# design 1

## src/rtl/assembler_constants.sv

```systemverilog
// Shared constants, types and character helpers for the assembler front end.
package assembler_constants;

    // Error report attached to a parsed operand.
    typedef struct packed {
        logic [7:0] line;
        logic       error_flag;
    } Error;

    // Characters that end an operand.
    localparam logic [7:0] CH_COMMA  = 8'h2C;
    localparam logic [7:0] CH_SPACE  = 8'h20;
    localparam logic [7:0] CH_TAB    = 8'h09;
    localparam logic [7:0] CH_LPAREN = 8'h28;
    localparam logic [7:0] CH_RPAREN = 8'h29;
    localparam logic [7:0] CH_NL     = 8'h0A;
    localparam logic [7:0] CH_NUL    = 8'h00;

    // Operand parser states.
    typedef enum logic [2:0] {
        IDLE,
        SIGN,
        ZERO,
        DEC,
        HEX,
        REG,
        ERR,
        EMIT
    } ParseState;

    function automatic logic isTerm(input logic [7:0] c);
        return (c == CH_COMMA) || (c == CH_SPACE) || (c == CH_TAB) ||
               (c == CH_LPAREN) || (c == CH_RPAREN) || (c == CH_NL) ||
               (c == CH_NUL);
    endfunction

    function automatic logic isNum(input logic [7:0] c);
        return (c >= 8'h30) && (c <= 8'h39);
    endfunction

    function automatic logic isAlpha(input logic [7:0] c);
        return ((c >= 8'h61) && (c <= 8'h7A)) || ((c >= 8'h41) && (c <= 8'h5A));
    endfunction

    function automatic logic isHex(input logic [7:0] c);
        return isNum(c) || ((c >= 8'h61) && (c <= 8'h66)) ||
               ((c >= 8'h41) && (c <= 8'h46));
    endfunction

    // Nibble value of a hex digit; decimal digits map to themselves.
    function automatic logic [3:0] ascii_to_hex(input logic [7:0] c);
        logic [7:0] t;
        if (isNum(c)) begin
            t = c - 8'h30;
        end else if ((c >= 8'h61) && (c <= 8'h66)) begin
            t = c - 8'h57;
        end else begin
            t = c - 8'h37;
        end
        return t[3:0];
    endfunction

endpackage

```

## src/rtl/operand_parser.sv

```systemverilog
// Streaming ASCII operand parser: one character per cycle in, one register
// index or 32-bit immediate out, plus the character that terminated it.
//
// Handshake: a character moves when char_valid_in and char_ready_out are both
// high on a rising clk_in edge; char_ready_out depends only on the state and
// drops for the single EMIT cycle in which result_valid_out pulses.
module operand_parser
    import assembler_constants::*;
#(
    parameter int MAX_HEX_DIGITS = 8,
    parameter int MAX_DEC_DIGITS = 10
) (
    input  logic       clk_in,
    input  logic       rst_in,
    input  logic       char_valid_in,
    input  logic [7:0] char_in,
    output logic       char_ready_out,
    input  logic [7:0] line_in,
    output logic       result_valid_out,
    output logic       is_reg_out,
    output logic [4:0] reg_out,
    output logic [31:0] imm_out,
    output logic [7:0] term_char_out,
    output Error       error_out,
    output ParseState  state_dbg_out
);

    localparam logic [4:0] MAX_HEX = 5'(MAX_HEX_DIGITS);
    localparam logic [4:0] MAX_DEC = 5'(MAX_DEC_DIGITS);

    ParseState   state, state_nxt;
    logic [31:0] acc, acc_nxt;
    logic [4:0]  cnt, cnt_nxt;
    logic        neg, neg_nxt;
    logic        is_reg, is_reg_nxt;
    logic        err, err_nxt;
    logic [7:0]  err_line;
    logic        emit;

    logic        accept;
    logic [3:0]  digit;
    logic [31:0] acc_dec;
    logic [31:0] acc_hex;
    logic [31:0] value;

    assign accept           = char_valid_in && char_ready_out;
    assign char_ready_out   = (state != EMIT);
    assign result_valid_out = (state == EMIT);
    assign state_dbg_out    = state;

    // Both accumulator candidates; the FSM picks one per character.
    assign digit   = ascii_to_hex(char_in);
    assign acc_dec = (acc << 3) + (acc << 1) + {28'd0, digit};
    assign acc_hex = {acc[27:0], digit};
    assign value   = neg ? (~acc + 32'd1) : acc;

    // Next-state and accumulator update for the accepted character.
    always_comb begin
        state_nxt  = state;
        acc_nxt    = acc;
        cnt_nxt    = cnt;
        neg_nxt    = neg;
        is_reg_nxt = is_reg;
        err_nxt    = err;
        emit       = 1'b0;
        if (state == EMIT) begin
            state_nxt  = IDLE;
            acc_nxt    = '0;
            cnt_nxt    = '0;
            neg_nxt    = 1'b0;
            is_reg_nxt = 1'b0;
            err_nxt    = 1'b0;
        end else if (accept) begin
            case (state)
                IDLE: begin
                    if ((char_in == CH_SPACE) || (char_in == CH_TAB)) begin
                        state_nxt = IDLE;
                    end else if (char_in == "x") begin
                        state_nxt  = REG;
                        is_reg_nxt = 1'b1;
                    end else if (char_in == "-") begin
                        state_nxt = SIGN;
                        neg_nxt   = 1'b1;
                    end else if (char_in == "0") begin
                        state_nxt = ZERO;
                    end else if (isNum(char_in)) begin
                        state_nxt = DEC;
                        acc_nxt   = {28'd0, digit};
                        cnt_nxt   = 5'd1;
                    end else if (isTerm(char_in)) begin
                        emit    = 1'b1;
                        err_nxt = 1'b1;
                    end else begin
                        state_nxt = ERR;
                        err_nxt   = 1'b1;
                    end
                end
                SIGN: begin
                    if (isNum(char_in)) begin
                        state_nxt = DEC;
                        acc_nxt   = {28'd0, digit};
                        cnt_nxt   = 5'd1;
                    end else if (isTerm(char_in)) begin
                        emit    = 1'b1;
                        err_nxt = 1'b1;
                    end else begin
                        state_nxt = ERR;
                        err_nxt   = 1'b1;
                    end
                end
                ZERO: begin
                    if ((char_in == "x") || (char_in == "X")) begin
                        state_nxt = HEX;
                        acc_nxt   = '0;
                        cnt_nxt   = '0;
                    end else if (isNum(char_in)) begin
                        // The leading zero counts toward the digit limit.
                        state_nxt = DEC;
                        acc_nxt   = {28'd0, digit};
                        cnt_nxt   = 5'd2;
                    end else if (isTerm(char_in)) begin
                        emit = 1'b1;
                    end else begin
                        state_nxt = ERR;
                        err_nxt   = 1'b1;
                    end
                end
                DEC: begin
                    if (isNum(char_in)) begin
                        if (cnt >= MAX_DEC) begin
                            state_nxt = ERR;
                            err_nxt   = 1'b1;
                        end else begin
                            acc_nxt = acc_dec;
                            cnt_nxt = cnt + 5'd1;
                        end
                    end else if (isTerm(char_in)) begin
                        emit = 1'b1;
                    end else begin
                        state_nxt = ERR;
                        err_nxt   = 1'b1;
                    end
                end
                HEX: begin
                    if (isHex(char_in)) begin
                        if (cnt >= MAX_HEX) begin
                            state_nxt = ERR;
                            err_nxt   = 1'b1;
                        end else begin
                            acc_nxt = acc_hex;
                            cnt_nxt = cnt + 5'd1;
                        end
                    end else if (isTerm(char_in)) begin
                        emit    = 1'b1;
                        err_nxt = (cnt == 5'd0);
                    end else begin
                        state_nxt = ERR;
                        err_nxt   = 1'b1;
                    end
                end
                REG: begin
                    if (isNum(char_in)) begin
                        if ((cnt >= 5'd2) || (acc_dec > 32'd31)) begin
                            state_nxt = ERR;
                            err_nxt   = 1'b1;
                        end else begin
                            acc_nxt = acc_dec;
                            cnt_nxt = cnt + 5'd1;
                        end
                    end else if (isTerm(char_in)) begin
                        emit    = 1'b1;
                        err_nxt = (cnt == 5'd0);
                    end else begin
                        state_nxt = ERR;
                        err_nxt   = 1'b1;
                    end
                end
                ERR: begin
                    if (isTerm(char_in)) begin
                        emit = 1'b1;
                    end
                end
                default: begin
                    state_nxt = IDLE;
                end
            endcase
            if (emit) begin
                state_nxt = EMIT;
            end
        end
    end

    // State, parse context and the held result registers.
    always_ff @(posedge clk_in) begin
        if (rst_in) begin
            state         <= IDLE;
            acc           <= '0;
            cnt           <= '0;
            neg           <= 1'b0;
            is_reg        <= 1'b0;
            err           <= 1'b0;
            err_line      <= '0;
            is_reg_out    <= 1'b0;
            reg_out       <= '0;
            imm_out       <= '0;
            term_char_out <= '0;
            error_out     <= '0;
        end else begin
            state  <= state_nxt;
            acc    <= acc_nxt;
            cnt    <= cnt_nxt;
            neg    <= neg_nxt;
            is_reg <= is_reg_nxt;
            err    <= err_nxt;
            // Remember where the operand first went wrong.
            if (!err && err_nxt) begin
                err_line <= line_in;
            end
            if (emit) begin
                is_reg_out    <= is_reg;
                term_char_out <= char_in;
                reg_out       <= err_nxt ? 5'd0 : acc[4:0];
                imm_out       <= err_nxt ? 32'd0 : value;
                error_out.error_flag <= err_nxt;
                error_out.line       <= err_nxt ? (err ? err_line : line_in) : 8'd0;
            end
        end
    end

endmodule

```

## config.mk

```make
export PLATFORM = sky130hd
export DESIGN_NAME = operand_parser
export DESIGN_NICKNAME = d
export VERILOG_FILES = /design/src/rtl/assembler_constants.sv /design/src/rtl/operand_parser.sv
export SDC_FILE = /design/constraint.sdc
export NUM_CORES = 1
export LEC_CHECK = 0
export ABC_AREA = 1
export CAP_MARGIN = 20
export CORE_MARGIN = 2
export CORE_UTILIZATION = 39
export CTS_BUF_LIST = sky130_fd_sc_hd__clkbuf_16
export CTS_CLUSTER_DIAMETER = 80
export DETAILED_ROUTE_END_ITERATION = 10
export PLACE_DENSITY = 0.61
export SYNTH_ARGS = -nofsm -noshare
export SYNTH_HDL_FRONTEND = slang
export SYNTH_SLANG_ARGS = --single-unit
```

## constraint.sdc

```tcl
create_clock -name clk_in -period 6.9 [get_ports clk_in]
set_input_delay 1.725 -clock clk_in [delete_from_list [all_inputs] [get_ports clk_in]]
set_output_delay 1.725 -clock clk_in [all_outputs]
set_load 0.005 [all_outputs]
```

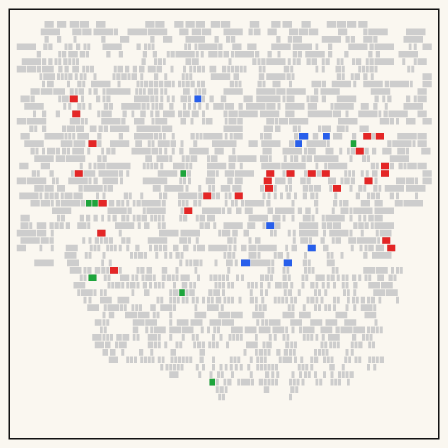
**Above:** design 1 (logic cells by family).
Key: blue = non-inverting ao/oa cells [cells 8]; red = xor and xnor cells [cells 25]; green = and/or cells [cells 7]

==> results.txt <==
Quick summary of the implementation run below.

Yosys attributes the largest share of cell area to sky130_fd_sc_hd__dfxtp_1 23%, sky130_fd_sc_hd__nand2_1 18%, sky130_fd_sc_hd__ha_1 9.1%. The cell resize tally after clock tree synthesis is 0. In this design, the stage delay of the slowest critical-path cell is 0.53 ns. The standby leakage power came out at 4.74 nW.

The average via count per standard cell came out at 5.19. The flop share of the area is 0.203. Setup repair after global routing left no endpoint under its margin.

The flow ran to the end, and the final reports show no timing, DRC or antenna violations. Per the synthesis report, the simple-gate share of the synthesized area is 0.383. The root buffer cell is sky130_fd_sc_hd__clkbuf_16.

The share of the synthesized area in the top cell type came out at 0.233. The pre-antenna-repair detailed-routing pass consisted of 8 iterations. The largest registers in the layout are acc: 32 flops, imm_out: 31 flops, error_out: 9 flops. Including well taps, the total number of placed cells is 1,756. The share of total power in sequential cells came out at 0.407. The number of top-level design ports came out at 79.

The synthesized instance count is 1,428. The final cycle utilization of the critical path came out at 0.933. The accumulated negative setup slack came out at 0 ns. The worst hold path begins at term_char_out[7].

The post-detailed-route DRC marker count came out at 0. The slowest stage of the critical path is the sky130_fd_sc_hd__fa_1 cell. The logic share of the area is 0.574. The highest layer touched by signal routing is met4. Looking at the reg2reg group, the worst path ends at acc[31]. The share of the Yosys chip area taken by registers is 0.233. According to the hold report, the worst path is of the register to register type. The critical path is of the input pin to register type.

The dominant cell type by area after synthesis is sky130_fd_sc_hd__dfxtp_1. The well-tap cell count came out at 285. The worst setup path is launched from an input pin.

The height of the die came out at 156 microns. The met1 track demand over resource in global routing came out at 0.306. The number of levels the H-tree was split into came out at 3.
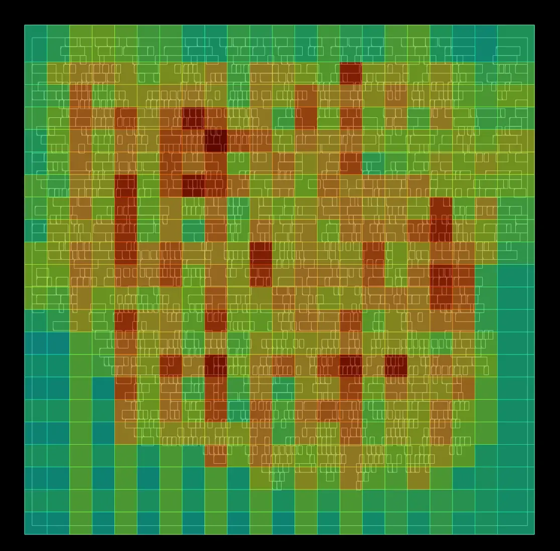
**Above:** design 1 (routing congestion map).
GR Layer Usage met3: 0.0277
global-route total usage across every layer: 0.217

-- logic make-up after synthesis --
logic type | Yosys count
flops | 105
compound gates | 227
xor+xnor | 25
buf+inv | 241
simple gates | 762
fa+ha+maj | 68
-- cells in the final DEF (no fill, tap or decap), types with 7 or more instances in the layout --
cell type,Yosys,routed
sky130_fd_sc_hd__a21oi_1,92,92
sky130_fd_sc_hd__a21oi_2,41,41
sky130_fd_sc_hd__buf_4,2,9
sky130_fd_sc_hd__clkbuf_16,0,9
sky130_fd_sc_hd__clkdlybuf4s50_1,0,77
sky130_fd_sc_hd__dfxtp_1,105,105
sky130_fd_sc_hd__ha_1,66,66
sky130_fd_sc_hd__inv_1,180,179
sky130_fd_sc_hd__inv_2,12,13
sky130_fd_sc_hd__nand2_1,433,432
sky130_fd_sc_hd__nand2_2,35,35
sky130_fd_sc_hd__nand3_1,90,90
sky130_fd_sc_hd__nand3_2,27,27
sky130_fd_sc_hd__nand3b_1,7,7
sky130_fd_sc_hd__nand4_1,23,23
sky130_fd_sc_hd__nor2_1,103,103
sky130_fd_sc_hd__nor2_2,12,12
sky130_fd_sc_hd__nor3_1,13,13
sky130_fd_sc_hd__o21ai_0,57,57
sky130_fd_sc_hd__xor2_1,22,22

# design 2

**Design 2: logic cells by family**

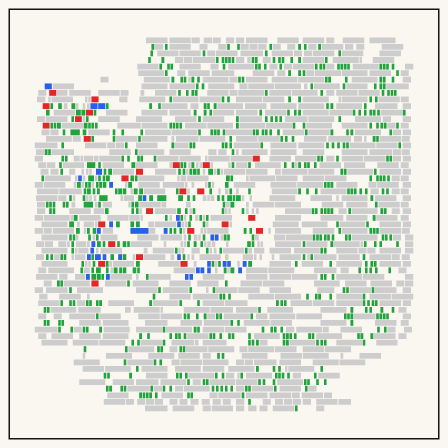
**Design 2: wiring by layer**

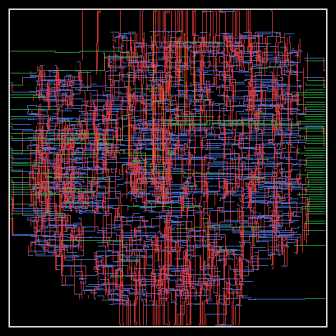
[src/rtl/pulse_param_loader.sv]
// -----------------------------------------------------------------------------
// pulse_param_loader
//
// Collects framed bytes from the UART receiver and turns them into the pulse
// generator's complete parameter set. A frame is SYNC_BYTE, 20 payload bytes
// and an 8-bit mod-256 checksum of the payload. The live outputs change only
// when a frame with a good checksum is committed. The cycle after a commit,
// a one-cycle strobe on rxd tells the generator to load the new values.
//
// Ports
//   clk_pll    in   1   system clock (200 MHz), the only clock
//   reset      in   1   asynchronous, active-low reset
//   rx_data    in   8   received byte
//   rx_valid   in   1   rx_data is valid in this cycle (one byte per cycle)
//   pu, bl     out  1   pump enable, blocking enable
//   per        out  8   period
//   p1wid      out  16  first pulse width
//   del        out  16  inter-pulse delay
//   p2wid      out  16  second pulse width
//   nut_w      out  32  nutation pulse width
//   nut_d      out  32  nutation delay
//   cp         out  8   mode / number of pi pulses
//   p_bl       out  8   block lead time
//   p_bl_off   out  16  block-open window
//   rxd        out  1   load strobe, one cycle per committed frame
//   frame_ok   out  1   one-cycle pulse when a frame is committed
//   frame_err  out  1   one-cycle pulse on checksum error, timeout or a byte
//                       arriving during the commit cycle
//   err_count  out  8   saturating count of frame errors
// -----------------------------------------------------------------------------
module pulse_param_loader #(
   parameter logic [7:0]  SYNC_BYTE = 8'hA5,
   parameter int unsigned TIMEOUT   = 2_000_000
) (
   input  logic        clk_pll,
   input  logic        reset,
   input  logic [7:0]  rx_data,
   input  logic        rx_valid,
   output logic        pu,
   output logic        bl,
   output logic [7:0]  per,
   output logic [15:0] p1wid,
   output logic [15:0] del,
   output logic [15:0] p2wid,
   output logic [31:0] nut_w,
   output logic [31:0] nut_d,
   output logic [7:0]  cp,
   output logic [7:0]  p_bl,
   output logic [15:0] p_bl_off,
   output logic        rxd,
   output logic        frame_ok,
   output logic        frame_err,
   output logic [7:0]  err_count
);

   typedef enum logic [2:0] {
      S_IDLE    = 3'd0,
      S_PAYLOAD = 3'd1,
      S_CHECK   = 3'd2,
      S_COMMIT  = 3'd3,
      S_STROBE  = 3'd4
   } state_t;

   localparam logic [23:0] TMO_LIM  = 24'(TIMEOUT);
   localparam logic [4:0]  LAST_IDX = 5'd19;

   // Power-on / reset parameter set.
   localparam logic        DEF_PU       = 1'b1;
   localparam logic        DEF_BL       = 1'b1;
   localparam logic [7:0]  DEF_PER      = 8'd1;
   localparam logic [15:0] DEF_P1WID    = 16'd30;
   localparam logic [15:0] DEF_DEL      = 16'd200;
   localparam logic [15:0] DEF_P2WID    = 16'd30;
   localparam logic [31:0] DEF_NUT_W    = 32'd50;
   localparam logic [31:0] DEF_NUT_D    = 32'd300;
   localparam logic [7:0]  DEF_CP       = 8'd3;
   localparam logic [7:0]  DEF_P_BL     = 8'd50;
   localparam logic [15:0] DEF_P_BL_OFF = 16'd100;

   function automatic logic [7:0] sat_inc8(input logic [7:0] v);
      return (v == 8'hFF) ? v : v + 8'd1;
   endfunction

   state_t      state;
   state_t      state_nxt;
   logic [4:0]  idx;
   logic [7:0]  sum;
   logic [23:0] tmo_cnt;

   // Shadow copy of the payload. Only bits 1:0 of the flags byte are
   // meaningful, so the flags byte is captured separately and the remaining
   // 19 bytes shift in big-endian order into shadow_body.
   logic [1:0]   shadow_flags;
   logic [151:0] shadow_body;

   logic is_sync;
   logic in_frame;
   logic tmo_hit;
   logic start_frame;
   logic take_byte;
   logic err_evt;
   logic do_commit;

   assign is_sync  = (rx_data == SYNC_BYTE);
   assign in_frame = (state == S_PAYLOAD) || (state == S_CHECK);
   // The timeout wins over a byte arriving in the same cycle.
   assign tmo_hit  = in_frame && (tmo_cnt == TMO_LIM);

   // State register
   always_ff @(posedge clk_pll or negedge reset) begin
      if (!reset) begin
         state <= S_IDLE;
      end else begin
         state <= state_nxt;
      end
   end

   // Next-state logic
   always_comb begin
      state_nxt = state;
      case (state)
         S_IDLE: begin
            if (rx_valid && is_sync) begin
               state_nxt = S_PAYLOAD;
            end
         end
         S_PAYLOAD: begin
            if (tmo_hit) begin
               state_nxt = S_IDLE;
            end else if (rx_valid && (idx == LAST_IDX)) begin
               state_nxt = S_CHECK;
            end
         end
         S_CHECK: begin
            if (tmo_hit) begin
               state_nxt = S_IDLE;
            end else if (rx_valid) begin
               state_nxt = (rx_data == sum) ? S_COMMIT : S_IDLE;
            end
         end
         S_COMMIT: begin
            state_nxt = S_STROBE;
         end
         S_STROBE: begin
            // A byte in the strobe cycle is handled exactly as in IDLE, so a
            // sync byte here starts the next frame without losing a cycle.
            state_nxt = (rx_valid && is_sync) ? S_PAYLOAD : S_IDLE;
         end
         default: begin
            state_nxt = S_IDLE;
         end
      endcase
   end

   // Output / control decode
   always_comb begin
      start_frame = 1'b0;
      take_byte   = 1'b0;
      err_evt     = 1'b0;
      do_commit   = 1'b0;
      case (state)
         S_IDLE: begin
            start_frame = rx_valid && is_sync;
         end
         S_PAYLOAD: begin
            take_byte = rx_valid && !tmo_hit;
            err_evt   = tmo_hit;
         end
         S_CHECK: begin
            err_evt = tmo_hit || (rx_valid && (rx_data != sum));
         end
         S_COMMIT: begin
            do_commit = 1'b1;
            // Nothing can accept a byte during the commit cycle.
            err_evt   = rx_valid;
         end
         S_STROBE: begin
            start_frame = rx_valid && is_sync;
         end
         default: begin
            start_frame = 1'b0;
         end
      endcase
   end

   // Frame bookkeeping: byte index, running checksum, idle timer
   always_ff @(posedge clk_pll or negedge reset) begin
      if (!reset) begin
         idx     <= 5'd0;
         sum     <= 8'd0;
         tmo_cnt <= 24'd0;
      end else begin
         if (start_frame) begin
            idx <= 5'd0;
            sum <= 8'd0;
         end else if (take_byte) begin
            idx <= idx + 5'd1;
            sum <= sum + rx_data;
         end

         if (!in_frame || rx_valid) begin
            tmo_cnt <= 24'd0;
         end else begin
            tmo_cnt <= tmo_cnt + 24'd1;
         end
      end
   end

   // Payload shadow (data only; partial contents after an abort are harmless
   // because they are never committed)
   always_ff @(posedge clk_pll) begin
      if (take_byte) begin
         if (idx == 5'd0) begin
            shadow_flags <= rx_data[1:0];
         end else begin
            shadow_body <= {shadow_body[143:0], rx_data};
         end
      end
   end

   // Live parameters and status
   always_ff @(posedge clk_pll or negedge reset) begin
      if (!reset) begin
         pu        <= DEF_PU;
         bl        <= DEF_BL;
         per       <= DEF_PER;
         p1wid     <= DEF_P1WID;
         del       <= DEF_DEL;
         p2wid     <= DEF_P2WID;
         nut_w     <= DEF_NUT_W;
         nut_d     <= DEF_NUT_D;
         cp        <= DEF_CP;
         p_bl      <= DEF_P_BL;
         p_bl_off  <= DEF_P_BL_OFF;
         rxd       <= 1'b0;
         frame_ok  <= 1'b0;
         frame_err <= 1'b0;
         err_count <= 8'd0;
      end else begin
         if (do_commit) begin
            pu       <= shadow_flags[0];
            bl       <= shadow_flags[1];
            per      <= shadow_body[151:144];
            p1wid    <= shadow_body[143:128];
            del      <= shadow_body[127:112];
            p2wid    <= shadow_body[111:96];
            nut_w    <= shadow_body[95:64];
            nut_d    <= shadow_body[63:32];
            cp       <= shadow_body[31:24];
            p_bl     <= shadow_body[23:16];
            p_bl_off <= shadow_body[15:0];
         end
         // rxd follows the commit by one cycle so the parameters are already
         // stable when the generator samples them.
         rxd       <= (state == S_STROBE);
         frame_ok  <= do_commit;
         frame_err <= err_evt;
         if (err_evt) begin
            err_count <= sat_inc8(err_count);
         end
      end
   end

endmodule

[config.mk]
export PLATFORM = sky130hd
export DESIGN_NAME = pulse_param_loader
export DESIGN_NICKNAME = d
export VERILOG_FILES = /design/src/rtl/pulse_param_loader.sv
export SDC_FILE = /design/constraint.sdc
export NUM_CORES = 1
export LEC_CHECK = 0
export ABC_AREA = 1
export CAP_MARGIN = 30
export CORE_MARGIN = 10
export CORE_UTILIZATION = 55
export CTS_CLUSTER_DIAMETER = 80
export DETAILED_ROUTE_END_ITERATION = 6
export PLACE_DENSITY = 0.8
export SLEW_MARGIN = 20
export SYNTH_ARGS = -nofsm -noshare
export SYNTH_HDL_FRONTEND = slang
export SYNTH_SLANG_ARGS = --single-unit
[constraint.sdc]
create_clock -name clk_pll -period 24.2 [get_ports clk_pll]
set_clock_uncertainty 0.1 [all_clocks]
set_input_delay 7.26 -clock clk_pll [delete_from_list [all_inputs] [get_ports clk_pll]]
set_output_delay 7.26 -clock clk_pll [all_outputs]
set_load 0.005 [all_outputs]
==> results.txt <==
Quick summary of the implementation run below.

The DRC violation total after the first TritonRoute iteration came out at 642. Sorting the synthesized cells by area gives the leading types as sky130_fd_sc_hd__edfxtp_1 34%, sky130_fd_sc_hd__dfrtp_1 32%, sky130_fd_sc_hd__nand2_1 16%. The biggest slice of the area belongs to sequential cells. TritonCTS built the clock tree. The dominant power group is registers. The number of flip-flops in the largest register is 152. The share of total power in sequential cells is 0.476. In this run, power in combinational logic comes to 0.579 mW. Row generation in the floorplan step produced 57 rows. The floorplan step set the die height to 177 microns.

The total congestion overflow came out at 0. Looking at the setup timing report, the critical path kind is input pin to register. The cell resize tally after clock tree synthesis came out at 0. The adder-cell area share of the yosys netlist is 0.0125. The startpoint identified for the worst hold timing path is shadow_body[93]. The script logs the mean routed wire length per placed instance as 17.0 microns. The total wire length after detailed routing came out at 30.1 mm. The initial antenna violation count is 0. The run finished with clean final reports. The total power per unit cell area came out at 126 nW/um^2.

The most frequently used cell type in the post-synthesis netlist is sky130_fd_sc_hd__nand2_1. The count of vias placed by the detailed router came out at 9,080. The count of state elements after synthesis came out at 359. Of all cell types, the one taking the most synthesized area is sky130_fd_sc_hd__edfxtp_1.

The placer congestion estimate is 0.875. The die covers 31,400 sq um. The number of top-level design ports came out at 176. Per the final report, max-transition violations number 0. The area share of buffers outside the clock network is 0.112. The proportion of layout cells with a drive suffix above 1 came out at 0.0763. The number of warnings reported in the yosys synthesis log is 0. The report shows a maximum critical-path fanout of 71.

At the placement stage, the worst setup path has a slack of 14.24 ns. The critical-path cell with the highest stage delay is sky130_fd_sc_hd__buf_4. The first-pass iteration count of the detailed router is 5.
## Picture notes: 'logic cells by family' of design 2
Key: red = xor and xnor cells [cells 25]; green = nand cells [cells 628, where all over the die]; blue = aoi and oai cells [cells 34]
Comb area share: 0.202
number of standard cells in the layout, taps in and fillers out: 1,766
commonest non-fill, non-tap cell in the layout: sky130_fd_sc_hd__nand2_1

## Picture notes: 'wiring by layer' of design 2
Key: orange = metal 4 [wire length 465 microns]; red = metal 2 [wire length 15,100 microns]; blue = metal 1 [wire length 12,500 microns]; green = metal 3 [wire length 2,060 microns]

-- how the worst max path moves through the flow --
stage | from | end | slack [ns] | cells past startpoint
floorplan | rx_valid | shadow_body[0] | 8.25 | 3
global route | rx_valid | shadow_body[66] | 14.69 | 4
detailed placement | rx_valid | shadow_body[60] | 14.24 | 4
global placement | rx_valid | shadow_body[81] | 14.26 | 4
finish | rx_valid | shadow_body[65] | 14.79 | 4
CTS | rx_valid | shadow_body[76] | 14.77 | 4
-- metal layers --
layer  share of wire  up-vias  wire length [microns]  GRT usage
met2            0.50      225                  15100      0.316
met1            0.42     4477                  12500      0.236
met5               0        -                      0          0
met4           0.015        0                    465     0.0490
li1                -     4337                      -          -
met3           0.068       41                   2060     0.0486
-- worst max-delay path: cells and delay by family --
family	cells	cell delay, ns
and+or+nand+nor	1	0.43
buffers and inverters	2	1.35
AOI/OAI and AO/OA	1	0.29
-- kinds of logic after synthesis --
kind of cell    Yosys count
buf+inv                  95
flops                   359
compound gates           35
xor+xnor                 25
simple gates            702
fa+ha+maj                13

# design 3

File: config.mk
export PLATFORM = sky130hd
export DESIGN_NAME = fc_tree_sequencer
export DESIGN_NICKNAME = d
export VERILOG_FILES = /design/src/rtl/fc_pkg.sv /design/src/rtl/fc_tag_pipe.sv /design/src/rtl/fc_tree_sequencer.sv
export SDC_FILE = /design/constraint.sdc
export NUM_CORES = 1
export LEC_CHECK = 0
export ABC_AREA = 1
export CORE_MARGIN = 2
export CORE_UTILIZATION = 46
export CTS_BUF_LIST = sky130_fd_sc_hd__clkbuf_4 sky130_fd_sc_hd__clkbuf_8 sky130_fd_sc_hd__clkbuf_16
export CTS_CLUSTER_SIZE = 40
export DETAILED_ROUTE_END_ITERATION = 10
export GPL_ROUTABILITY_DRIVEN = 1
export HOLD_SLACK_MARGIN = 0.03
export PLACE_DENSITY = 0.78
export SYNTH_ARGS = -nofsm -noshare
export SYNTH_HDL_FRONTEND = slang
export SYNTH_HIERARCHICAL = 1
export SYNTH_SLANG_ARGS = --single-unit
File: constraint.sdc
create_clock -name clk -period 3 [get_ports clk]
set_input_delay 0.45 -clock clk [delete_from_list [all_inputs] [get_ports clk]]
set_output_delay 0.45 -clock clk [all_outputs]
set_load 0.01 [all_outputs]
File: src/rtl/fc_pkg.sv
// rtl/fc_pkg.sv - shared types, constants and helpers for the FC tree sequencer
package fc_pkg;

    localparam int FC_DATAWIDTH = 16;
    localparam int FC_MAX_OUT   = 64;
    localparam int FC_IDX_W     = $clog2(FC_MAX_OUT);

    typedef struct packed {
        logic                valid;
        logic                first;
        logic                last;
        logic [FC_IDX_W-1:0] idx;
    } fc_tag_t;

    typedef enum logic [1:0] {
        ST_IDLE,
        ST_RUN,
        ST_DRAIN,
        ST_DONE
    } fc_state_t;

    function automatic int ceil_div(input int a, input int b);
        return (a + b - 1) / b;
    endfunction

endpackage

File: src/rtl/fc_tag_pipe.sv
// rtl/fc_tag_pipe.sv - fixed-depth tag delay line matching buffer plus adder-tree latency
module fc_tag_pipe
    import fc_pkg::*;
#(
    parameter int DEPTH = 5
) (
    input  logic    clk,
    input  logic    rst,
    input  fc_tag_t tag_in,
    output fc_tag_t tag_out,
    output logic    any_valid
);

    fc_tag_t [DEPTH-1:0] stage_q;
    fc_tag_t [DEPTH-1:0] stage_d;

    always_comb begin
        stage_d    = stage_q;
        stage_d[0] = tag_in;
        for (int i = 1; i < DEPTH; i++) begin
            stage_d[i] = stage_q[i-1];
        end
    end

    always_ff @(posedge clk or posedge rst) begin
        if (rst) begin
            stage_q <= '0;
        end else begin
            stage_q <= stage_d;
        end
    end

    assign tag_out = stage_q[DEPTH-1];

    always_comb begin
        any_valid = 1'b0;
        for (int i = 0; i < DEPTH; i++) begin
            any_valid = any_valid | stage_q[i].valid;
        end
    end

endmodule

File: src/rtl/fc_tree_sequencer.sv
// rtl/fc_tree_sequencer.sv - chunk issue sequencer and accumulator control for one FC layer
module fc_tree_sequencer
    import fc_pkg::*;
#(
    parameter int MULT_ADD_UNITS = 16,
    parameter int MAX_IN         = 1024,
    parameter int MAX_OUT        = FC_MAX_OUT,
    parameter int RD_LAT         = 1,
    parameter int TREE_LAT       = 4,
    parameter int PIPE_LAT       = RD_LAT + TREE_LAT,
    parameter int CHUNK_W        = $clog2(ceil_div(MAX_IN, MULT_ADD_UNITS)),
    parameter int OUT_W          = $clog2(MAX_OUT),
    parameter int NIN_W          = $clog2(MAX_IN + 1),
    parameter int NOUT_W         = $clog2(MAX_OUT + 1)
) (
    input  logic                      clk,
    input  logic                      rst,
    input  logic                      start,
    input  logic [NIN_W-1:0]          num_in,
    input  logic [NOUT_W-1:0]         num_out,
    output logic                      rd_en,
    output logic [CHUNK_W-1:0]        in_addr,
    output logic [OUT_W+CHUNK_W-1:0]  w_addr,
    output logic [MULT_ADD_UNITS-1:0] lane_mask,
    output logic                      acc_load,
    output logic                      acc_en,
    output logic                      out_valid,
    output logic [OUT_W-1:0]          out_idx,
    output logic                      busy,
    output logic                      done
);

    localparam int U  = MULT_ADD_UNITS;
    localparam int LW = $clog2(U);
    localparam int CW = CHUNK_W + 1;
    localparam int WW = OUT_W + CHUNK_W;

    fc_state_t          state_q, state_d;
    logic [CHUNK_W-1:0] k_q, k_d;
    logic [OUT_W-1:0]   n_q, n_d;
    logic [WW-1:0]      w_q, w_d;
    logic [CW-1:0]      c_q, c_d;
    logic [LW-1:0]      r_q, r_d;
    logic [NOUT_W-1:0]  nout_q, nout_d;
    logic               rd_en_q, rd_en_d;
    logic [U-1:0]       mask_q, mask_d;
    logic               acc_load_q, acc_load_d;
    logic               acc_en_q, acc_en_d;
    logic               acc_last_q, acc_last_d;
    logic [OUT_W-1:0]   acc_idx_q, acc_idx_d;
    logic               out_valid_q, out_valid_d;
    logic [OUT_W-1:0]   out_idx_q, out_idx_d;
    logic               busy_q, busy_d;
    logic               done_q, done_d;
    logic               last_k, last_n, issue_last;
    fc_tag_t            tag_d, tag_tail;
    logic               pipe_busy;

    always_comb begin
        state_d = state_q;
        k_d     = k_q;
        n_d     = n_q;
        w_d     = w_q;
        c_d     = c_q;
        r_d     = r_q;
        nout_d  = nout_q;
        rd_en_d = 1'b0;
        mask_d  = mask_q;
        tag_d   = '0;
        last_k  = ({1'b0, k_q} == c_q - CW'(1));
        last_n  = (NOUT_W'(n_q) == nout_q - NOUT_W'(1));

        case (state_q)
            ST_IDLE: begin
                // the cycle carrying done still counts as busy, so start waits one more
                if (start && !done_q) begin
                    c_d    = CW'(ceil_div(int'(num_in), U));
                    r_d    = LW'(int'(num_in) % U);
                    nout_d = num_out;
                    k_d    = '0;
                    n_d    = '0;
                    w_d    = '0;
                    if (num_in == '0 || num_out == '0) begin
                        state_d = ST_DONE;
                    end else begin
                        state_d = ST_RUN;
                        rd_en_d = 1'b1;
                    end
                end
            end
            ST_RUN: begin
                if (last_k && last_n) begin
                    state_d = ST_DRAIN;
                end else begin
                    rd_en_d = 1'b1;
                    w_d     = w_q + WW'(1);
                    if (last_k) begin
                        k_d = '0;
                        n_d = n_q + OUT_W'(1);
                    end else begin
                        k_d = k_q + CHUNK_W'(1);
                    end
                end
            end
            ST_DRAIN: begin
                if (!pipe_busy && acc_last_q) begin
                    state_d = ST_DONE;
                end
            end
            ST_DONE: begin
                state_d = ST_IDLE;
            end
            default: begin
                state_d = ST_IDLE;
            end
        endcase

        issue_last = ({1'b0, k_d} == c_d - CW'(1));
        if (rd_en_d) begin
            mask_d      = (issue_last && r_d != '0) ? ((U'(1) << r_d) - U'(1)) : '1;
            tag_d.valid = 1'b1;
            tag_d.first = (k_d == '0);
            tag_d.last  = issue_last;
            tag_d.idx   = n_d;
        end

        acc_load_d  = tag_tail.valid && tag_tail.first;
        acc_en_d    = tag_tail.valid && !tag_tail.first;
        acc_last_d  = tag_tail.valid && tag_tail.last;
        acc_idx_d   = tag_tail.valid ? tag_tail.idx : acc_idx_q;
        out_valid_d = acc_last_q;
        out_idx_d   = acc_last_q ? acc_idx_q : out_idx_q;
        done_d      = (state_q == ST_DONE);
        busy_d      = (state_d != ST_IDLE) || done_d;
    end

    always_ff @(posedge clk or posedge rst) begin
        if (rst) begin
            state_q     <= ST_IDLE;
            k_q         <= '0;
            n_q         <= '0;
            w_q         <= '0;
            c_q         <= '0;
            r_q         <= '0;
            nout_q      <= '0;
            rd_en_q     <= 1'b0;
            mask_q      <= '0;
            acc_load_q  <= 1'b0;
            acc_en_q    <= 1'b0;
            acc_last_q  <= 1'b0;
            acc_idx_q   <= '0;
            out_valid_q <= 1'b0;
            out_idx_q   <= '0;
            busy_q      <= 1'b0;
            done_q      <= 1'b0;
        end else begin
            state_q     <= state_d;
            k_q         <= k_d;
            n_q         <= n_d;
            w_q         <= w_d;
            c_q         <= c_d;
            r_q         <= r_d;
            nout_q      <= nout_d;
            rd_en_q     <= rd_en_d;
            mask_q      <= mask_d;
            acc_load_q  <= acc_load_d;
            acc_en_q    <= acc_en_d;
            acc_last_q  <= acc_last_d;
            acc_idx_q   <= acc_idx_d;
            out_valid_q <= out_valid_d;
            out_idx_q   <= out_idx_d;
            busy_q      <= busy_d;
            done_q      <= done_d;
        end
    end

    // tags enter alongside the registered rd_en so stage 0 lines up with the issue cycle
    fc_tag_pipe #(
        .DEPTH(PIPE_LAT)
    ) u_tag_pipe (
        .clk      (clk),
        .rst      (rst),
        .tag_in   (tag_d),
        .tag_out  (tag_tail),
        .any_valid(pipe_busy)
    );

    assign rd_en     = rd_en_q;
    assign in_addr   = k_q;
    assign w_addr    = w_q;
    assign lane_mask = mask_q;
    assign acc_load  = acc_load_q;
    assign acc_en    = acc_en_q;
    assign out_valid = out_valid_q;
    assign out_idx   = out_idx_q;
    assign busy      = busy_q;
    assign done      = done_q;

endmodule

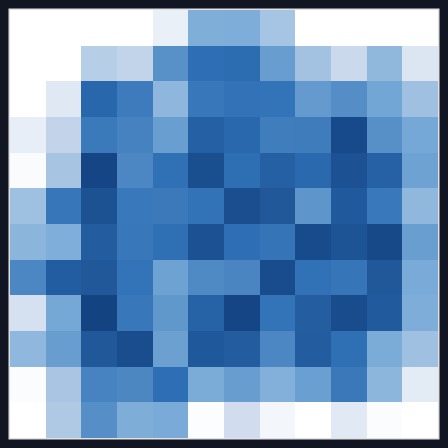
**Above:** design 3 (local utilization).
The die is cut into 12 by 12 equal tiles; white is low, dark blue is high, 0 to 100% covered.
25% of the tiles are over 75% full. The emptiest ninth of the die: north-west. 12% of the tiles are nearly empty.

==> results.txt <==
Quick summary of the implementation run below.

The post-detailed-route DRC marker count came out at 0. TritonCTS built the clock tree. The global routing usage on met2 came out at 0.321.

The die area is 13,800 sq um. Counting I/O delays and the setup requirement, the final critical path takes 2.74 ns. The count of vias placed by the detailed router is 4,947. The number of nets with antenna violations after routing came out at 0. For the worst reg-to-reg path, the startpoint reported by OpenROAD is nout_q[0]. The multi-input combinational gate total is 487.

The number of clock buffers added by TritonCTS is 17. The worst setup path is launched from a register. The core footprint is 12,600 sq um. The net switching component of the power came out at 3.17 mW. The internal power summed over all cells is 4.88 mW. The buffers inserted during post-CTS setup optimization is 0. The post-placement cell area came out at 7020 sq um.

The number of clock buffers in the layout came out at 20. The proportion of power drawn by combinational gates came out at 0.430. The number of buffers added to fix hold violations after cts is 0. The summed instance area of the synthesized netlist came out at 5920 sq um. The number of maximum-capacitance violations recorded for the run is 0.

The met1 track demand over resource in global routing came out at 0.261. The inverter tally of the final layout excluding the clock network came out at 104. The number of buffers outside the clock class in the layout is 100. The number of stages on the worst setup path came out at 18.

The flow ran to the end, and the final reports show no timing, DRC or antenna violations. The top cell type in the final layout, fill and taps aside, is sky130_fd_sc_hd__nand2_1. Routability-driven placement finished with a final weighted congestion of 0.902.

The buffer-and-inverter tally for the worst setup path came out at 2. Leaving out fill and tap cells, the most frequent cells in the layout are 181 x sky130_fd_sc_hd__nand2_1, 124 x sky130_fd_sc_hd__dfrtp_1, 97 x sky130_fd_sc_hd__inv_1. By area the synthesized netlist is led by sky130_fd_sc_hd__dfrtp_1 52%, sky130_fd_sc_hd__nand2_1 12%, sky130_fd_sc_hd__inv_1 6.2%.

The count of state elements after synthesis came out at 124. The power share of the clock group came out at 0.249. For this configuration, the core starts out at a cell density of 0.471. The height of the die is 117 microns. The launch point of the worst path is nout_q[0]. The cell class contributing the biggest share of worst-path delay is simple AND/OR/NAND/NOR gates. The share of the synthesized area in the top cell type came out at 0.524. The synthesized instance count is 728. The clock insertion delay at the later pin of the skew report is 0.41 ns.

The worst setup path is of the register to register kind. The proportion of total power due to net switching is 0.394. The pre-CTS setup slack came out at -0.0765 ns.
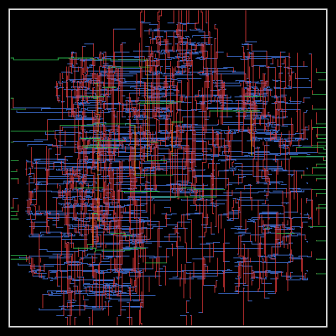
**Above:** design 3 (wiring by layer).
Key: green = metal 3 [wire length 523 microns]; orange = metal 4 [wire length 147 microns]; blue = metal 1 [wire length 5,940 microns]; red = metal 2 [wire length 6,210 microns]

-- sequential cells by signal, summed over array words and instances (netlist names) --
| name | flops |
|---|---|
| acc_en | 1 |
| acc_idx_q | 6 |
| acc_last_q | 1 |
| acc_load | 1 |
| busy | 1 |
| c_q | 7 |
| done | 1 |
| in_addr | 6 |
| lane_mask | 16 |
| n_q | 6 |
| nout_q | 7 |
| out_idx | 6 |
| out_valid | 1 |
| r_q | 4 |
| rd_en | 1 |
| state_q | 2 |
| u_tag_pipe/stage_d | 36 |
| u_tag_pipe/tag_out | 9 |
| w_addr | 12 |
-- kinds of logic after synthesis --
logic type	count (synthesis)	synth area share
DFF	124	0.524
AOI/OAI and AO/OA	64	0.0590
xor gates and xnor gates	13	0.0192
adders and majority gates	7	0.0148
buffers and inverters	117	0.0771
and+or+nand+nor	403	0.306
-- power groups by stage --
| stage | combinational, mW | sequential (mW) | clock [mW] |
|---|---|---|---|
| after floorplan | 2.23 | 2.57 | 0 |
| after global placement | 3.31 | 2.58 | 0 |
| after detailed placement | 3.39 | 2.60 | 0 |
| after CTS | 3.43 | 2.58 | 2.04 |
| after global routing | 3.90 | 2.66 | 2.12 |
| final | 3.46 | 2.58 | 2.00 |

# design 4

## src/rtl/data_mem_unit.sv

```systemverilog
// ---------------------------------------------------------------------------
// data_mem_unit
// Data memory and memory-mapped I/O responder for the 8-bit CPU.
// A 16x8 data memory is accessed through the control unit's strobe pairs.
// Two addresses are I/O ports:
//    OUT_ADDR : a write also pushes into an output FIFO (valid/ready consumer)
//    IN_ADDR  : a read returns and pops a one-entry input mailbox
//
// Ports
//    clk_i        clock; all state updates on posedge
//    rst_i        asynchronous, active-low reset
//    DM_read      read strobe      (a read requires DM_read & OU_read)
//    OU_read      read qualifier
//    DM_write     write strobe     (a write requires DM_write & OU_write)
//    OU_write     write qualifier
//    DM_addr      word address
//    data_i       write data
//    data_o       registered read data
//    out_data_o   FIFO head (8'h00 when empty)
//    out_valid_o  FIFO non-empty
//    out_ready_i  consumer accepts head
//    in_data_i    producer data
//    in_valid_i   producer offers data
//    in_ready_o   mailbox empty
//    overflow_o   sticky: push dropped because FIFO full
//    underflow_o  sticky: input-port read while mailbox empty
//    proto_err_o  sticky: half strobe pair, or read and write together
// ---------------------------------------------------------------------------
module data_mem_unit #(
   parameter int         FIFO_DEPTH = 4,
   parameter logic [3:0] OUT_ADDR   = 4'hF,
   parameter logic [3:0] IN_ADDR    = 4'hE
) (
   input  logic       clk_i,
   input  logic       rst_i,
   input  logic       DM_read,
   input  logic       OU_read,
   input  logic       DM_write,
   input  logic       OU_write,
   input  logic [3:0] DM_addr,
   input  logic [7:0] data_i,
   output logic [7:0] data_o,
   output logic [7:0] out_data_o,
   output logic       out_valid_o,
   input  logic       out_ready_i,
   input  logic [7:0] in_data_i,
   input  logic       in_valid_i,
   output logic       in_ready_o,
   output logic       overflow_o,
   output logic       underflow_o,
   output logic       proto_err_o
);

   localparam int PTR_W = $clog2(FIFO_DEPTH);
   localparam int CNT_W = PTR_W + 1;

   logic [7:0]       mem_q  [16];
   logic [7:0]       fifo_q [FIFO_DEPTH];
   logic [PTR_W-1:0] wr_ptr_q, wr_ptr_d;
   logic [PTR_W-1:0] rd_ptr_q, rd_ptr_d;
   logic [CNT_W-1:0] cnt_q, cnt_d;
   logic [7:0]       data_q, data_d;
   logic [7:0]       mbox_data_q;
   logic             mbox_full_q;
   logic             rd_q, wr_q;
   logic             ovf_q, unf_q, perr_q;

   logic rd, wr, rd_ok, wr_ok, rd_first, wr_first;
   logic half_strobe, conflict;
   logic fifo_full, fifo_valid, fifo_pop, push_req, fifo_push, ovf_evt;
   logic in_sel, mbox_pop, mbox_load, unf_evt;

   // Strobe decode
   always_comb begin
      rd          = DM_read & OU_read;
      wr          = DM_write & OU_write;
      conflict    = rd & wr;
      half_strobe = (DM_read ^ OU_read) | (DM_write ^ OU_write);
      rd_ok       = rd & ~wr;
      wr_ok       = wr & ~rd;
      // The control unit holds a read for two cycles; side effects fire once.
      rd_first    = rd & ~rd_q;
      wr_first    = wr & ~wr_q;
   end

   // FIFO / mailbox control
   always_comb begin
      fifo_full  = (cnt_q == FIFO_DEPTH[CNT_W-1:0]);
      fifo_valid = (cnt_q != '0);
      fifo_pop   = fifo_valid & out_ready_i;
      push_req   = wr_ok & wr_first & (DM_addr == OUT_ADDR);
      // A simultaneous pop frees the slot, so a push into a full FIFO is legal then.
      fifo_push  = push_req & (~fifo_full | fifo_pop);
      ovf_evt    = push_req & fifo_full & ~fifo_pop;
      in_sel     = rd_ok & (DM_addr == IN_ADDR);
      mbox_pop   = in_sel & rd_first & mbox_full_q;
      unf_evt    = in_sel & rd_first & ~mbox_full_q;
      mbox_load  = in_valid_i & ~mbox_full_q;
   end

   // Next-state for FIFO pointers, count and read data
   always_comb begin
      wr_ptr_d = wr_ptr_q;
      rd_ptr_d = rd_ptr_q;
      cnt_d    = cnt_q;
      data_d   = data_q;
      if (fifo_push) wr_ptr_d = wr_ptr_q + 1'b1;
      if (fifo_pop)  rd_ptr_d = rd_ptr_q + 1'b1;
      case ({fifo_push, fifo_pop})
         2'b10:   cnt_d = cnt_q + 1'b1;
         2'b01:   cnt_d = cnt_q - 1'b1;
         default: cnt_d = cnt_q;
      endcase
      if (rd_ok) begin
         if (DM_addr == IN_ADDR) begin
            // The first cycle captures the mailbox (or 00 if empty); the second
            // cycle of the same read keeps that value since the entry is gone.
            if (rd_first) data_d = mbox_full_q ? mbox_data_q : 8'h00;
         end else begin
            data_d = mem_q[DM_addr];
         end
      end
   end

   always_ff @(posedge clk_i or negedge rst_i) begin
      if (!rst_i) begin
         for (int i = 0; i < 16; i++) mem_q[i] <= 8'h00;
         for (int i = 0; i < FIFO_DEPTH; i++) fifo_q[i] <= 8'h00;
         wr_ptr_q    <= '0;
         rd_ptr_q    <= '0;
         cnt_q       <= '0;
         data_q      <= 8'h00;
         mbox_data_q <= 8'h00;
         mbox_full_q <= 1'b0;
         rd_q        <= 1'b0;
         wr_q        <= 1'b0;
         ovf_q       <= 1'b0;
         unf_q       <= 1'b0;
         perr_q      <= 1'b0;
      end else begin
         if (wr_ok) mem_q[DM_addr] <= data_i;
         if (fifo_push) fifo_q[wr_ptr_q] <= data_i;
         wr_ptr_q <= wr_ptr_d;
         rd_ptr_q <= rd_ptr_d;
         cnt_q    <= cnt_d;
         data_q   <= data_d;
         if (mbox_load) begin
            mbox_data_q <= in_data_i;
            mbox_full_q <= 1'b1;
         end else if (mbox_pop) begin
            mbox_full_q <= 1'b0;
         end
         rd_q <= rd;
         wr_q <= wr;
         if (ovf_evt)                 ovf_q  <= 1'b1;
         if (unf_evt)                 unf_q  <= 1'b1;
         if (conflict || half_strobe) perr_q <= 1'b1;
      end
   end

   assign data_o      = data_q;
   assign out_valid_o = fifo_valid;
   assign out_data_o  = fifo_valid ? fifo_q[rd_ptr_q] : 8'h00;
   assign in_ready_o  = ~mbox_full_q;
   assign overflow_o  = ovf_q;
   assign underflow_o = unf_q;
   assign proto_err_o = perr_q;

endmodule

```

## config.mk

```make
export PLATFORM = sky130hd
export DESIGN_NAME = data_mem_unit
export DESIGN_NICKNAME = d
export VERILOG_FILES = /design/src/rtl/data_mem_unit.sv
export SDC_FILE = /design/constraint.sdc
export NUM_CORES = 1
export LEC_CHECK = 0
export CORE_ASPECT_RATIO = 1.1
export CORE_MARGIN = 1.5
export CORE_UTILIZATION = 56
export CTS_BUF_LIST = sky130_fd_sc_hd__clkbuf_4
export CTS_CLUSTER_SIZE = 16
export DETAILED_ROUTE_END_ITERATION = 10
export GPL_TIMING_DRIVEN = 0
export PLACE_DENSITY = 0.76
export SKIP_CTS_REPAIR_TIMING = 1
export SYNTH_ARGS = -nofsm -noshare
export SYNTH_HDL_FRONTEND = slang
export SYNTH_SLANG_ARGS = --single-unit
export TNS_END_PERCENT = 50
```

## constraint.sdc

```tcl
create_clock -name clk_i -period 2.6 [get_ports clk_i]
set_input_delay 0.52 -clock clk_i [delete_from_list [all_inputs] [get_ports clk_i]]
set_output_delay 0.52 -clock clk_i [all_outputs]
set_load 0.02 [all_outputs]
```

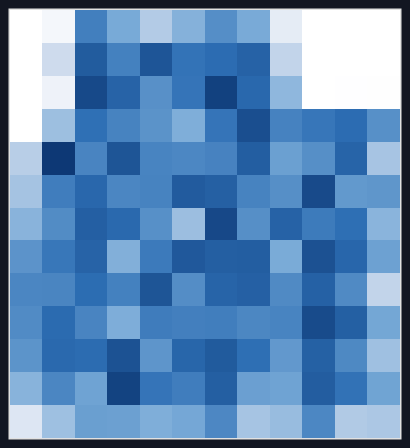
**Above:** design 4 (local utilization).
The die is cut into 12 by 13 equal tiles; white is low, dark blue is high, 0 to 100% covered.
The fullest tile reaches 97%. The mean over all tiles is 58%. 8.3% of the tiles are nearly empty. The emptiest ninth of the die: north-east. 29% of the tiles are over 75% full.
pre-placement core utilization: 0.575
core occupancy in the finished layout: 0.645
Core Region: 14,400 sq um

==> results.txt <==
Quick summary of the implementation run below.

The detailed placer's ending HPWL is 12.8 mm. The run finished with clean final reports. The number of different library cells in the post-synthesis netlist is 39. The average cell area after synthesis came out at 13.8 sq um. The launch point of the worst path is OU_write. The average wire per standard cell is 20.8 microns. The detail route stage leaves a number of antenna-violating nets equal to 0. The number of stages on the worst setup path came out at 11. Leaving out filler cells and counting taps, the final layout contains 867.

The maximum number of buffers from clock root to sink came out at 2. Total power for the finished layout comes to 6.71 mW. The script logs the ratio of routed vias to standard cells as 5.92.

The number of cells on the worst hold path is listed as 1. The first global-routing pass estimated 29.1 mm of wire. The delay of the slowest cell on the worst path is 0.47 ns.

The clock-pin slew reported for the worst setup and hold paths after clock tree synthesis is 0.14 ns. Looking at the max-slew report, the worst-margin pin has a slew of 0.821 ns. The fraction of the yosys area taken by sequential cells is 0.545.

The area of all placed cells without fillers came out at 9310 sq um. The height of the die came out at 131 microns. Yosys reports the multiplexer fraction of the synthesized area as 0.310. The data arrival time at the worst-slack endpoint is 2.96 ns.

Post-synth the commonest register cell is sky130_fd_sc_hd__dfrtp_1.
registers in the layout, summed over array words and instances, names as in the netlist:
signal,flops
mem_q,120
fifo_q,32
data_o,8
mbox_data_q,8
cnt_q,3
rd_ptr_q,2
wr_ptr_q,2
mbox_full_q,1
overflow_o,1
proto_err_o,1
rd_q,1
underflow_o,1
wr_q,1
per-layer routing:
metal | part of all wire | track usage | up-vias
met4 | 0.024 | 0.0943 | 0
met1 | 0.42 | 0.321 | 2671
met3 | 0.039 | 0.0408 | 26
met2 | 0.52 | 0.431 | 128
li1 | - | - | 2311
met5 | 0 | 0 | -
area by class of cell:
class                   count  area [sq um]
plain buffers              41           185
diodes                      1          2.50
fillers                  1102          5130
well taps                 192           240
clock buffers              18           135
multi-input cells         371          3580
repair buffers             43           473
clock inverters            12           139
inverters                   8          30.0
flip-flops and latches    181          4530
power by group through the flow:
stage / logic [mW] / clock network, mW / registers [mW]
floorplan: 1.07 / 0 / 3.60
global placement: 1.48 / 0 / 3.63
detailed placement: 1.55 / 0 / 3.66
CTS: 1.55 / 1.59 / 3.60
global route: 1.66 / 1.70 / 3.70
finish: 1.52 / 1.56 / 3.64

# design 5

**Design 5: wiring by layer**

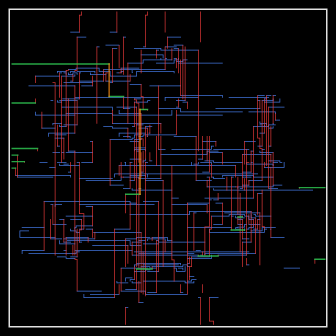
--- src/rtl/uart_tx_ser_if.sv ---
// FIFO-side, baud-tick and serial-line signals of the UART transmit serializer.
// The master drives ticks and FIFO data; the slave is the serializer itself.
interface uart_tx_ser_if #(
  parameter int DBIT = 8
);
  logic            s_tick;
  logic            fifo_not_empty;
  logic [DBIT-1:0] fifo_r_data;
  logic            fifo_rd_en;
  logic            tx;
  logic            tx_busy;
  logic            tx_done_tick;

  modport master (
    output s_tick, fifo_not_empty, fifo_r_data,
    input  fifo_rd_en, tx, tx_busy, tx_done_tick
  );

  modport slave (
    input  s_tick, fifo_not_empty, fifo_r_data,
    output fifo_rd_en, tx, tx_busy, tx_done_tick
  );
endinterface

--- src/rtl/uart_tx_ser.sv ---
// UART transmit serializer: pops one FIFO word per frame and shifts it out LSB first.
// Define UART_TX_PARITY_EN to insert an even-parity bit between the data and stop bits.
module uart_tx_ser #(
  parameter int DBIT    = 8,
  parameter int OS      = 16,
  parameter int SB_TICK = 16
) (
  input  logic         clk,
  input  logic         reset,
  uart_tx_ser_if.slave bus
);

  localparam int S_MAX = (OS > SB_TICK) ? OS : SB_TICK;
  localparam int SW    = (S_MAX > 1) ? $clog2(S_MAX) : 1;
  localparam int NW    = (DBIT > 1) ? $clog2(DBIT) : 1;

  localparam logic [SW-1:0] OS_LAST = SW'(OS - 1);
  localparam logic [SW-1:0] SB_LAST = SW'(SB_TICK - 1);
  localparam logic [NW-1:0] N_LAST  = NW'(DBIT - 1);

  localparam logic [2:0] IDLE   = 3'd0;
  localparam logic [2:0] FETCH  = 3'd1;
  localparam logic [2:0] LOAD   = 3'd2;
  localparam logic [2:0] START  = 3'd3;
  localparam logic [2:0] DATA   = 3'd4;
  localparam logic [2:0] STOP   = 3'd6;
`ifdef UART_TX_PARITY_EN
  localparam logic [2:0] PARITY = 3'd5;
`endif

  logic [2:0]      state_reg, state_next;
  logic [SW-1:0]   s_cnt, s_next;
  logic [NW-1:0]   n_cnt, n_next;
  logic [DBIT-1:0] b_reg, b_next;
  logic            tx_reg, tx_next;
  logic            done_reg, done_next;
`ifdef UART_TX_PARITY_EN
  logic            par_reg, par_next;
`endif

  always_ff @(posedge clk or posedge reset) begin
    if (reset) begin
      state_reg <= IDLE;
      s_cnt     <= '0;
      n_cnt     <= '0;
      b_reg     <= '0;
      tx_reg    <= 1'b1;
      done_reg  <= 1'b0;
`ifdef UART_TX_PARITY_EN
      par_reg   <= 1'b0;
`endif
    end else begin
      state_reg <= state_next;
      s_cnt     <= s_next;
      n_cnt     <= n_next;
      b_reg     <= b_next;
      tx_reg    <= tx_next;
      done_reg  <= done_next;
`ifdef UART_TX_PARITY_EN
      par_reg   <= par_next;
`endif
    end
  end

  always_comb begin
    state_next = state_reg;
    s_next     = s_cnt;
    n_next     = n_cnt;
    b_next     = b_reg;
    done_next  = 1'b0;
`ifdef UART_TX_PARITY_EN
    par_next   = par_reg;
`endif
    case (state_reg)
      IDLE: begin
        if (bus.fifo_not_empty) state_next = FETCH;
      end
      FETCH: begin
        state_next = LOAD;
      end
      LOAD: begin
        // fifo_r_data is the registered word popped during FETCH
        b_next     = bus.fifo_r_data;
        s_next     = '0;
        n_next     = '0;
`ifdef UART_TX_PARITY_EN
        par_next   = ^bus.fifo_r_data;
`endif
        state_next = START;
      end
      START: begin
        if (bus.s_tick) begin
          if (s_cnt == OS_LAST) begin
            s_next     = '0;
            n_next     = '0;
            state_next = DATA;
          end else begin
            s_next = s_cnt + 1'b1;
          end
        end
      end
      DATA: begin
        if (bus.s_tick) begin
          if (s_cnt == OS_LAST) begin
            s_next = '0;
            b_next = b_reg >> 1;
            if (n_cnt == N_LAST) begin
              n_next     = '0;
`ifdef UART_TX_PARITY_EN
              state_next = PARITY;
`else
              state_next = STOP;
`endif
            end else begin
              n_next = n_cnt + 1'b1;
            end
          end else begin
            s_next = s_cnt + 1'b1;
          end
        end
      end
`ifdef UART_TX_PARITY_EN
      PARITY: begin
        if (bus.s_tick) begin
          if (s_cnt == OS_LAST) begin
            s_next     = '0;
            state_next = STOP;
          end else begin
            s_next = s_cnt + 1'b1;
          end
        end
      end
`endif
      STOP: begin
        if (bus.s_tick) begin
          if (s_cnt == SB_LAST) begin
            s_next     = '0;
            done_next  = 1'b1;
            state_next = IDLE;
          end else begin
            s_next = s_cnt + 1'b1;
          end
        end
      end
      default: begin
        state_next = IDLE;
        s_next     = '0;
        n_next     = '0;
      end
    endcase
  end

  // tx is registered from the next state so the line changes on the same edge as the FSM
  always_comb begin
    tx_next = 1'b1;
    case (state_next)
      START:   tx_next = 1'b0;
      DATA:    tx_next = b_next[0];
`ifdef UART_TX_PARITY_EN
      PARITY:  tx_next = par_next;
`endif
      default: tx_next = 1'b1;
    endcase
  end

  assign bus.fifo_rd_en   = (state_reg == FETCH);
  assign bus.tx_busy      = (state_reg != IDLE);
  assign bus.tx           = tx_reg;
  assign bus.tx_done_tick = done_reg;

endmodule
--- src/flat_wrapper.sv ---
// flat-port wrapper written by rule: the top's interface ports become plain ports
module uart_tx_ser_flat 
#(
  parameter int DBIT    = 8,
  parameter int OS      = 16,
  parameter int SB_TICK = 16
)
  (clk, reset, bus_s_tick, bus_fifo_not_empty, bus_fifo_r_data, bus_fifo_rd_en, bus_tx, bus_tx_busy, bus_tx_done_tick);
  uart_tx_ser_if #(.DBIT(DBIT)) bus_i ();
  input  logic clk;
  input  logic reset;
  input wire logic [$bits(bus_i.s_tick)-1:0] bus_s_tick;
  input wire logic [$bits(bus_i.fifo_not_empty)-1:0] bus_fifo_not_empty;
  input wire logic [$bits(bus_i.fifo_r_data)-1:0] bus_fifo_r_data;
  output wire logic [$bits(bus_i.fifo_rd_en)-1:0] bus_fifo_rd_en;
  output wire logic [$bits(bus_i.tx)-1:0] bus_tx;
  output wire logic [$bits(bus_i.tx_busy)-1:0] bus_tx_busy;
  output wire logic [$bits(bus_i.tx_done_tick)-1:0] bus_tx_done_tick;
  assign bus_i.s_tick = bus_s_tick;
  assign bus_i.fifo_not_empty = bus_fifo_not_empty;
  assign bus_i.fifo_r_data = bus_fifo_r_data;
  assign bus_fifo_rd_en = bus_i.fifo_rd_en;
  assign bus_tx = bus_i.tx;
  assign bus_tx_busy = bus_i.tx_busy;
  assign bus_tx_done_tick = bus_i.tx_done_tick;
  uart_tx_ser #(.DBIT(DBIT), .OS(OS), .SB_TICK(SB_TICK)) u_core (.clk(clk), .reset(reset), .bus(bus_i));
endmodule
--- config.mk ---
export PLATFORM = sky130hd
export DESIGN_NAME = uart_tx_ser_flat
export DESIGN_NICKNAME = d
export VERILOG_FILES = /design/src/rtl/uart_tx_ser_if.sv /design/src/rtl/uart_tx_ser.sv /design/src/flat_wrapper.sv
export SDC_FILE = /design/constraint.sdc
export NUM_CORES = 1
export LEC_CHECK = 0
export CELL_PAD_IN_SITES_DETAIL_PLACEMENT = 0
export CELL_PAD_IN_SITES_GLOBAL_PLACEMENT = 1
export CORE_MARGIN = 2
export CORE_UTILIZATION = 30
export CTS_BUF_LIST = sky130_fd_sc_hd__clkbuf_4 sky130_fd_sc_hd__clkbuf_8
export CTS_CLUSTER_SIZE = 12
export DETAILED_ROUTE_END_ITERATION = 10
export PLACE_DENSITY = 0.57
export RECOVER_POWER = 100
export SYNTH_ARGS = -nofsm -noshare
export SYNTH_HDL_FRONTEND = slang
export SYNTH_SLANG_ARGS = --single-unit
--- constraint.sdc ---
create_clock -name clk -period 3.43 [get_ports clk]
set_clock_uncertainty 0.2 [all_clocks]
set_input_delay 0.686 -clock clk [delete_from_list [all_inputs] [get_ports clk]]
set_output_delay 0.686 -clock clk [all_outputs]
set_load 0.05 [all_outputs]
==> results.txt <==
Quick summary of the implementation run below.

The critical path's slowest stage uses the library cell sky130_fd_sc_hd__dlygate4sd3_1. Per the placement log, port buffering inserted 15 buffers. The die area came out at 4360 sq um.

The number of filler instances in the final layout came out at 374. The final worst setup slack is 0.408 ns. For the worst reg-to-reg path, the endpoint reported by OpenROAD is u_core.b_reg[1]. The data arrival time at the worst-slack endpoint came out at 2.14 ns. Entering global routing, the biggest net connects 21 pins. The share of total power dissipated in combinational logic is 0.262. The fraction of the yosys area taken by sequential cells is 0.435.

By count the netlist is led by 19 x sky130_fd_sc_hd__dfrtp_1, 19 x sky130_fd_sc_hd__nand2_1, 8 x sky130_fd_sc_hd__a22oi_1, 8 x sky130_fd_sc_hd__nor2_1. The cell resize tally after clock tree synthesis is 0. The count of library flops with an enable pin is 0. Per the synthesis report, the simple-gate share of the synthesized area is 0.251. STA classifies the critical path endpoint as an output port. Per the final timing report, the hold violations number 0. The hold path depth is 2. The timing report lists the critical path depth as 2 cells. The area of the synthesized netlist per yosys stat came out at 1150 sq um. The via count of the first global-routing pass came out at 949.

The buffer-and-inverter tally for the worst setup path is 1. The x dimension of the die is 66.0 microns. The warning tally printed by Yosys for this design is 0. The height of the die came out at 66.0 microns. The number of antenna repair diodes is 0. The number of different library cells in the post-synthesis netlist came out at 41. The total congestion overflow came out at 0. The floorplan net count is 136.

TritonCTS built the clock tree. The number of flip-flops in the largest register came out at 8. The share of total power in sequential cells is 0.449.

The proportion of layout cells with a drive suffix above 1 came out at 0.0677. The most common logic cells in the final layout are 19 x sky130_fd_sc_hd__nand2_1, 19 x sky130_fd_sc_hd__dfrtp_1, 9 x sky130_fd_sc_hd__clkdlybuf4s50_1. The count of state elements after synthesis came out at 20. The analysis attributes to cell leakage a power of 0.598 nW. The post-synthesis to final-layout area growth came out at 17.7%.

The share of synthesized area in the top cell type comes to 0.412. The clock-pin slew reported for the worst setup and hold paths after clock tree synthesis came out at 0.08 ns. The first global-routing pass estimated 4.37 mm of wire. The flow ran to the end, and the final reports show no timing, DRC or antenna violations. The detailed-routed wire length on met3 came out at 60 microns. In the final layout, the multi-input gates occupy 559 sq um.
About 'wiring by layer' of design 5:
Key: green = metal 3 [wire length 60.7 microns]; red = metal 2 [wire length 1,120 microns]; orange = metal 4 [wire length 24.5 microns]; blue = metal 1 [wire length 1,240 microns]
global-route total usage across every layer: 0.128
Routed Wire Length: 2.45 mm
Avg WL per Cell: 13.5 microns
number of vias in the routed layout: 908

[final cells by class]
cell class,instances,share of cell area
Inverter,4,0.0111
Tap cell,48,0.0442
Timing Repair Buffer,15,0.111
Clock buffer,3,0.0304
Clock inverter,1,0.0221
Sequential cell,20,0.370
Multi-Input combinational cell,90,0.412
[per-stage QoR]
stage	util	instance area (sq um)	total power, mW	instances	hold slack [ns]
floorplan	-	1150	0.561	121	0.246
global placement	0.355	1310	0.603	177	0.260
detailed placement	0.355	1310	0.608	177	0.264
CTS	0.375	1380	0.851	181	0.285
global route	0.368	1360	0.905	181	0.307
finish	0.368	1360	0.833	181	0.282
[power groups by stage]
stage | logic, mW | clock network (mW) | registers [mW]
floorplan | 0.212 | 0 | 0.349
CTS | 0.228 | 0.246 | 0.376
finish | 0.218 | 0.241 | 0.374
global placement | 0.223 | 0 | 0.381
global route | 0.258 | 0.257 | 0.390
detailed placement | 0.228 | 0 | 0.380
[tightest hold or removal path, delay by kind of cell, from the launching register on]
kind	cells	cell delay [ns]
AND/OR/NAND/NOR	2	0.11
flip-flops	1	0.35

# design 6

### src/rtl/seg7_pkg.sv
// rtl/seg7_pkg.sv - segment pattern constants and BCD to 7-segment decode for the scan driver
package seg7_pkg;

    // Patterns are {g,f,e,d,c,b,a}, active high
    localparam logic [6:0] SEG_0     = 7'h3F;
    localparam logic [6:0] SEG_1     = 7'h06;
    localparam logic [6:0] SEG_2     = 7'h5B;
    localparam logic [6:0] SEG_3     = 7'h4F;
    localparam logic [6:0] SEG_4     = 7'h66;
    localparam logic [6:0] SEG_5     = 7'h6D;
    localparam logic [6:0] SEG_6     = 7'h7C;
    localparam logic [6:0] SEG_7     = 7'h07;
    localparam logic [6:0] SEG_8     = 7'h7F;
    localparam logic [6:0] SEG_9     = 7'h67;
    localparam logic [6:0] SEG_BLANK = 7'h00;
    localparam logic [6:0] SEG_ALL   = 7'h7F;

    function automatic logic [6:0] bcd_to_seg(input logic [3:0] bcd);
        logic [6:0] pat;
        case (bcd)
            4'd0:    pat = SEG_0;
            4'd1:    pat = SEG_1;
            4'd2:    pat = SEG_2;
            4'd3:    pat = SEG_3;
            4'd4:    pat = SEG_4;
            4'd5:    pat = SEG_5;
            4'd6:    pat = SEG_6;
            4'd7:    pat = SEG_7;
            4'd8:    pat = SEG_8;
            4'd9:    pat = SEG_9;
            default: pat = SEG_BLANK;
        endcase
        return pat;
    endfunction

endpackage

### src/rtl/bcd7_decode.sv
// rtl/bcd7_decode.sv - combinational BCD to 7-segment decode with lamp test over blank over decode
module bcd7_decode
    import seg7_pkg::*;
(
    input  logic [3:0] bcd,
    input  logic       lt_n,
    input  logic       bl_n,
    output logic [6:0] seg
);

    always_comb begin
        seg = bcd_to_seg(bcd);
        if (!bl_n) begin
            seg = SEG_BLANK;
        end
        if (!lt_n) begin
            seg = SEG_ALL;
        end
    end

endmodule

### src/rtl/seg7_scan_driver.sv
// rtl/seg7_scan_driver.sv - multiplexed N-digit 7-segment scan driver; LEADING_ZERO_BLANK_EN adds leading-zero suppression
module seg7_scan_driver
    import seg7_pkg::*;
#(
    parameter int N_DIGITS       = 4,
    parameter int SCAN_DIV       = 1000,
    parameter int SEG_ACTIVE_LOW = 0,
    parameter int DIG_ACTIVE_LOW = 0
) (
    input  logic                    clk,
    input  logic                    rst_n,
    input  logic [4*N_DIGITS-1:0]   bcd_in,
    input  logic                    le,
    input  logic                    lt_n,
    input  logic                    bl_n,
    output logic [6:0]              seg,
    output logic [N_DIGITS-1:0]     dig
);

    localparam int CNT_W = (SCAN_DIV > 1) ? $clog2(SCAN_DIV) : 1;
    localparam int IDX_W = (N_DIGITS > 1) ? $clog2(N_DIGITS) : 1;
    localparam logic [CNT_W-1:0] CNT_LAST = CNT_W'(SCAN_DIV - 1);
    localparam logic [IDX_W-1:0] IDX_LAST = IDX_W'(N_DIGITS - 1);
    localparam logic [6:0] SEG_OFF = (SEG_ACTIVE_LOW != 0) ? ~SEG_BLANK : SEG_BLANK;
    localparam logic [N_DIGITS-1:0] DIG_OFF = {N_DIGITS{DIG_ACTIVE_LOW != 0}};

    logic [N_DIGITS-1:0][3:0] latch_q, latch_d;
    logic [CNT_W-1:0]         cnt_q, cnt_d;
    logic [IDX_W-1:0]         idx_q, idx_d;
    logic [6:0]               seg_q, seg_d;
    logic [N_DIGITS-1:0]      dig_q, dig_d;

    logic [3:0]               cur_bcd;
    logic [N_DIGITS-1:0]      onehot;
    logic                     dec_bl_n;
    logic [6:0]               dec_seg;

`ifdef LEADING_ZERO_BLANK_EN
    logic [N_DIGITS-1:0] lz_mask;
    logic                lz_run;

    // Walk down from the top digit; suppression holds only while every higher code is zero
    always_comb begin
        lz_mask = '0;
        lz_run  = 1'b1;
        for (int i = N_DIGITS - 1; i >= 1; i--) begin
            lz_run     = lz_run && (latch_q[i] == 4'd0);
            lz_mask[i] = lz_run;
        end
    end

    assign dec_bl_n = bl_n & ~lz_mask[idx_q];
`else
    assign dec_bl_n = bl_n;
`endif

    assign cur_bcd = latch_q[idx_q];

    bcd7_decode u_decode (
        .bcd  (cur_bcd),
        .lt_n (lt_n),
        .bl_n (dec_bl_n),
        .seg  (dec_seg)
    );

    always_comb begin
        latch_d = le ? bcd_in : latch_q;

        cnt_d = cnt_q + 1'b1;
        idx_d = idx_q;
        if (cnt_q == CNT_LAST) begin
            cnt_d = '0;
            idx_d = (idx_q == IDX_LAST) ? '0 : idx_q + 1'b1;
        end

        onehot        = '0;
        onehot[idx_q] = 1'b1;
        dig_d = (DIG_ACTIVE_LOW != 0) ? ~onehot : onehot;
        seg_d = (SEG_ACTIVE_LOW != 0) ? ~dec_seg : dec_seg;
    end

    always_ff @(posedge clk or negedge rst_n) begin
        if (!rst_n) begin
            latch_q <= '0;
            cnt_q   <= '0;
            idx_q   <= '0;
            seg_q   <= SEG_OFF;
            dig_q   <= DIG_OFF;
        end else begin
            latch_q <= latch_d;
            cnt_q   <= cnt_d;
            idx_q   <= idx_d;
            seg_q   <= seg_d;
            dig_q   <= dig_d;
        end
    end

    assign seg = seg_q;
    assign dig = dig_q;

endmodule

### config.mk
export PLATFORM = sky130hd
export DESIGN_NAME = seg7_scan_driver
export DESIGN_NICKNAME = d
export VERILOG_FILES = /design/src/rtl/seg7_pkg.sv /design/src/rtl/bcd7_decode.sv /design/src/rtl/seg7_scan_driver.sv
export SDC_FILE = /design/constraint.sdc
export NUM_CORES = 1
export LEC_CHECK = 0
export ABC_AREA = 1
export CAP_MARGIN = 20
export CORE_UTILIZATION = 47
export CTS_CLUSTER_SIZE = 16
export DETAILED_ROUTE_END_ITERATION = 10
export GPL_TIMING_DRIVEN = 0
export HOLD_SLACK_MARGIN = 0.1
export MAX_ROUTING_LAYER = met4
export PLACE_DENSITY = 0.76
export SLEW_MARGIN = 20
export SYNTH_ARGS = -nofsm -noshare
export SYNTH_HDL_FRONTEND = slang
export SYNTH_SLANG_ARGS = --single-unit
### constraint.sdc
create_clock -name clk -period 1.4 [get_ports clk]
set_input_delay 0.14 -clock clk [delete_from_list [all_inputs] [get_ports clk]]
set_output_delay 0.14 -clock clk [all_outputs]
set_load 0.02 [all_outputs]
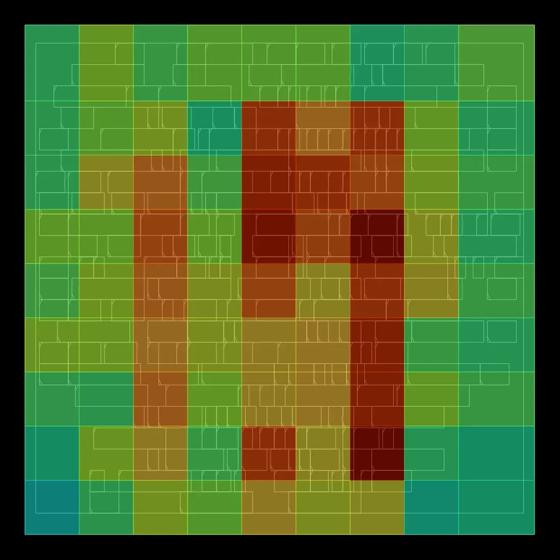
**Above:** design 6 (routing congestion map).
M2 GR Usage: 0.333
global-route total usage across every layer: 0.208

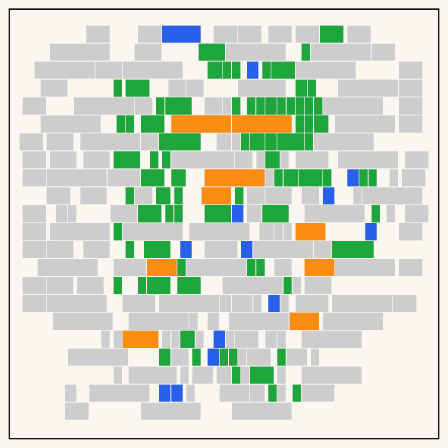
**Above:** design 6 (logic cells by family).
Key: orange = fa/ha/maj cells [cells 9]; green = nand cells [cells 79]; blue = aoi and oai cells [cells 13]
commonest non-fill, non-tap cell in the layout: sky130_fd_sc_hd__nand2_1
number of standard cells in the layout, taps in and fillers out: 298
Comb area share: 0.357

==> results.txt <==
Quick summary of the implementation run below.

Ranking logic cells in the layout by count gives the top entries 48 x sky130_fd_sc_hd__nand2_1, 38 x sky130_fd_sc_hd__dfrtp_1, 28 x sky130_fd_sc_hd__clkdlybuf4s50_1. The met1 track demand over resource in global routing is 0.250. The detailed router put a total of 1.70 mm of wire on met1. The busiest metal layer after global routing is met2. The maximum number of buffers from clock root to sink came out at 2. The post-synthesis to final-layout area growth is 41.7%. The largest clock skew in the final design is 0.00576 ns. The final reports fail on setup timing.

The final worst setup slack is -0.128 ns. The slack of the worst reg-to-reg path is -0.13 ns. The endpoint kind of the worst setup timing path is a register. The flow ran to the end, but the final reports show violations.

The number of stages on the worst setup path is 11. The average instance in the mapped netlist occupies 9.48 sq um. The power report attributes to the sequential group a share of 0.490. The beginning of the worst register-to-register path is idx_q[0]. The post-synthesis compound-gate area fraction is 0.0411. The final cell utilization of the core came out at 0.708. From the final report, the count of setup violators was given as 7. Of the combinational cells, the family taking the most area is simple AND/OR/NAND/NOR gates. At the floorplan stage, the core utilization is reported as 0.500. Together, buffers and inverters on the worst path number 3.

STA classifies the critical path startpoint as a register. The fraction of the yosys area taken by sequential cells came out at 0.525. The placer congestion estimate is 0.824.
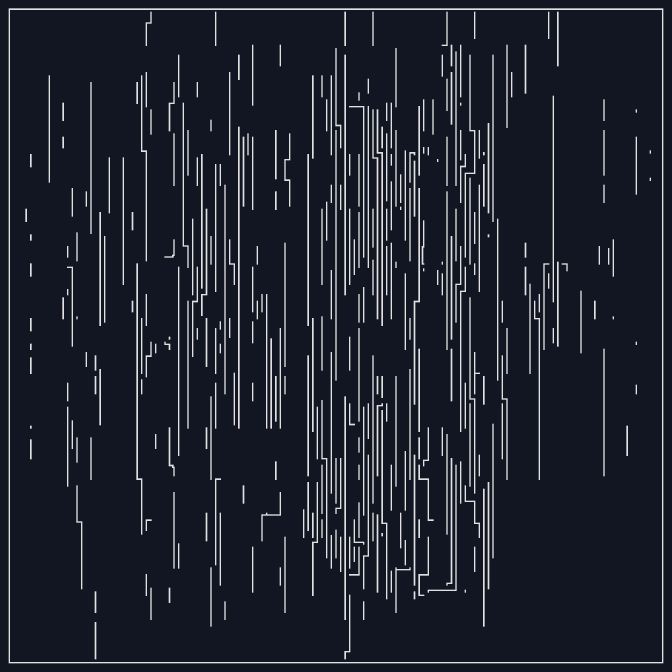
**Above:** design 6 (signal wires on met2).
The layer holds 48% of the routed length. The layer carries 1,850 microns of wire. The wires run mostly vertical. 225 nets have wire on it.
Routed Wire Length: 3.82 mm
number of vias in the routed layout: 1,502

[layout make-up]
cell class	count	area [sq um]
sequential	39	977
fill	294	1080
timing repair inverter	1	5.00
tap	48	60.1
timing repair buffer	45	438
multi-input combinational	134	940
clock buffer	8	100
inverter	20	92.6
buffer	3	20.0
[sequential cells by signal (all words and copies together) (netlist names)]
name / flops
latch_q: 16
cnt_q: 10
seg: 7
dig: 4
idx_q: 2
[how the worst min path moves through the flow]
stage	from	endpoint	slack [ns]	cells past startpoint
after floorplan	rst_n	cnt_q[0]	-0.16	0
final	rst_n	cnt_q[9]	0.22	2
after detailed placement	rst_n	cnt_q[0]	0.004	1
after global routing	rst_n	cnt_q[4]	0.24	2
after global placement	cnt_q[0]	cnt_q[0]	0.45	1
after CTS	rst_n	cnt_q[4]	0.22	2
[power groups by stage]
stage                     Sequential [mW]  Combinational [mW]  Clock [mW]
final                                1.22               0.438       0.829
after global routing                 1.22               0.481       0.891
after CTS                            1.21               0.404       0.847
after detailed placement             1.24               0.353           0
after global placement               1.23               0.341           0
after floorplan                      1.26               0.180           0

# design 7

<file path="config.mk">
export PLATFORM = sky130hd
export DESIGN_NAME = rom_port_arbiter
export DESIGN_NICKNAME = d
export VERILOG_FILES = /design/src/rtl/bmp_pkg.sv /design/src/rtl/rom_port_arbiter_rr_pick.sv /design/src/rtl/rom_port_arbiter.sv
export SDC_FILE = /design/constraint.sdc
export NUM_CORES = 1
export LEC_CHECK = 0
export CORE_ASPECT_RATIO = 0.5
export CORE_MARGIN = 10
export CORE_UTILIZATION = 40
export CTS_CLUSTER_SIZE = 14
export DETAILED_ROUTE_END_ITERATION = 16
export GPL_TIMING_DRIVEN = 0
export PLACE_DENSITY_LB_ADDON = 0.25
export SLEW_MARGIN = 25
export SYNTH_ARGS = -nofsm -noshare
export SYNTH_HDL_FRONTEND = slang
export SYNTH_SLANG_ARGS = --single-unit
</file>
<file path="constraint.sdc">
create_clock -name clk -period 4.1 [get_ports clk]
set_clock_uncertainty 0.15 [all_clocks]
set_input_delay 0.41 -clock clk [delete_from_list [all_inputs] [get_ports clk]]
set_output_delay 0.41 -clock clk [all_outputs]
set_load 0.05 [all_outputs]
</file>
<file path="src/rtl/bmp_pkg.sv">
// Shared constants for the bitmap ROM path.
// Holds the ROM geometry, the read latency, the compositor transparency key,
// the layer index constants, and a small helper for sizing pointer fields.
package bmp_pkg;

  localparam int BMP_AW      = 18;   // ROM address width
  localparam int BMP_DW      = 12;   // ROM data width: 4 bits each of R, G, B
  localparam int BMP_ROM_LAT = 2;    // rom_addr valid -> rom_data valid, in cycles

  // Pixel value treated as "see-through" by the downstream compositor.
  localparam logic [BMP_DW-1:0] TRANSPARENT_KEY = 12'hfff;

  // Which fetcher sits on which arbiter port.
  typedef enum logic [1:0] {
    L_BACK  = 2'd0,
    L_BTN   = 2'd1,
    L_CAR   = 2'd2,
    L_SPARE = 2'd3
  } layer_e;

  // Width of an index into n items; never less than one bit.
  function automatic int ptr_width(input int n);
    return (n > 1) ? $clog2(n) : 1;
  endfunction

endpackage

</file>
<file path="src/rtl/rom_port_arbiter_rr_pick.sv">
// rr_pick: combinational round-robin priority picker.
// Ports:
//   cand   - candidate request vector
//   ptr    - index searched first; search continues upward and wraps to 0
//   onehot - one-hot winner (all zero when cand is zero)
//   idx    - winner index (0 when cand is zero)
module rr_pick
  import bmp_pkg::*;
#(
  parameter int N  = 4,
  parameter int PW = ptr_width(N)
) (
  input  logic [N-1:0]  cand,
  input  logic [PW-1:0] ptr,
  output logic [N-1:0]  onehot,
  output logic [PW-1:0] idx
);

  // Walk the offsets from farthest to nearest so the candidate closest to
  // ptr (in wrap order) is the last one written and therefore wins.
  always_comb begin
    onehot = '0;
    idx    = '0;
    for (int k = N - 1; k >= 0; k--) begin
      if (cand[(int'(ptr) + k) % N]) begin
        onehot                         = '0;
        onehot[(int'(ptr) + k) % N]    = 1'b1;
        idx                            = PW'((int'(ptr) + k) % N);
      end
    end
  end

endmodule

</file>
<file path="src/rtl/rom_port_arbiter.sv">
// rom_port_arbiter: shares one single-port bitmap ROM between NREQ pixel-layer
// fetchers. Round-robin within a priority class, urgent requests first. Each
// read is returned to its issuer ROM_LAT+1 cycles after the grant, in order.
// Ports:
//   clk, clr        - system clock / synchronous active-high reset
//   req, urgent     - per-requester request and priority class
//   addr            - flattened addresses, requester i at [i*AW +: AW]
//   gnt             - combinational one-hot grant
//   rom_en,rom_addr - registered ROM read port
//   rom_data        - ROM read data
//   rvalid, rdata   - one-hot return strobe and returned data
module rom_port_arbiter
  import bmp_pkg::*;
#(
  parameter int NREQ    = 4,
  parameter int AW      = BMP_AW,
  parameter int DW      = BMP_DW,
  parameter int ROM_LAT = BMP_ROM_LAT
) (
  input  logic              clk,
  input  logic              clr,
  input  logic [NREQ-1:0]   req,
  input  logic [NREQ-1:0]   urgent,
  input  logic [NREQ*AW-1:0] addr,
  output logic [NREQ-1:0]   gnt,
  output logic              rom_en,
  output logic [AW-1:0]     rom_addr,
  input  logic [DW-1:0]     rom_data,
  output logic [NREQ-1:0]   rvalid,
  output logic [DW-1:0]     rdata
);

  localparam int PW = ptr_width(NREQ);

  logic [NREQ-1:0]           urgent_req;
  logic [NREQ-1:0]           cand;
  logic [NREQ-1:0]           pick_onehot;
  logic [PW-1:0]             pick_idx;
  logic                      grant;

  logic [PW-1:0]             ptr_reg;
  logic                      rom_en_reg;
  logic [AW-1:0]             rom_addr_reg;
  // Stage 0 is loaded on the grant edge; stage ROM_LAT lines up with rom_data.
  logic [ROM_LAT:0][NREQ-1:0] tag_reg;

  // Urgent requesters mask out everyone else whenever at least one is present.
  assign urgent_req = req & urgent;
  assign cand       = (urgent_req != '0) ? urgent_req : req;

  rr_pick #(
    .N  (NREQ),
    .PW (PW)
  ) u_pick (
    .cand   (cand),
    .ptr    (ptr_reg),
    .onehot (pick_onehot),
    .idx    (pick_idx)
  );

  assign gnt   = clr ? '0 : pick_onehot;
  assign grant = |gnt;

  always_ff @(posedge clk) begin
    if (clr) begin
      ptr_reg      <= '0;
      rom_en_reg   <= 1'b0;
      rom_addr_reg <= '0;
      tag_reg      <= '0;
    end else begin
      rom_en_reg <= grant;
      tag_reg[0] <= gnt;
      for (int s = 1; s <= ROM_LAT; s++) begin
        tag_reg[s] <= tag_reg[s-1];
      end
      if (grant) begin
        rom_addr_reg <= addr[int'(pick_idx)*AW +: AW];
        ptr_reg      <= (pick_idx == PW'(NREQ - 1)) ? '0 : pick_idx + 1'b1;
      end
    end
  end

  assign rom_en   = rom_en_reg;
  assign rom_addr = rom_addr_reg;
  assign rvalid   = tag_reg[ROM_LAT];
  assign rdata    = rom_data;

endmodule

</file>
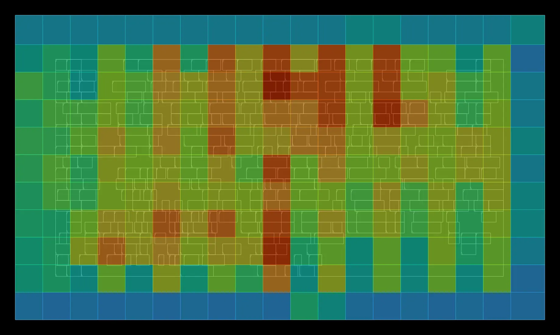
**Above:** design 7 (routing congestion map).
Most Used Layer, Global Route: met2
met1 capacity usage during global routing: 0.158
core occupancy in the finished layout: 0.643
Avg WL per Cell: 16.9 microns

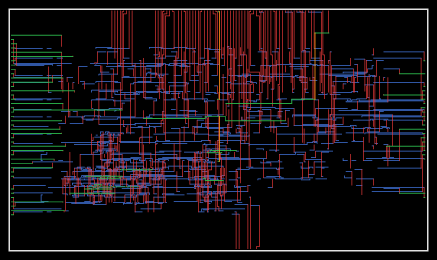
**Above:** design 7 (wiring by layer).
Key: blue = metal 1 [wire length 3,000 microns]; red = metal 2 [wire length 3,640 microns]; orange = metal 4 [wire length 63.2 microns]; green = metal 3 [wire length 551 microns]

==> results.txt <==
Quick summary of the implementation run below.

The flow ran to the end, and the final reports show no timing, DRC or antenna violations. STA lists the startpoint of the worst register-to-register path as ptr_reg[1]. The via count of the first global-routing pass is 2,272. In this run, the synthesized area fraction spent on AND-OR/OR-AND gates is recorded as 0.171. After synthesis, the cell types taking the most area are sky130_fd_sc_hd__dfxtp_1 26%, sky130_fd_sc_hd__mux4_2 16%, sky130_fd_sc_hd__mux2_4 11%. Post-CTS timing repair inserted 0 buffers for setup.

The data required time at the worst endpoint came out at 3.54 ns. The slack of the worst reg-to-reg path came out at 0.31 ns. The count of vias placed by the detailed router came out at 2,182. The DRC violation total after the first TritonRoute iteration is 122.

The clock passes through at most 2 buffers. The first-pass iteration count of the detailed router came out at 5. The core footprint came out at 6110 sq um. Leaving out filler cells and counting taps, the final layout contains 429. The detailed placer's ending HPWL is 6.08 mm. Per the timing report, the most critical flop-to-flop path finishes at rom_addr[2]. The average cell area after synthesis is 11.6 sq um. The number of nets with antenna violations after routing is 0. The number of buffers added to fix hold violations after cts came out at 0.

The die area came out at 10,100 sq um. The worst setup path is captured at an output port. For reference, the top cells by count after synthesis are 33 x sky130_fd_sc_hd__dfxtp_1, 19 x sky130_fd_sc_hd__mux2_4, 18 x sky130_fd_sc_hd__buf_4, 18 x sky130_fd_sc_hd__mux4_2, 18 x sky130_fd_sc_hd__nor2b_1.

The synthesis report names the predominant flop master as sky130_fd_sc_hd__dfxtp_1. Per the CTS log, the maximum H-tree level is 2. The total congestion overflow is 0. Of the total synthesized cell area, the portion taken by AND, OR, NAND and NOR gates is 0.118. The number of clock buffers added by TritonCTS is 5. The share of the synthesized area in the top cell type is 0.260. The pre-CTS setup slack is -0.0637 ns.
## layout make-up
cell class	instances	area, sq um
inverter	7	26.3
timing repair buffer	114	1130
buffer	34	275
fill	528	2180
clock inverter	3	17.5
clock buffer	5	125
multi-input combinational	145	1580
sequential	33	661
tap	88	110
## layer usage
| layer | vias to the layer above | track usage | part of all wire |
|---|---|---|---|
| met5 | - | 0 | 0 |
| met1 | 1019 | 0.158 | 0.41 |
| met3 | 6 | 0.0487 | 0.076 |
| met2 | 96 | 0.246 | 0.50 |
| li1 | 1061 | - | - |
| met4 | 0 | 0.0273 | 0.0087 |
## worst max path at each step
stage,from,end,depth (start not counted)
2_1_floorplan,ptr_reg[1],rom_addr[0],13
3_3_place_gp,req[2],gnt[2],8
3_5_place_dp,req[2],gnt[2],8
4_1_cts,ptr_reg[1],gnt[0],11
5_1_grt,ptr_reg[1],gnt[2],11
6_report,ptr_reg[1],gnt[0],11
## power breakdown
| part | internal, mW | switching (mW) | leakage (nW) |
|---|---|---|---|
| sequential | 0.464 | 0.0534 | 0.274 |
| combinational | 1.33 | 1.32 | 1.25 |
| clock | 0.222 | 0.130 | 0.0696 |
| total | 2.02 | 1.50 | 1.59 |

# design 8

### config.mk
export PLATFORM = sky130hd
export DESIGN_NAME = keyed_mux_n
export DESIGN_NICKNAME = d
export VERILOG_FILES = /design/src/rtl/keyed_mux_n.sv
export SDC_FILE = /design/constraint.sdc
export NUM_CORES = 1
export LEC_CHECK = 0
export CAP_MARGIN = 40
export CORE_ASPECT_RATIO = 0.75
export CORE_MARGIN = 1
export CORE_UTILIZATION = 25
export DETAILED_ROUTE_END_ITERATION = 8
export GPL_ROUTABILITY_DRIVEN = 0
export PLACE_DENSITY = 0.55
export SLEW_MARGIN = 20
export SYNTH_ARGS = -nofsm -noshare
export SYNTH_HDL_FRONTEND = slang
export SYNTH_SLANG_ARGS = --single-unit
### constraint.sdc
create_clock -name clk -period 1.1 [get_ports clk]
set_input_delay 0.22 -clock clk [delete_from_list [all_inputs] [get_ports clk]]
set_output_delay 0.22 -clock clk [all_outputs]
set_load 0.03 [all_outputs]
### src/rtl/keyed_mux_n.sv
// Registered N-to-1 selector whose select is loaded serially as a key, committed, then locked until reset.
// Optional build macro KEYED_MUX_PARITY_EN appends an even-parity bit to the key and checks it at commit.
module keyed_mux_n #(
  parameter int N_IN = 8
) (
  input  logic            clk,
  input  logic            rst,
  input  logic [N_IN-1:0] data_in,
  input  logic            in_valid,
  input  logic            key_bit,
  input  logic            key_shift,
  input  logic            key_commit,
  output logic            mux_out,
  output logic            out_valid,
  output logic            sel_locked,
  output logic            key_err
);

  localparam int SEL_W = $clog2(N_IN);
`ifdef KEYED_MUX_PARITY_EN
  localparam int KEY_W = SEL_W + 1;
`else
  localparam int KEY_W = SEL_W;
`endif
  localparam int CNT_W = $clog2(KEY_W + 1);
  localparam logic [CNT_W-1:0] CNT_FULL = CNT_W'(KEY_W);
  localparam logic [CNT_W-1:0] CNT_ONE  = CNT_W'(1);
  localparam logic [SEL_W:0]   N_LIM    = (SEL_W + 1)'(N_IN);

  typedef enum logic [1:0] {
    UNKEYED = 2'd0,
    LOADING = 2'd1,
    LOCKED  = 2'd2
  } state_t;

`ifdef KEYED_MUX_PARITY_EN
  // Even parity: select bits plus trailing parity bit XOR to zero.
  function automatic logic parity_ok(input logic [KEY_W-1:0] key);
    return ~(^key);
  endfunction
`endif

  state_t             state_r, state_nx;
  logic [KEY_W-1:0]   sreg_r, sreg_nx, sreg_sh;
  logic [CNT_W-1:0]   cnt_r, cnt_nx, cnt_sh;
  logic [SEL_W-1:0]   sel_r, sel_nx, key_sel;
  logic               key_valid;
  logic               err_set;

  // Key register as it stands once this cycle's shift has been applied.
  assign sreg_sh = key_shift ? KEY_W'({sreg_r, key_bit}) : sreg_r;

  // Bit counter after this cycle's shift; restarts at 1 from UNKEYED and saturates at the key length.
  always_comb begin
    cnt_sh = cnt_r;
    if (!key_shift) begin
      cnt_sh = cnt_r;
    end else if (state_r == UNKEYED) begin
      cnt_sh = CNT_ONE;
    end else if (cnt_r == CNT_FULL) begin
      cnt_sh = CNT_FULL;
    end else begin
      cnt_sh = cnt_r + CNT_ONE;
    end
  end

`ifdef KEYED_MUX_PARITY_EN
  assign key_sel   = sreg_sh[KEY_W-1:1];
  assign key_valid = ({1'b0, key_sel} < N_LIM) && parity_ok(sreg_sh);
`else
  assign key_sel   = sreg_sh;
  assign key_valid = ({1'b0, key_sel} < N_LIM);
`endif

  // Key-load FSM: shift is applied first, then a commit is judged against the updated key.
  always_comb begin
    state_nx = state_r;
    sreg_nx  = sreg_r;
    cnt_nx   = cnt_r;
    sel_nx   = sel_r;
    err_set  = 1'b0;
    case (state_r)
      UNKEYED, LOADING: begin
        sreg_nx = sreg_sh;
        cnt_nx  = cnt_sh;
        if (key_shift) begin
          state_nx = LOADING;
        end else begin
          state_nx = state_r;
        end
        if (!key_commit) begin
          err_set = 1'b0;
        end else if (!key_shift && (state_r == UNKEYED)) begin
          err_set = 1'b1;
        end else if ((cnt_sh == CNT_FULL) && key_valid) begin
          sel_nx   = key_sel;
          state_nx = LOCKED;
        end else begin
          err_set  = 1'b1;
          state_nx = UNKEYED;
          cnt_nx   = {CNT_W{1'b0}};
        end
      end
      LOCKED: begin
        state_nx = LOCKED;
      end
      default: begin
        state_nx = UNKEYED;
        cnt_nx   = {CNT_W{1'b0}};
      end
    endcase
  end

  // State, key and registered output stage.
  always_ff @(posedge clk) begin
    if (rst) begin
      state_r    <= UNKEYED;
      sreg_r     <= {KEY_W{1'b0}};
      cnt_r      <= {CNT_W{1'b0}};
      sel_r      <= {SEL_W{1'b0}};
      sel_locked <= 1'b0;
      key_err    <= 1'b0;
      mux_out    <= 1'b0;
      out_valid  <= 1'b0;
    end else begin
      state_r    <= state_nx;
      sreg_r     <= sreg_nx;
      cnt_r      <= cnt_nx;
      sel_r      <= sel_nx;
      sel_locked <= (state_nx == LOCKED);
      key_err    <= key_err | err_set;
      if (state_r != LOCKED) begin
        mux_out   <= 1'b0;
        out_valid <= 1'b0;
      end else if (in_valid) begin
        mux_out   <= data_in[sel_r];
        out_valid <= 1'b1;
      end else begin
        mux_out   <= mux_out;
        out_valid <= 1'b0;
      end
    end
  end

endmodule

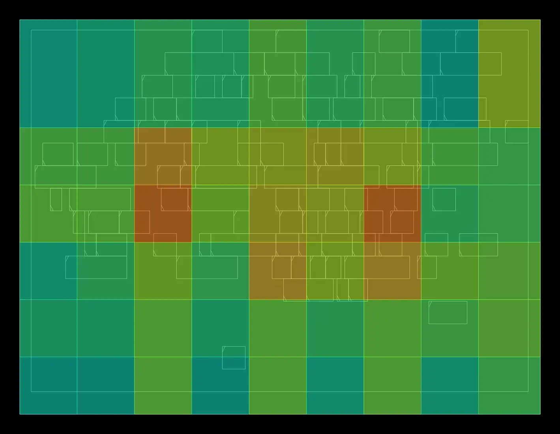
**Above:** design 8 (routing congestion map).
core occupancy in the finished layout: 0.401
Most Used Layer, Global Route: met2
M2 GR Usage: 0.165
Avg WL per Cell: 11.4 microns

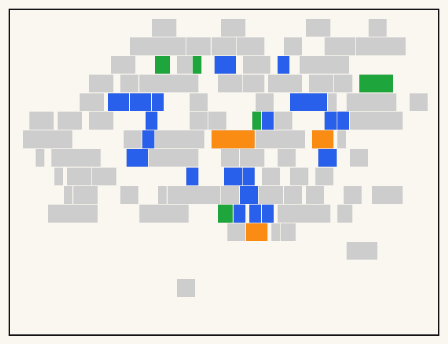
**Above:** design 8 (logic cells by family).
Key: orange = non-inverting ao/oa cells [cells 3]; green = nand cells [cells 5, where north]; blue = aoi and oai cells [cells 20]
Comb area share: 0.364
number of standard cells in the layout, taps in and fillers out: 138

==> results.txt <==
Quick summary of the implementation run below.

The post-placement cell area is 981 sq um. The first-pass iteration count of the detailed router came out at 6. Per the synthesis report, the adder-cell share of the synthesized area is 0. The power of the clock network came out at 0.362 mW. The most critical hold endpoint after final layout shows a slack of 0.338 ns. The gate-level netlist out of Yosys references 29 unique cell types. The run finished, with violations left.

The buffers inserted during post-CTS setup optimization is 1. The proportion of power drawn by combinational gates is 0.162. The buffer-and-inverter tally for the worst setup path is 0.

Counting instances in the post-synthesis netlist gives the leading cell types as 14 x sky130_fd_sc_hd__dfxtp_1, 10 x sky130_fd_sc_hd__a21oi_1, 7 x sky130_fd_sc_hd__nor2_1. The count of library flops with an enable pin is 0. The internal portion of the total power is 0.827 mW. The number of slew-limit violations in the final report is 0. The final worst setup slack is -0.0452 ns. The checks that failed: setup timing. The cell resize tally after clock tree synthesis came out at 6. The proportion of total power due to net switching came out at 0.225. The dominant cell type by area after synthesis is sky130_fd_sc_hd__dfxtp_1. The clock period minus worst slack is 1.15 ns. The total wire length after detailed routing came out at 1.58 mm. The share of synthesized registers carrying an async set or reset is 0. The main area contributors are sky130_fd_sc_hd__dfxtp_1 41%, sky130_fd_sc_hd__mux2i_1 8.7%, sky130_fd_sc_hd__a21oi_1 7.3%.

The wire length on met1 came out at 790 microns. The DRC violation total after the first TritonRoute iteration is 14. Nets still carrying antenna violations after routing amount to 0. The leading cell type in the layout, fill and taps excluded is sky130_fd_sc_hd__buf_4. The total congestion overflow came out at 0. The maximum operating frequency came out at 0.873 GHz. The data arrival time at the worst-slack endpoint came out at 1.32 ns. In this run the critical path is formed by mux4_2, nor2_2, o21ai_1. The x dimension of the die came out at 62.6 microns. The met3 demand-to-capacity share in global routing is 0.0452. The share of the synthesized area in the top cell type came out at 0.407. The met1 track demand over resource in global routing came out at 0.157. The post-route total power is 1.07 mW. The number of warnings reported in the yosys synthesis log came out at 0. The area of the synthesized netlist per yosys stat is 689 sq um. The number of endpoints failing setup at the final stage is 1.

Yosys reported a register bit count of 14. For the pin with the worst max-slew slack, the measured transition is 0.267 ns.
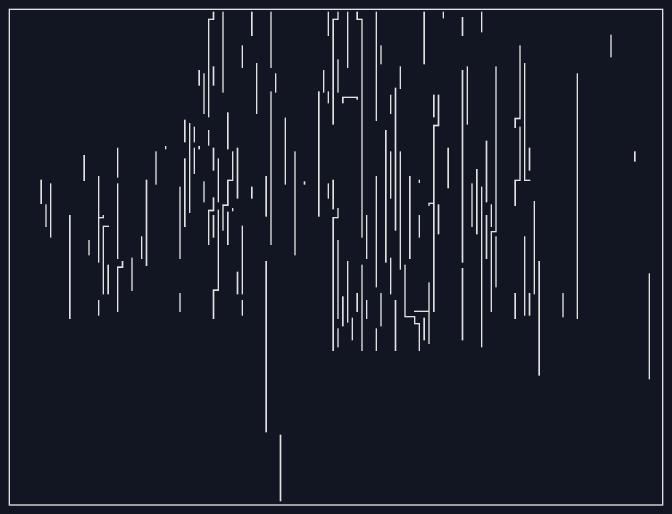
**Above:** design 8 (signal wires on met2).
The longest straight run is 23.5 microns. The layer holds 46% of the routed length. 94 nets have wire on it. The wires run mostly vertical.

## sequential cells by signal (all words and copies together), names as in the netlist
register	flops
sel_r	3
sreg_r	3
cnt_r	2
state_r	2
key_err	1
mux_out	1
out_valid	1
sel_locked	1
## path summary, 6_finish.rpt
check                           cells past startpoint  slack (ns)         end
worst min-delay path                                4        0.34  state_r[0]
worst min register to register                      2        0.49     key_err
worst max register to register                      3       -0.05     mux_out
worst max-delay path                                3       -0.05     mux_out
## final cells by class
| class | instances | area, sq um |
|---|---|---|
| fillers | 273 | 1560 |
| multi-input cells | 49 | 380 |
| repair buffers | 34 | 292 |
| flip-flops and latches | 14 | 288 |
| well taps | 36 | 45.0 |
| clock buffers | 4 | 36.3 |
| inverters | 1 | 3.75 |
## through the flow
step,util,cells
after floorplan,-,69
after global placement,0.377,133
after detailed placement,0.377,133
after CTS,0.399,138
after global routing,0.401,138
final,0.401,138
## cell families after synthesis
family	after synthesis
buf+inv	6
simple gates	17
mux	9
flops	14
compound gates	23
## worst min-delay path: stages
cell and delay, ns:
sky130_fd_sc_hd__dlymetal6s2s_1 0.10, sky130_fd_sc_hd__buf_4 0.12, sky130_fd_sc_hd__buf_4 0.10, sky130_fd_sc_hd__nor4_1 0.04

# design 9

### src/rtl/clb_cfg_pkg.sv
// Shared types and field-layout helpers for the serially configured logic block.
// Latency: n/a (types, constants and constant functions only).
// Backpressure: n/a.
package clb_cfg_pkg;

  typedef enum logic [1:0] {
    UNCONF = 2'd0,
    LOAD   = 2'd1,
    RUN    = 2'd2
  } clb_state_t;

  // Per-LUT field layout, LSB first: mem, sel[LUT_K], bypass, init, ce_use.
  // mem always starts at bit 0. The three single-bit flags follow the
  // select fields and are given relative to the end of those fields.
  localparam int OFF_MEM        = 0;
  localparam int OFF_BYPASS_REL = 0;
  localparam int OFF_INIT_REL   = 1;
  localparam int OFF_CE_USE_REL = 2;

  function automatic int calc_sw(input int num_in, input int num_lut);
    return $clog2(num_in + num_lut);
  endfunction

  function automatic int off_sel(input int k);
    return 1 << k;
  endfunction

  function automatic int off_flags(input int k, input int sw);
    return (1 << k) + k * sw;
  endfunction

  function automatic int calc_lut_bits(input int k, input int sw);
    return off_flags(k, sw) + 3;
  endfunction

endpackage

### src/rtl/clb_lut_cell.sv
// One LUT slice: LUT_K input selectors, 2**LUT_K:1 LUT mux, optional register, bypass mux.
// Latency: F is combinational; the registered path updates one K edge later.
// Backpressure: none; the register honours the global clock enable when ce_use is set.
// Ports: K/rst_n clock and sync reset; i_mem/i_sel/i_bypass/i_ce_use field values;
//   i_init init bit as it stands after the current edge; i_din primary inputs;
//   i_q_all registered outputs of every cell; i_enter_run/i_stay_run/i_run FSM
//   qualifiers; o_q register; o_dout slice output.
module clb_lut_cell
  import clb_cfg_pkg::*;
#(
  parameter int LUT_K   = 4,
  parameter int NUM_IN  = 4,
  parameter int NUM_LUT = 2,
  parameter int SW      = calc_sw(NUM_IN, NUM_LUT)
) (
  input  logic                  K,
  input  logic                  rst_n,
  input  logic [(1<<LUT_K)-1:0] i_mem,
  input  logic [LUT_K*SW-1:0]   i_sel,
  input  logic                  i_bypass,
  input  logic                  i_init,
  input  logic                  i_ce_use,
  input  logic [NUM_IN-1:0]     i_din,
  input  logic [NUM_LUT-1:0]    i_q_all,
  input  logic                  i_ce,
  input  logic                  i_enter_run,
  input  logic                  i_stay_run,
  input  logic                  i_run,
  output logic                  o_q,
  output logic                  o_dout
);

  localparam int NSRC = 1 << SW;

  logic [NSRC-1:0]  w_src;
  logic [LUT_K-1:0] w_addr;
  logic             w_f;
  logic             r_q;

  // Source codes past the last feedback output read the zero padding.
  always_comb begin
    w_src = '0;
    w_src[NUM_IN+NUM_LUT-1:0] = {i_q_all, i_din};
  end

  always_comb begin
    w_addr = '0;
    for (int j = 0; j < LUT_K; j++) begin
      w_addr[j] = w_src[i_sel[j*SW +: SW]];
    end
  end

  // Feedback only ever comes from registered Q, so bypassed cells cannot
  // form a combinational loop.
  assign w_f = i_mem[w_addr];

  always_ff @(posedge K) begin
    if (!rst_n) begin
      r_q <= 1'b0;
    end else if (i_enter_run) begin
      r_q <= i_init;
    end else if (i_stay_run) begin
      if (i_ce | ~i_ce_use) begin
        r_q <= w_f;
      end
    end else begin
      r_q <= 1'b0;
    end
  end

  assign o_q    = r_q;
  assign o_dout = i_run ? (i_bypass ? w_f : r_q) : 1'b0;

endmodule

### src/rtl/clb_cfg.sv
// Configurable logic block of NUM_LUT LUT slices loaded through a serial shift chain.
// Latency: cfg_done rises on the CFG_BITS-th shift edge; dout is combinational (bypass) or one edge (registered).
// Backpressure: none; cfg_en gaps pause the load and hold the bit count.
// Ports: K clock; rst_n sync active-low reset; din primary inputs; ce register enable;
//   cfg_en/cfg_din shift chain input; cfg_dout chain bit 0; cfg_done running flag;
//   dout one output per LUT.
module clb_cfg
  import clb_cfg_pkg::*;
#(
  parameter int LUT_K   = 4,
  parameter int NUM_LUT = 2,
  parameter int NUM_IN  = 4
) (
  input  logic               K,
  input  logic               rst_n,
  input  logic [NUM_IN-1:0]  din,
  input  logic               ce,
  input  logic               cfg_en,
  input  logic               cfg_din,
  output logic               cfg_dout,
  output logic               cfg_done,
  output logic [NUM_LUT-1:0] dout
);

  localparam int SW       = calc_sw(NUM_IN, NUM_LUT);
  localparam int LUT_BITS = calc_lut_bits(LUT_K, SW);
  localparam int CFG_BITS = NUM_LUT * LUT_BITS;
  localparam int CW       = $clog2(CFG_BITS + 1);
  localparam logic [CW-1:0] LAST_CNT = CW'(CFG_BITS - 1);

  logic [CFG_BITS-1:0] r_chain;
  logic [CFG_BITS-1:0] w_chain_nxt;
  clb_state_t          r_state;
  clb_state_t          w_state_nxt;
  logic [CW-1:0]       r_bitcnt;
  logic [CW-1:0]       w_bitcnt_nxt;
  logic [NUM_LUT-1:0]  w_q;
  logic                w_enter_run;
  logic                w_stay_run;
  logic                w_run;

  // First bit shifted in travels down to chain[0] after CFG_BITS shifts.
  assign w_chain_nxt = cfg_en ? {cfg_din, r_chain[CFG_BITS-1:1]} : r_chain;

  always_ff @(posedge K) begin
    if (!rst_n) begin
      r_chain  <= '0;
      r_state  <= UNCONF;
      r_bitcnt <= '0;
    end else begin
      r_chain  <= w_chain_nxt;
      r_state  <= w_state_nxt;
      r_bitcnt <= w_bitcnt_nxt;
    end
  end

  // The shift that leaves UNCONF or RUN is itself counted, hence the count of 1.
  always_comb begin
    w_state_nxt  = r_state;
    w_bitcnt_nxt = r_bitcnt;
    case (r_state)
      UNCONF, RUN: begin
        if (cfg_en) begin
          w_state_nxt  = LOAD;
          w_bitcnt_nxt = CW'(1);
        end
      end
      LOAD: begin
        if (cfg_en) begin
          if (r_bitcnt == LAST_CNT) begin
            w_state_nxt  = RUN;
            w_bitcnt_nxt = '0;
          end else begin
            w_bitcnt_nxt = r_bitcnt + CW'(1);
          end
        end
      end
      default: begin
        w_state_nxt  = UNCONF;
        w_bitcnt_nxt = '0;
      end
    endcase
  end

  assign w_run       = (r_state == RUN);
  assign w_enter_run = (r_state != RUN) && (w_state_nxt == RUN);
  assign w_stay_run  = w_run && (w_state_nxt == RUN);

  assign cfg_dout = r_chain[0];
  assign cfg_done = w_run;

  for (genvar gi = 0; gi < NUM_LUT; gi++) begin : g_lut
    localparam int BASE  = gi * LUT_BITS;
    localparam int FLAGS = BASE + off_flags(LUT_K, SW);

    // init is taken from the post-shift chain so the RUN entry edge loads
    // the bit that arrives with the final shift.
    clb_lut_cell #(
      .LUT_K   (LUT_K),
      .NUM_IN  (NUM_IN),
      .NUM_LUT (NUM_LUT),
      .SW      (SW)
    ) u_cell (
      .K           (K),
      .rst_n       (rst_n),
      .i_mem       (r_chain[BASE + OFF_MEM +: (1 << LUT_K)]),
      .i_sel       (r_chain[BASE + off_sel(LUT_K) +: LUT_K*SW]),
      .i_bypass    (r_chain[FLAGS + OFF_BYPASS_REL]),
      .i_init      (w_chain_nxt[FLAGS + OFF_INIT_REL]),
      .i_ce_use    (r_chain[FLAGS + OFF_CE_USE_REL]),
      .i_din       (din),
      .i_q_all     (w_q),
      .i_ce        (ce),
      .i_enter_run (w_enter_run),
      .i_stay_run  (w_stay_run),
      .i_run       (w_run),
      .o_q         (w_q[gi]),
      .o_dout      (dout[gi])
    );
  end

endmodule

### config.mk
export PLATFORM = sky130hd
export DESIGN_NAME = clb_cfg
export DESIGN_NICKNAME = d
export VERILOG_FILES = /design/src/rtl/clb_cfg_pkg.sv /design/src/rtl/clb_lut_cell.sv /design/src/rtl/clb_cfg.sv
export SDC_FILE = /design/constraint.sdc
export NUM_CORES = 1
export LEC_CHECK = 0
export CORE_ASPECT_RATIO = 1.2
export CORE_MARGIN = 2
export CORE_UTILIZATION = 40
export CTS_CLUSTER_DIAMETER = 50
export DETAILED_ROUTE_END_ITERATION = 16
export PLACE_DENSITY = 0.59
export SETUP_SLACK_MARGIN = 0.05
export SYNTH_ARGS = -nofsm -noshare
export SYNTH_HDL_FRONTEND = slang
export SYNTH_HIERARCHICAL = 1
export SYNTH_SLANG_ARGS = --single-unit
### constraint.sdc
create_clock -name K -period 3.3 [get_ports K]
set_input_delay 0.825 -clock K [delete_from_list [all_inputs] [get_ports K]]
set_output_delay 0.825 -clock K [all_outputs]
set_load 0.03 [all_outputs]
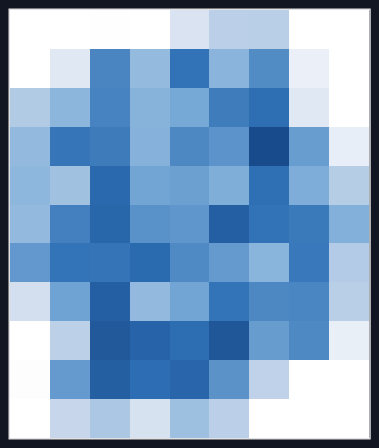
**Above:** design 9 (local utilization).
The die is cut into 9 by 11 equal tiles; white is low, dark blue is high, 0 to 100% covered.
13% of the tiles are over 75% full. The fullest tile reaches 89%. The mean over all tiles is 44%. 17% of the tiles are nearly empty.

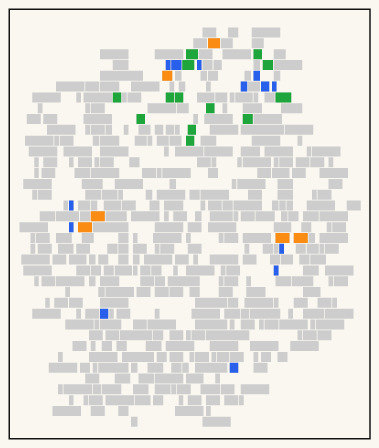
**Above:** design 9 (logic cells by family).
Key: blue = nand cells [cells 13]; orange = non-inverting ao/oa cells [cells 6]; green = and/or cells [cells 13, where north]

==> results.txt <==
Quick summary of the implementation run below.

The proportion of power drawn by combinational gates is 0.091. The final worst setup slack is -0.452 ns. The number of clock sinks came out at 72. In the finished design the tool counted flip-flops and latches totalling 72.

The maximum operating frequency is 0.267 GHz. The slowest stage of the critical path belongs to the cell sky130_fd_sc_hd__mux4_2. The synthesized instance count is 360. The proportion of layout cells with a drive suffix above 1 came out at 0.260. The final cell utilization of the core came out at 0.513. Across the whole layout, storage elements account for 1440 sq um. The post-synthesis to final-layout area growth is 23.9%. Counting stages on the worst path, the most repeated cell is sky130_fd_sc_hd__buf_6.

The run finished, with violations left. STA lists the startpoint of the worst register-to-register path as g_lut[0].u_cell/o_q. The first-pass iteration count of the detailed router is 4. Ranked by instance count, the synthesized netlist is headed by 76 x sky130_fd_sc_hd__mux2i_1, 72 x sky130_fd_sc_hd__dfxtp_1, 67 x sky130_fd_sc_hd__nor2_1. The floorplan net count came out at 371. The power report attributes to the clock group a share of 0.443. The area share of buffers outside the clock network is 0.103. The total congestion overflow came out at 0. The total global routing track utilization is 0.162. The average cell area after synthesis is 9.95 sq um.

The count of vias placed by the detailed router is 2,769. The proportion of total power due to net switching came out at 0.228. The clock-pin slew reported for the worst setup and hold paths after clock tree synthesis is 0.08 ns. Note that the worst hold path type here is register to register.

Cell internal power was estimated by the tool at 1.46 mW. The number of endpoints failing setup at the final stage came out at 2. The checks that failed: setup timing.

The kind of start point of the critical path is an input pin. The logic share of the area came out at 0.475. In this run, power in combinational logic comes to 0.172 mW.

Setup repair after global routing could not meet its margin everywhere. The maximum fanout along the worst path came out at 6. The cell resize tally after clock tree synthesis came out at 24. The buffers inserted during post-CTS setup optimization came out at 4.
[flip-flops by register name, indices dropped and copies added, names as in the netlist]
register	cells
r_chain	62
g_lut.u_cell/o_q	2
r_state	2
r_bitcnt	6
[worst max-delay path: cells and delay by family]
kind | cells | cell delay (ns)
AND-OR/OR-AND | 5 | 1.04
multiplexers | 2 | 0.56
buffers and inverters | 4 | 0.50
[cells in the final DEF (no fill, tap or decap), drive strengths merged, types with 3 or more instances in the layout]
cell type / instances
nor3: 8
mux2: 16
clkbuf: 13
nor2b: 4
nor2: 67
and2: 5
a221oi: 4
o21ai: 8
nand2: 7
a21oi: 9
dfxtp: 72
mux4: 6
a211oi: 8
buf: 42
mux2i: 76
or3: 3
inv: 13
clkdlybuf4s50: 5
bufinv: 3
[per-layer routing]
layer,share of wire,wire (microns),global-route usage,vias up
met5,0,0,0,-
met4,0.020,146,0.0714,0
met3,0.025,190,0.0385,9
met2,0.50,3690,0.276,22
met1,0.46,3430,0.196,1339
li1,-,-,-,1399
[kinds of logic after synthesis]
group / share of synthesized area
adder cells (fa/ha/maj): 0.00698
multiplexers: 0.300
buffers and inverters: 0.0332
AND-OR/OR-AND: 0.116
AND/OR/NAND/NOR: 0.141
flip-flops: 0.402

# design 10

--- config.mk ---
export PLATFORM = sky130hd
export DESIGN_NAME = gf_mixcol_engine
export DESIGN_NICKNAME = d
export VERILOG_FILES = /design/src/rtl/gf_mixcol_engine.sv
export SDC_FILE = /design/constraint.sdc
export NUM_CORES = 1
export LEC_CHECK = 0
export CAP_MARGIN = 20
export CORE_ASPECT_RATIO = 1.2
export CORE_MARGIN = 1
export CORE_UTILIZATION = 30
export DETAILED_ROUTE_END_ITERATION = 8
export SETUP_SLACK_MARGIN = 0.02
export SLEW_MARGIN = 20
export SYNTH_ARGS = -nofsm -noshare
export SYNTH_HDL_FRONTEND = slang
export SYNTH_SLANG_ARGS = --single-unit
export TNS_END_PERCENT = 10
--- constraint.sdc ---
create_clock -name clk -period 4.1 [get_ports clk]
set_input_delay 0.615 -clock clk [delete_from_list [all_inputs] [get_ports clk]]
set_output_delay 0.615 -clock clk [all_outputs]
set_load 0.005 [all_outputs]
--- src/rtl/gf_mixcol_engine.sv ---
// gf_mixcol_engine: (Inv)MixColumns over an NCOL-column state, LANES columns per cycle; GF_MIXCOL_FWD_EN builds forward mode.
// Latency: out_valid rises NCOL/LANES cycles after the accept edge.
// Backpressure: in_ready only in IDLE; dout/out_valid held in DONE until out_ready.
module gf_mixcol_engine #(
  parameter int NCOL  = 4,
  parameter int LANES = 1
) (
  input  logic              clk,
  input  logic              rst,
  input  logic              in_valid,
  output logic              in_ready,
  input  logic              mode,
  input  logic [32*NCOL-1:0] din,
  output logic              out_valid,
  input  logic              out_ready,
  output logic [32*NCOL-1:0] dout,
  output logic              busy
);
  localparam int STEPS = NCOL / LANES;
  localparam int CW    = (STEPS > 1) ? $clog2(STEPS) : 1;
  localparam int W     = 32 * NCOL;

  typedef enum logic [1:0] {
    S_IDLE = 2'd0,
    S_RUN  = 2'd1,
    S_DONE = 2'd2
  } state_t;

  typedef struct packed {
    logic [7:0] x9;
    logic [7:0] xb;
    logic [7:0] xd;
    logic [7:0] xe;
  } inv_mul_t;

  state_t         state_q, state_d;
  logic [CW-1:0]  cnt_q;
  logic [W-1:0]   work_q, work_nx, dout_q;
  logic           out_valid_q;
  logic           last_step;
  logic           accept;

  function automatic logic [7:0] xtime(input logic [7:0] a);
    return {a[6:0], 1'b0} ^ (a[7] ? 8'h1b : 8'h00);
  endfunction

  function automatic inv_mul_t inv_mul(input logic [7:0] a);
    logic [7:0] x2, x4, x8;
    inv_mul_t   m;
    x2   = xtime(a);
    x4   = xtime(x2);
    x8   = xtime(x4);
    m.x9 = x8 ^ a;
    m.xb = x8 ^ x2 ^ a;
    m.xd = x8 ^ x4 ^ a;
    m.xe = x8 ^ x4 ^ x2;
    return m;
  endfunction

  function automatic logic [31:0] inv_col(input logic [31:0] c);
    inv_mul_t m0, m1, m2, m3;
    m0 = inv_mul(c[31:24]);
    m1 = inv_mul(c[23:16]);
    m2 = inv_mul(c[15:8]);
    m3 = inv_mul(c[7:0]);
    return {m0.xe ^ m1.xb ^ m2.xd ^ m3.x9,
            m0.x9 ^ m1.xe ^ m2.xb ^ m3.xd,
            m0.xd ^ m1.x9 ^ m2.xe ^ m3.xb,
            m0.xb ^ m1.xd ^ m2.x9 ^ m3.xe};
  endfunction

`ifdef GF_MIXCOL_FWD_EN
  logic mode_q;

  // 3*a is folded as xtime(a)^a; no separate multiplier needed.
  function automatic logic [31:0] fwd_col(input logic [31:0] c);
    logic [7:0] a0, a1, a2, a3, d0, d1, d2, d3;
    a0 = c[31:24];
    a1 = c[23:16];
    a2 = c[15:8];
    a3 = c[7:0];
    d0 = xtime(a0);
    d1 = xtime(a1);
    d2 = xtime(a2);
    d3 = xtime(a3);
    return {d0 ^ d1 ^ a1 ^ a2 ^ a3,
            a0 ^ d1 ^ d2 ^ a2 ^ a3,
            a0 ^ a1 ^ d2 ^ d3 ^ a3,
            d0 ^ a0 ^ a1 ^ a2 ^ d3};
  endfunction

  always_ff @(posedge clk) begin
    if (rst)
      mode_q <= 1'b0;
    else if (accept)
      mode_q <= mode;
  end
`else
  logic unused_mode;
  assign unused_mode = mode;
`endif

  assign accept    = in_valid && in_ready;
  assign last_step = (cnt_q == CW'(STEPS - 1));

  // Column idx lives at bit offset 32*(NCOL-1-idx) = W-32*(idx+1).
  always_comb begin
    int base;
    work_nx = work_q;
    base    = int'(cnt_q) * LANES;
    for (int l = 0; l < LANES; l++) begin
`ifdef GF_MIXCOL_FWD_EN
      work_nx[W-32*(base+l+1) +: 32] = mode_q ? fwd_col(work_q[W-32*(base+l+1) +: 32])
                                              : inv_col(work_q[W-32*(base+l+1) +: 32]);
`else
      work_nx[W-32*(base+l+1) +: 32] = inv_col(work_q[W-32*(base+l+1) +: 32]);
`endif
    end
  end

  always_ff @(posedge clk) begin
    if (rst)
      state_q <= S_IDLE;
    else
      state_q <= state_d;
  end

  always_comb begin
    state_d  = state_q;
    in_ready = 1'b0;
    busy     = 1'b0;
    case (state_q)
      S_IDLE: begin
        in_ready = !rst;
        if (accept)
          state_d = S_RUN;
      end
      S_RUN: begin
        busy = 1'b1;
        if (last_step)
          state_d = S_DONE;
      end
      S_DONE: begin
        busy = 1'b1;
        if (out_ready)
          state_d = S_IDLE;
      end
      default: state_d = S_IDLE;
    endcase
  end

  always_ff @(posedge clk) begin
    if (rst) begin
      cnt_q       <= '0;
      work_q      <= '0;
      dout_q      <= '0;
      out_valid_q <= 1'b0;
    end else begin
      case (state_q)
        S_IDLE: begin
          if (accept) begin
            work_q <= din;
            cnt_q  <= '0;
          end
        end
        S_RUN: begin
          work_q <= work_nx;
          cnt_q  <= cnt_q + CW'(1);
          if (last_step) begin
            dout_q      <= work_nx;
            out_valid_q <= 1'b1;
          end
        end
        S_DONE: begin
          if (out_ready)
            out_valid_q <= 1'b0;
        end
        default: out_valid_q <= 1'b0;
      endcase
    end
  end

  assign out_valid = out_valid_q;
  assign dout      = dout_q;

endmodule

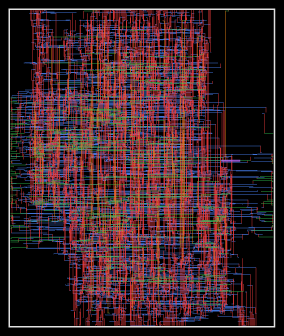
**Above:** design 10 (wiring by layer).
Key: red = metal 2 [wire length 36.1 mm]; purple = metal 5 [wire length 13.8 microns]; blue = metal 1 [wire length 30.2 mm]; orange = metal 4 [wire length 3,710 microns]; green = metal 3 [wire length 5,910 microns]

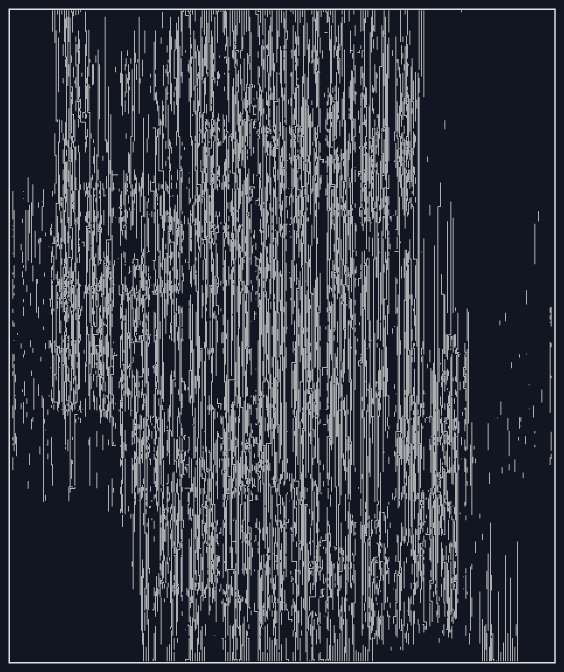
**Above:** design 10 (signal wires on met2).
The layer carries 36.1 mm of wire. The wires run mostly vertical. 1,888 nets have wire on it. The longest straight run is 130 microns.
number of vias in the routed layout: 16,700
M2 GR Usage: 0.453
Routed Wire Length: 76.0 mm

==> results.txt <==
Quick summary of the implementation run below.

The simple logic cell fraction of the synthesized area is 0.152. The critical path endpoint is work_q[105]. The dominant non-sequential cell family after synthesis is AND-OR/OR-AND gates. The delay of the slowest cell on the worst path is 0.70 ns. The maximum number of buffers from clock root to sink came out at 3. The kind of start point of the critical path is a register. The standby leakage power is 8.31 nW. The startpoint identified for the worst register-to-register timing path is cnt_q[1].

The power report attributes to the sequential group a share of 0.152. The internal power of the cells totals 10.8 mW. The met1 track demand over resource in global routing is 0.334. The final cycle utilization of the critical path is 0.958.

The logic share of the area came out at 0.476. According to the CTS report, the clock sink count is 261. The buffers inserted during post-CTS setup optimization is 0. The number of maximum-capacitance violations recorded for the run is 0. For reference, the final report shows the max-slew violation count at 0. After its last routability iteration, the placer logged a weighted congestion of 0.983. The total area of sequential cells is 5230 sq um. The synthesized instance count is 1,958. Looking at the reg2reg group, the worst path ends at work_q[105]. The area of the synthesized netlist per yosys stat came out at 16,200 sq um. Global routing put the most usage on met2. TritonCTS built the clock tree. The class of the tightest hold or removal check is register to register. By area the synthesized netlist is led by sky130_fd_sc_hd__dfxtp_1 32%, sky130_fd_sc_hd__a21oi_1 5.9%, sky130_fd_sc_hd__nor2_1 5.4%.

The clock insertion delay at the later pin of the skew report is 0.57 ns. The average wire per standard cell came out at 26.2 microns. At floorplan, the net count of the design was reported as 2,099. The number of CTS-inserted buffers is 28. The average cell area after synthesis is 8.29 sq um.

The flow ran to the end, and the final reports show no timing, DRC or antenna violations. Counting the fill cells in the layout gives 5,496. The total area of multi-input combinational cells came out at 9980 sq um.
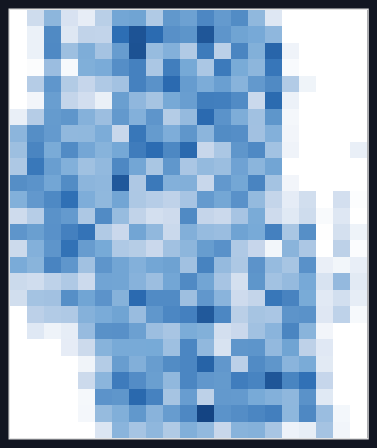
**Above:** design 10 (local utilization).
The die is cut into 21 by 26 equal tiles; white is low, dark blue is high, 0 to 100% covered.
18% of the tiles are nearly empty. 3.3% of the tiles are over 75% full. The emptiest ninth of the die: north-east. The mean over all tiles is 36%. The densest ninth of the die: north. The fullest tile reaches 92%.

placed cells by master (no fill, tap or decap), types with 20 or more instances in the layout:
cell,n
sky130_fd_sc_hd__xnor2_1,89
sky130_fd_sc_hd__a21oi_1,192
sky130_fd_sc_hd__o221a_2,20
sky130_fd_sc_hd__nand2_1,192
sky130_fd_sc_hd__dfxtp_1,260
sky130_fd_sc_hd__xnor3_1,33
sky130_fd_sc_hd__a31oi_1,118
sky130_fd_sc_hd__a22o_1,27
sky130_fd_sc_hd__clkbuf_16,29
sky130_fd_sc_hd__o221ai_1,68
sky130_fd_sc_hd__nor2_1,230
sky130_fd_sc_hd__nand3_1,31
sky130_fd_sc_hd__mux4_2,38
sky130_fd_sc_hd__inv_1,105
sky130_fd_sc_hd__o21ai_0,50
sky130_fd_sc_hd__buf_4,95
sky130_fd_sc_hd__clkdlybuf4s50_1,260
sky130_fd_sc_hd__xor2_1,41
sky130_fd_sc_hd__and3_1,42
sequential cells by signal, summed over array words and instances (netlist names):
| signal | flops |
|---|---|
| work_q | 128 |
| dout | 128 |
| out_valid | 1 |
| state_q | 2 |
| cnt_q | 2 |


==> notes/layouts.md <==
Pictures saved along the way, in no particular order.

Logic cells by family.
panel A
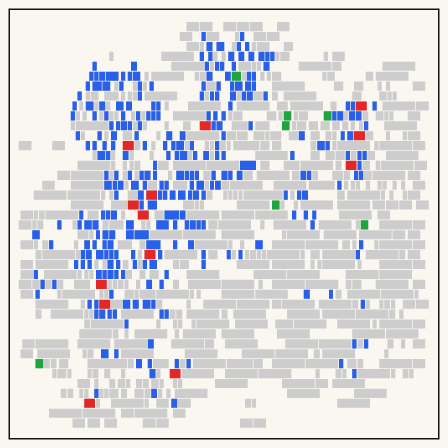
panel B
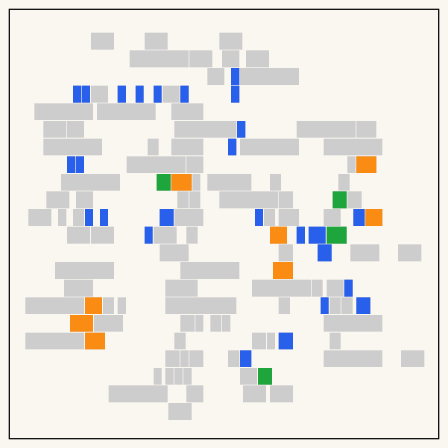
panel C
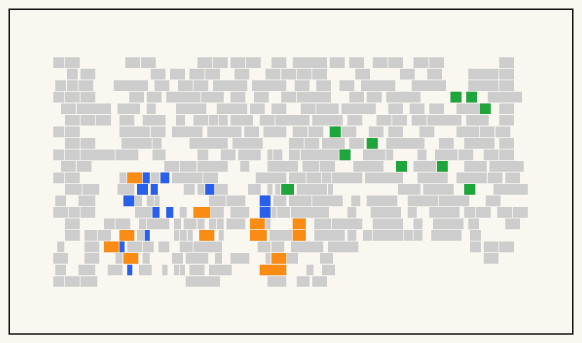
panel D
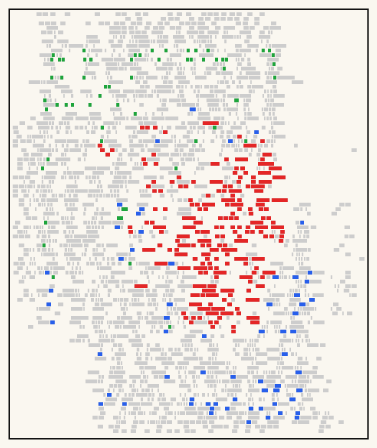
panel E
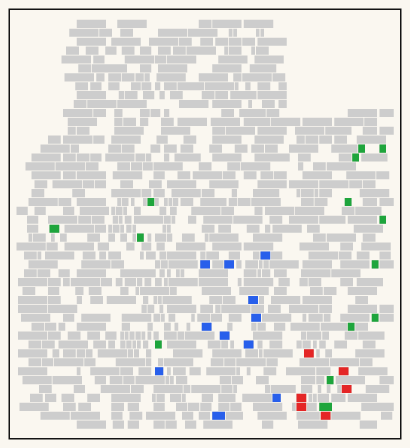
Of these, fewest cells: panel B
Of these, most cells: panel D
design 5: panel B
design 4: panel E
design 10: panel D
design 7: panel C
design 3: panel A


==> screenshots <==
Signal wires on met2.
image #1
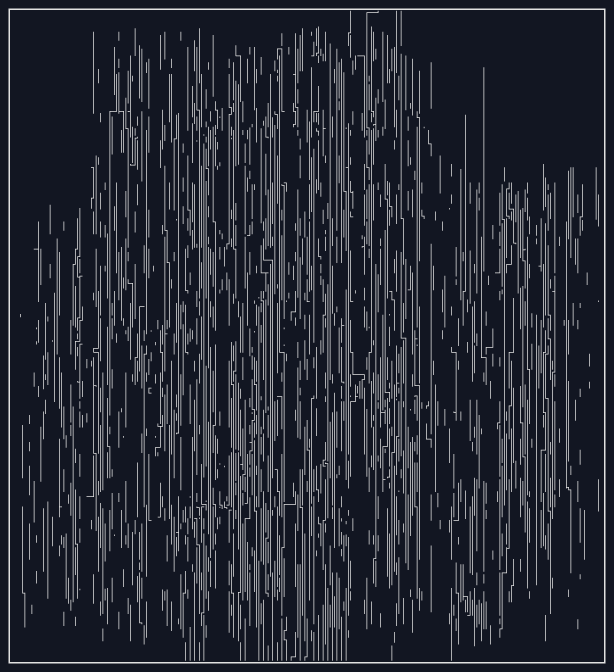
image #2
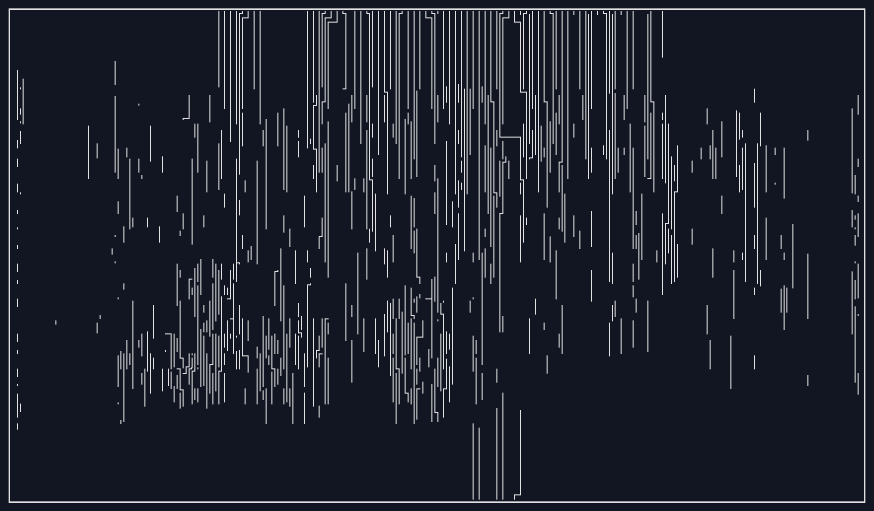
image #3
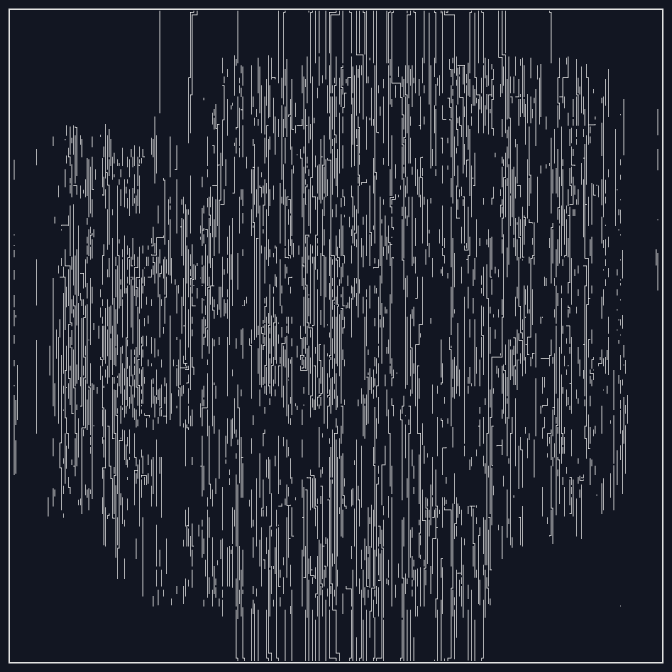
image #4
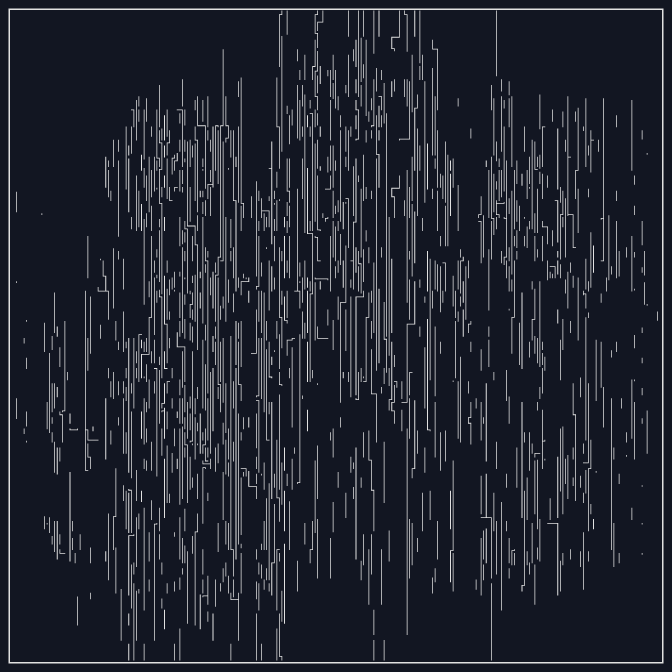
image #5
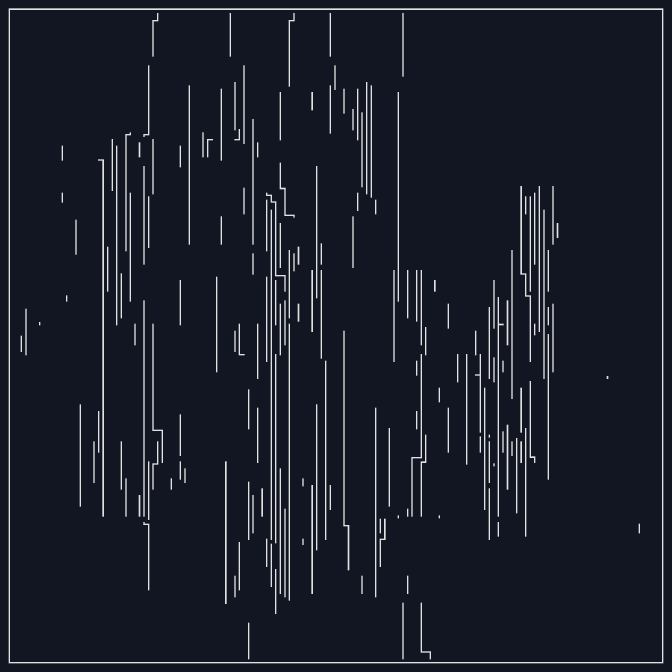
image #6
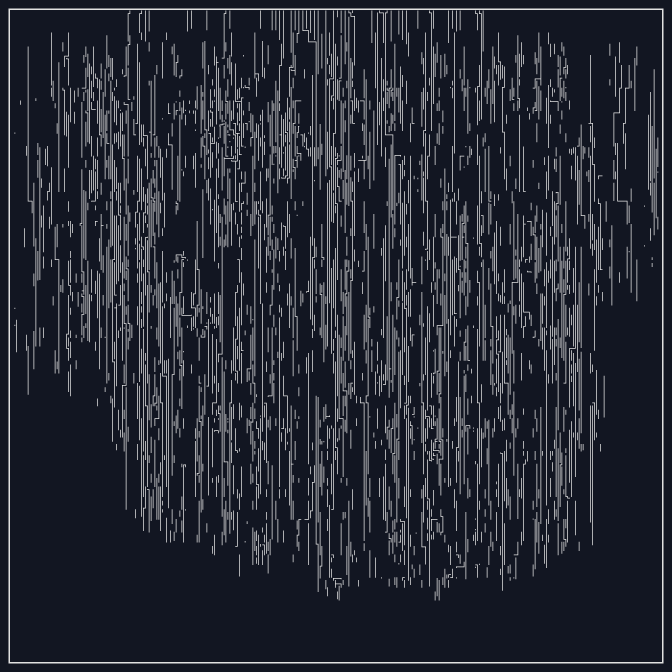
image #5 -> design 5
image #3 -> design 2
image #1 -> design 4
image #2 -> design 7
image #4 -> design 3
image #6 -> design 1

No activity file was given, so power comes from the tool's default toggle rates.
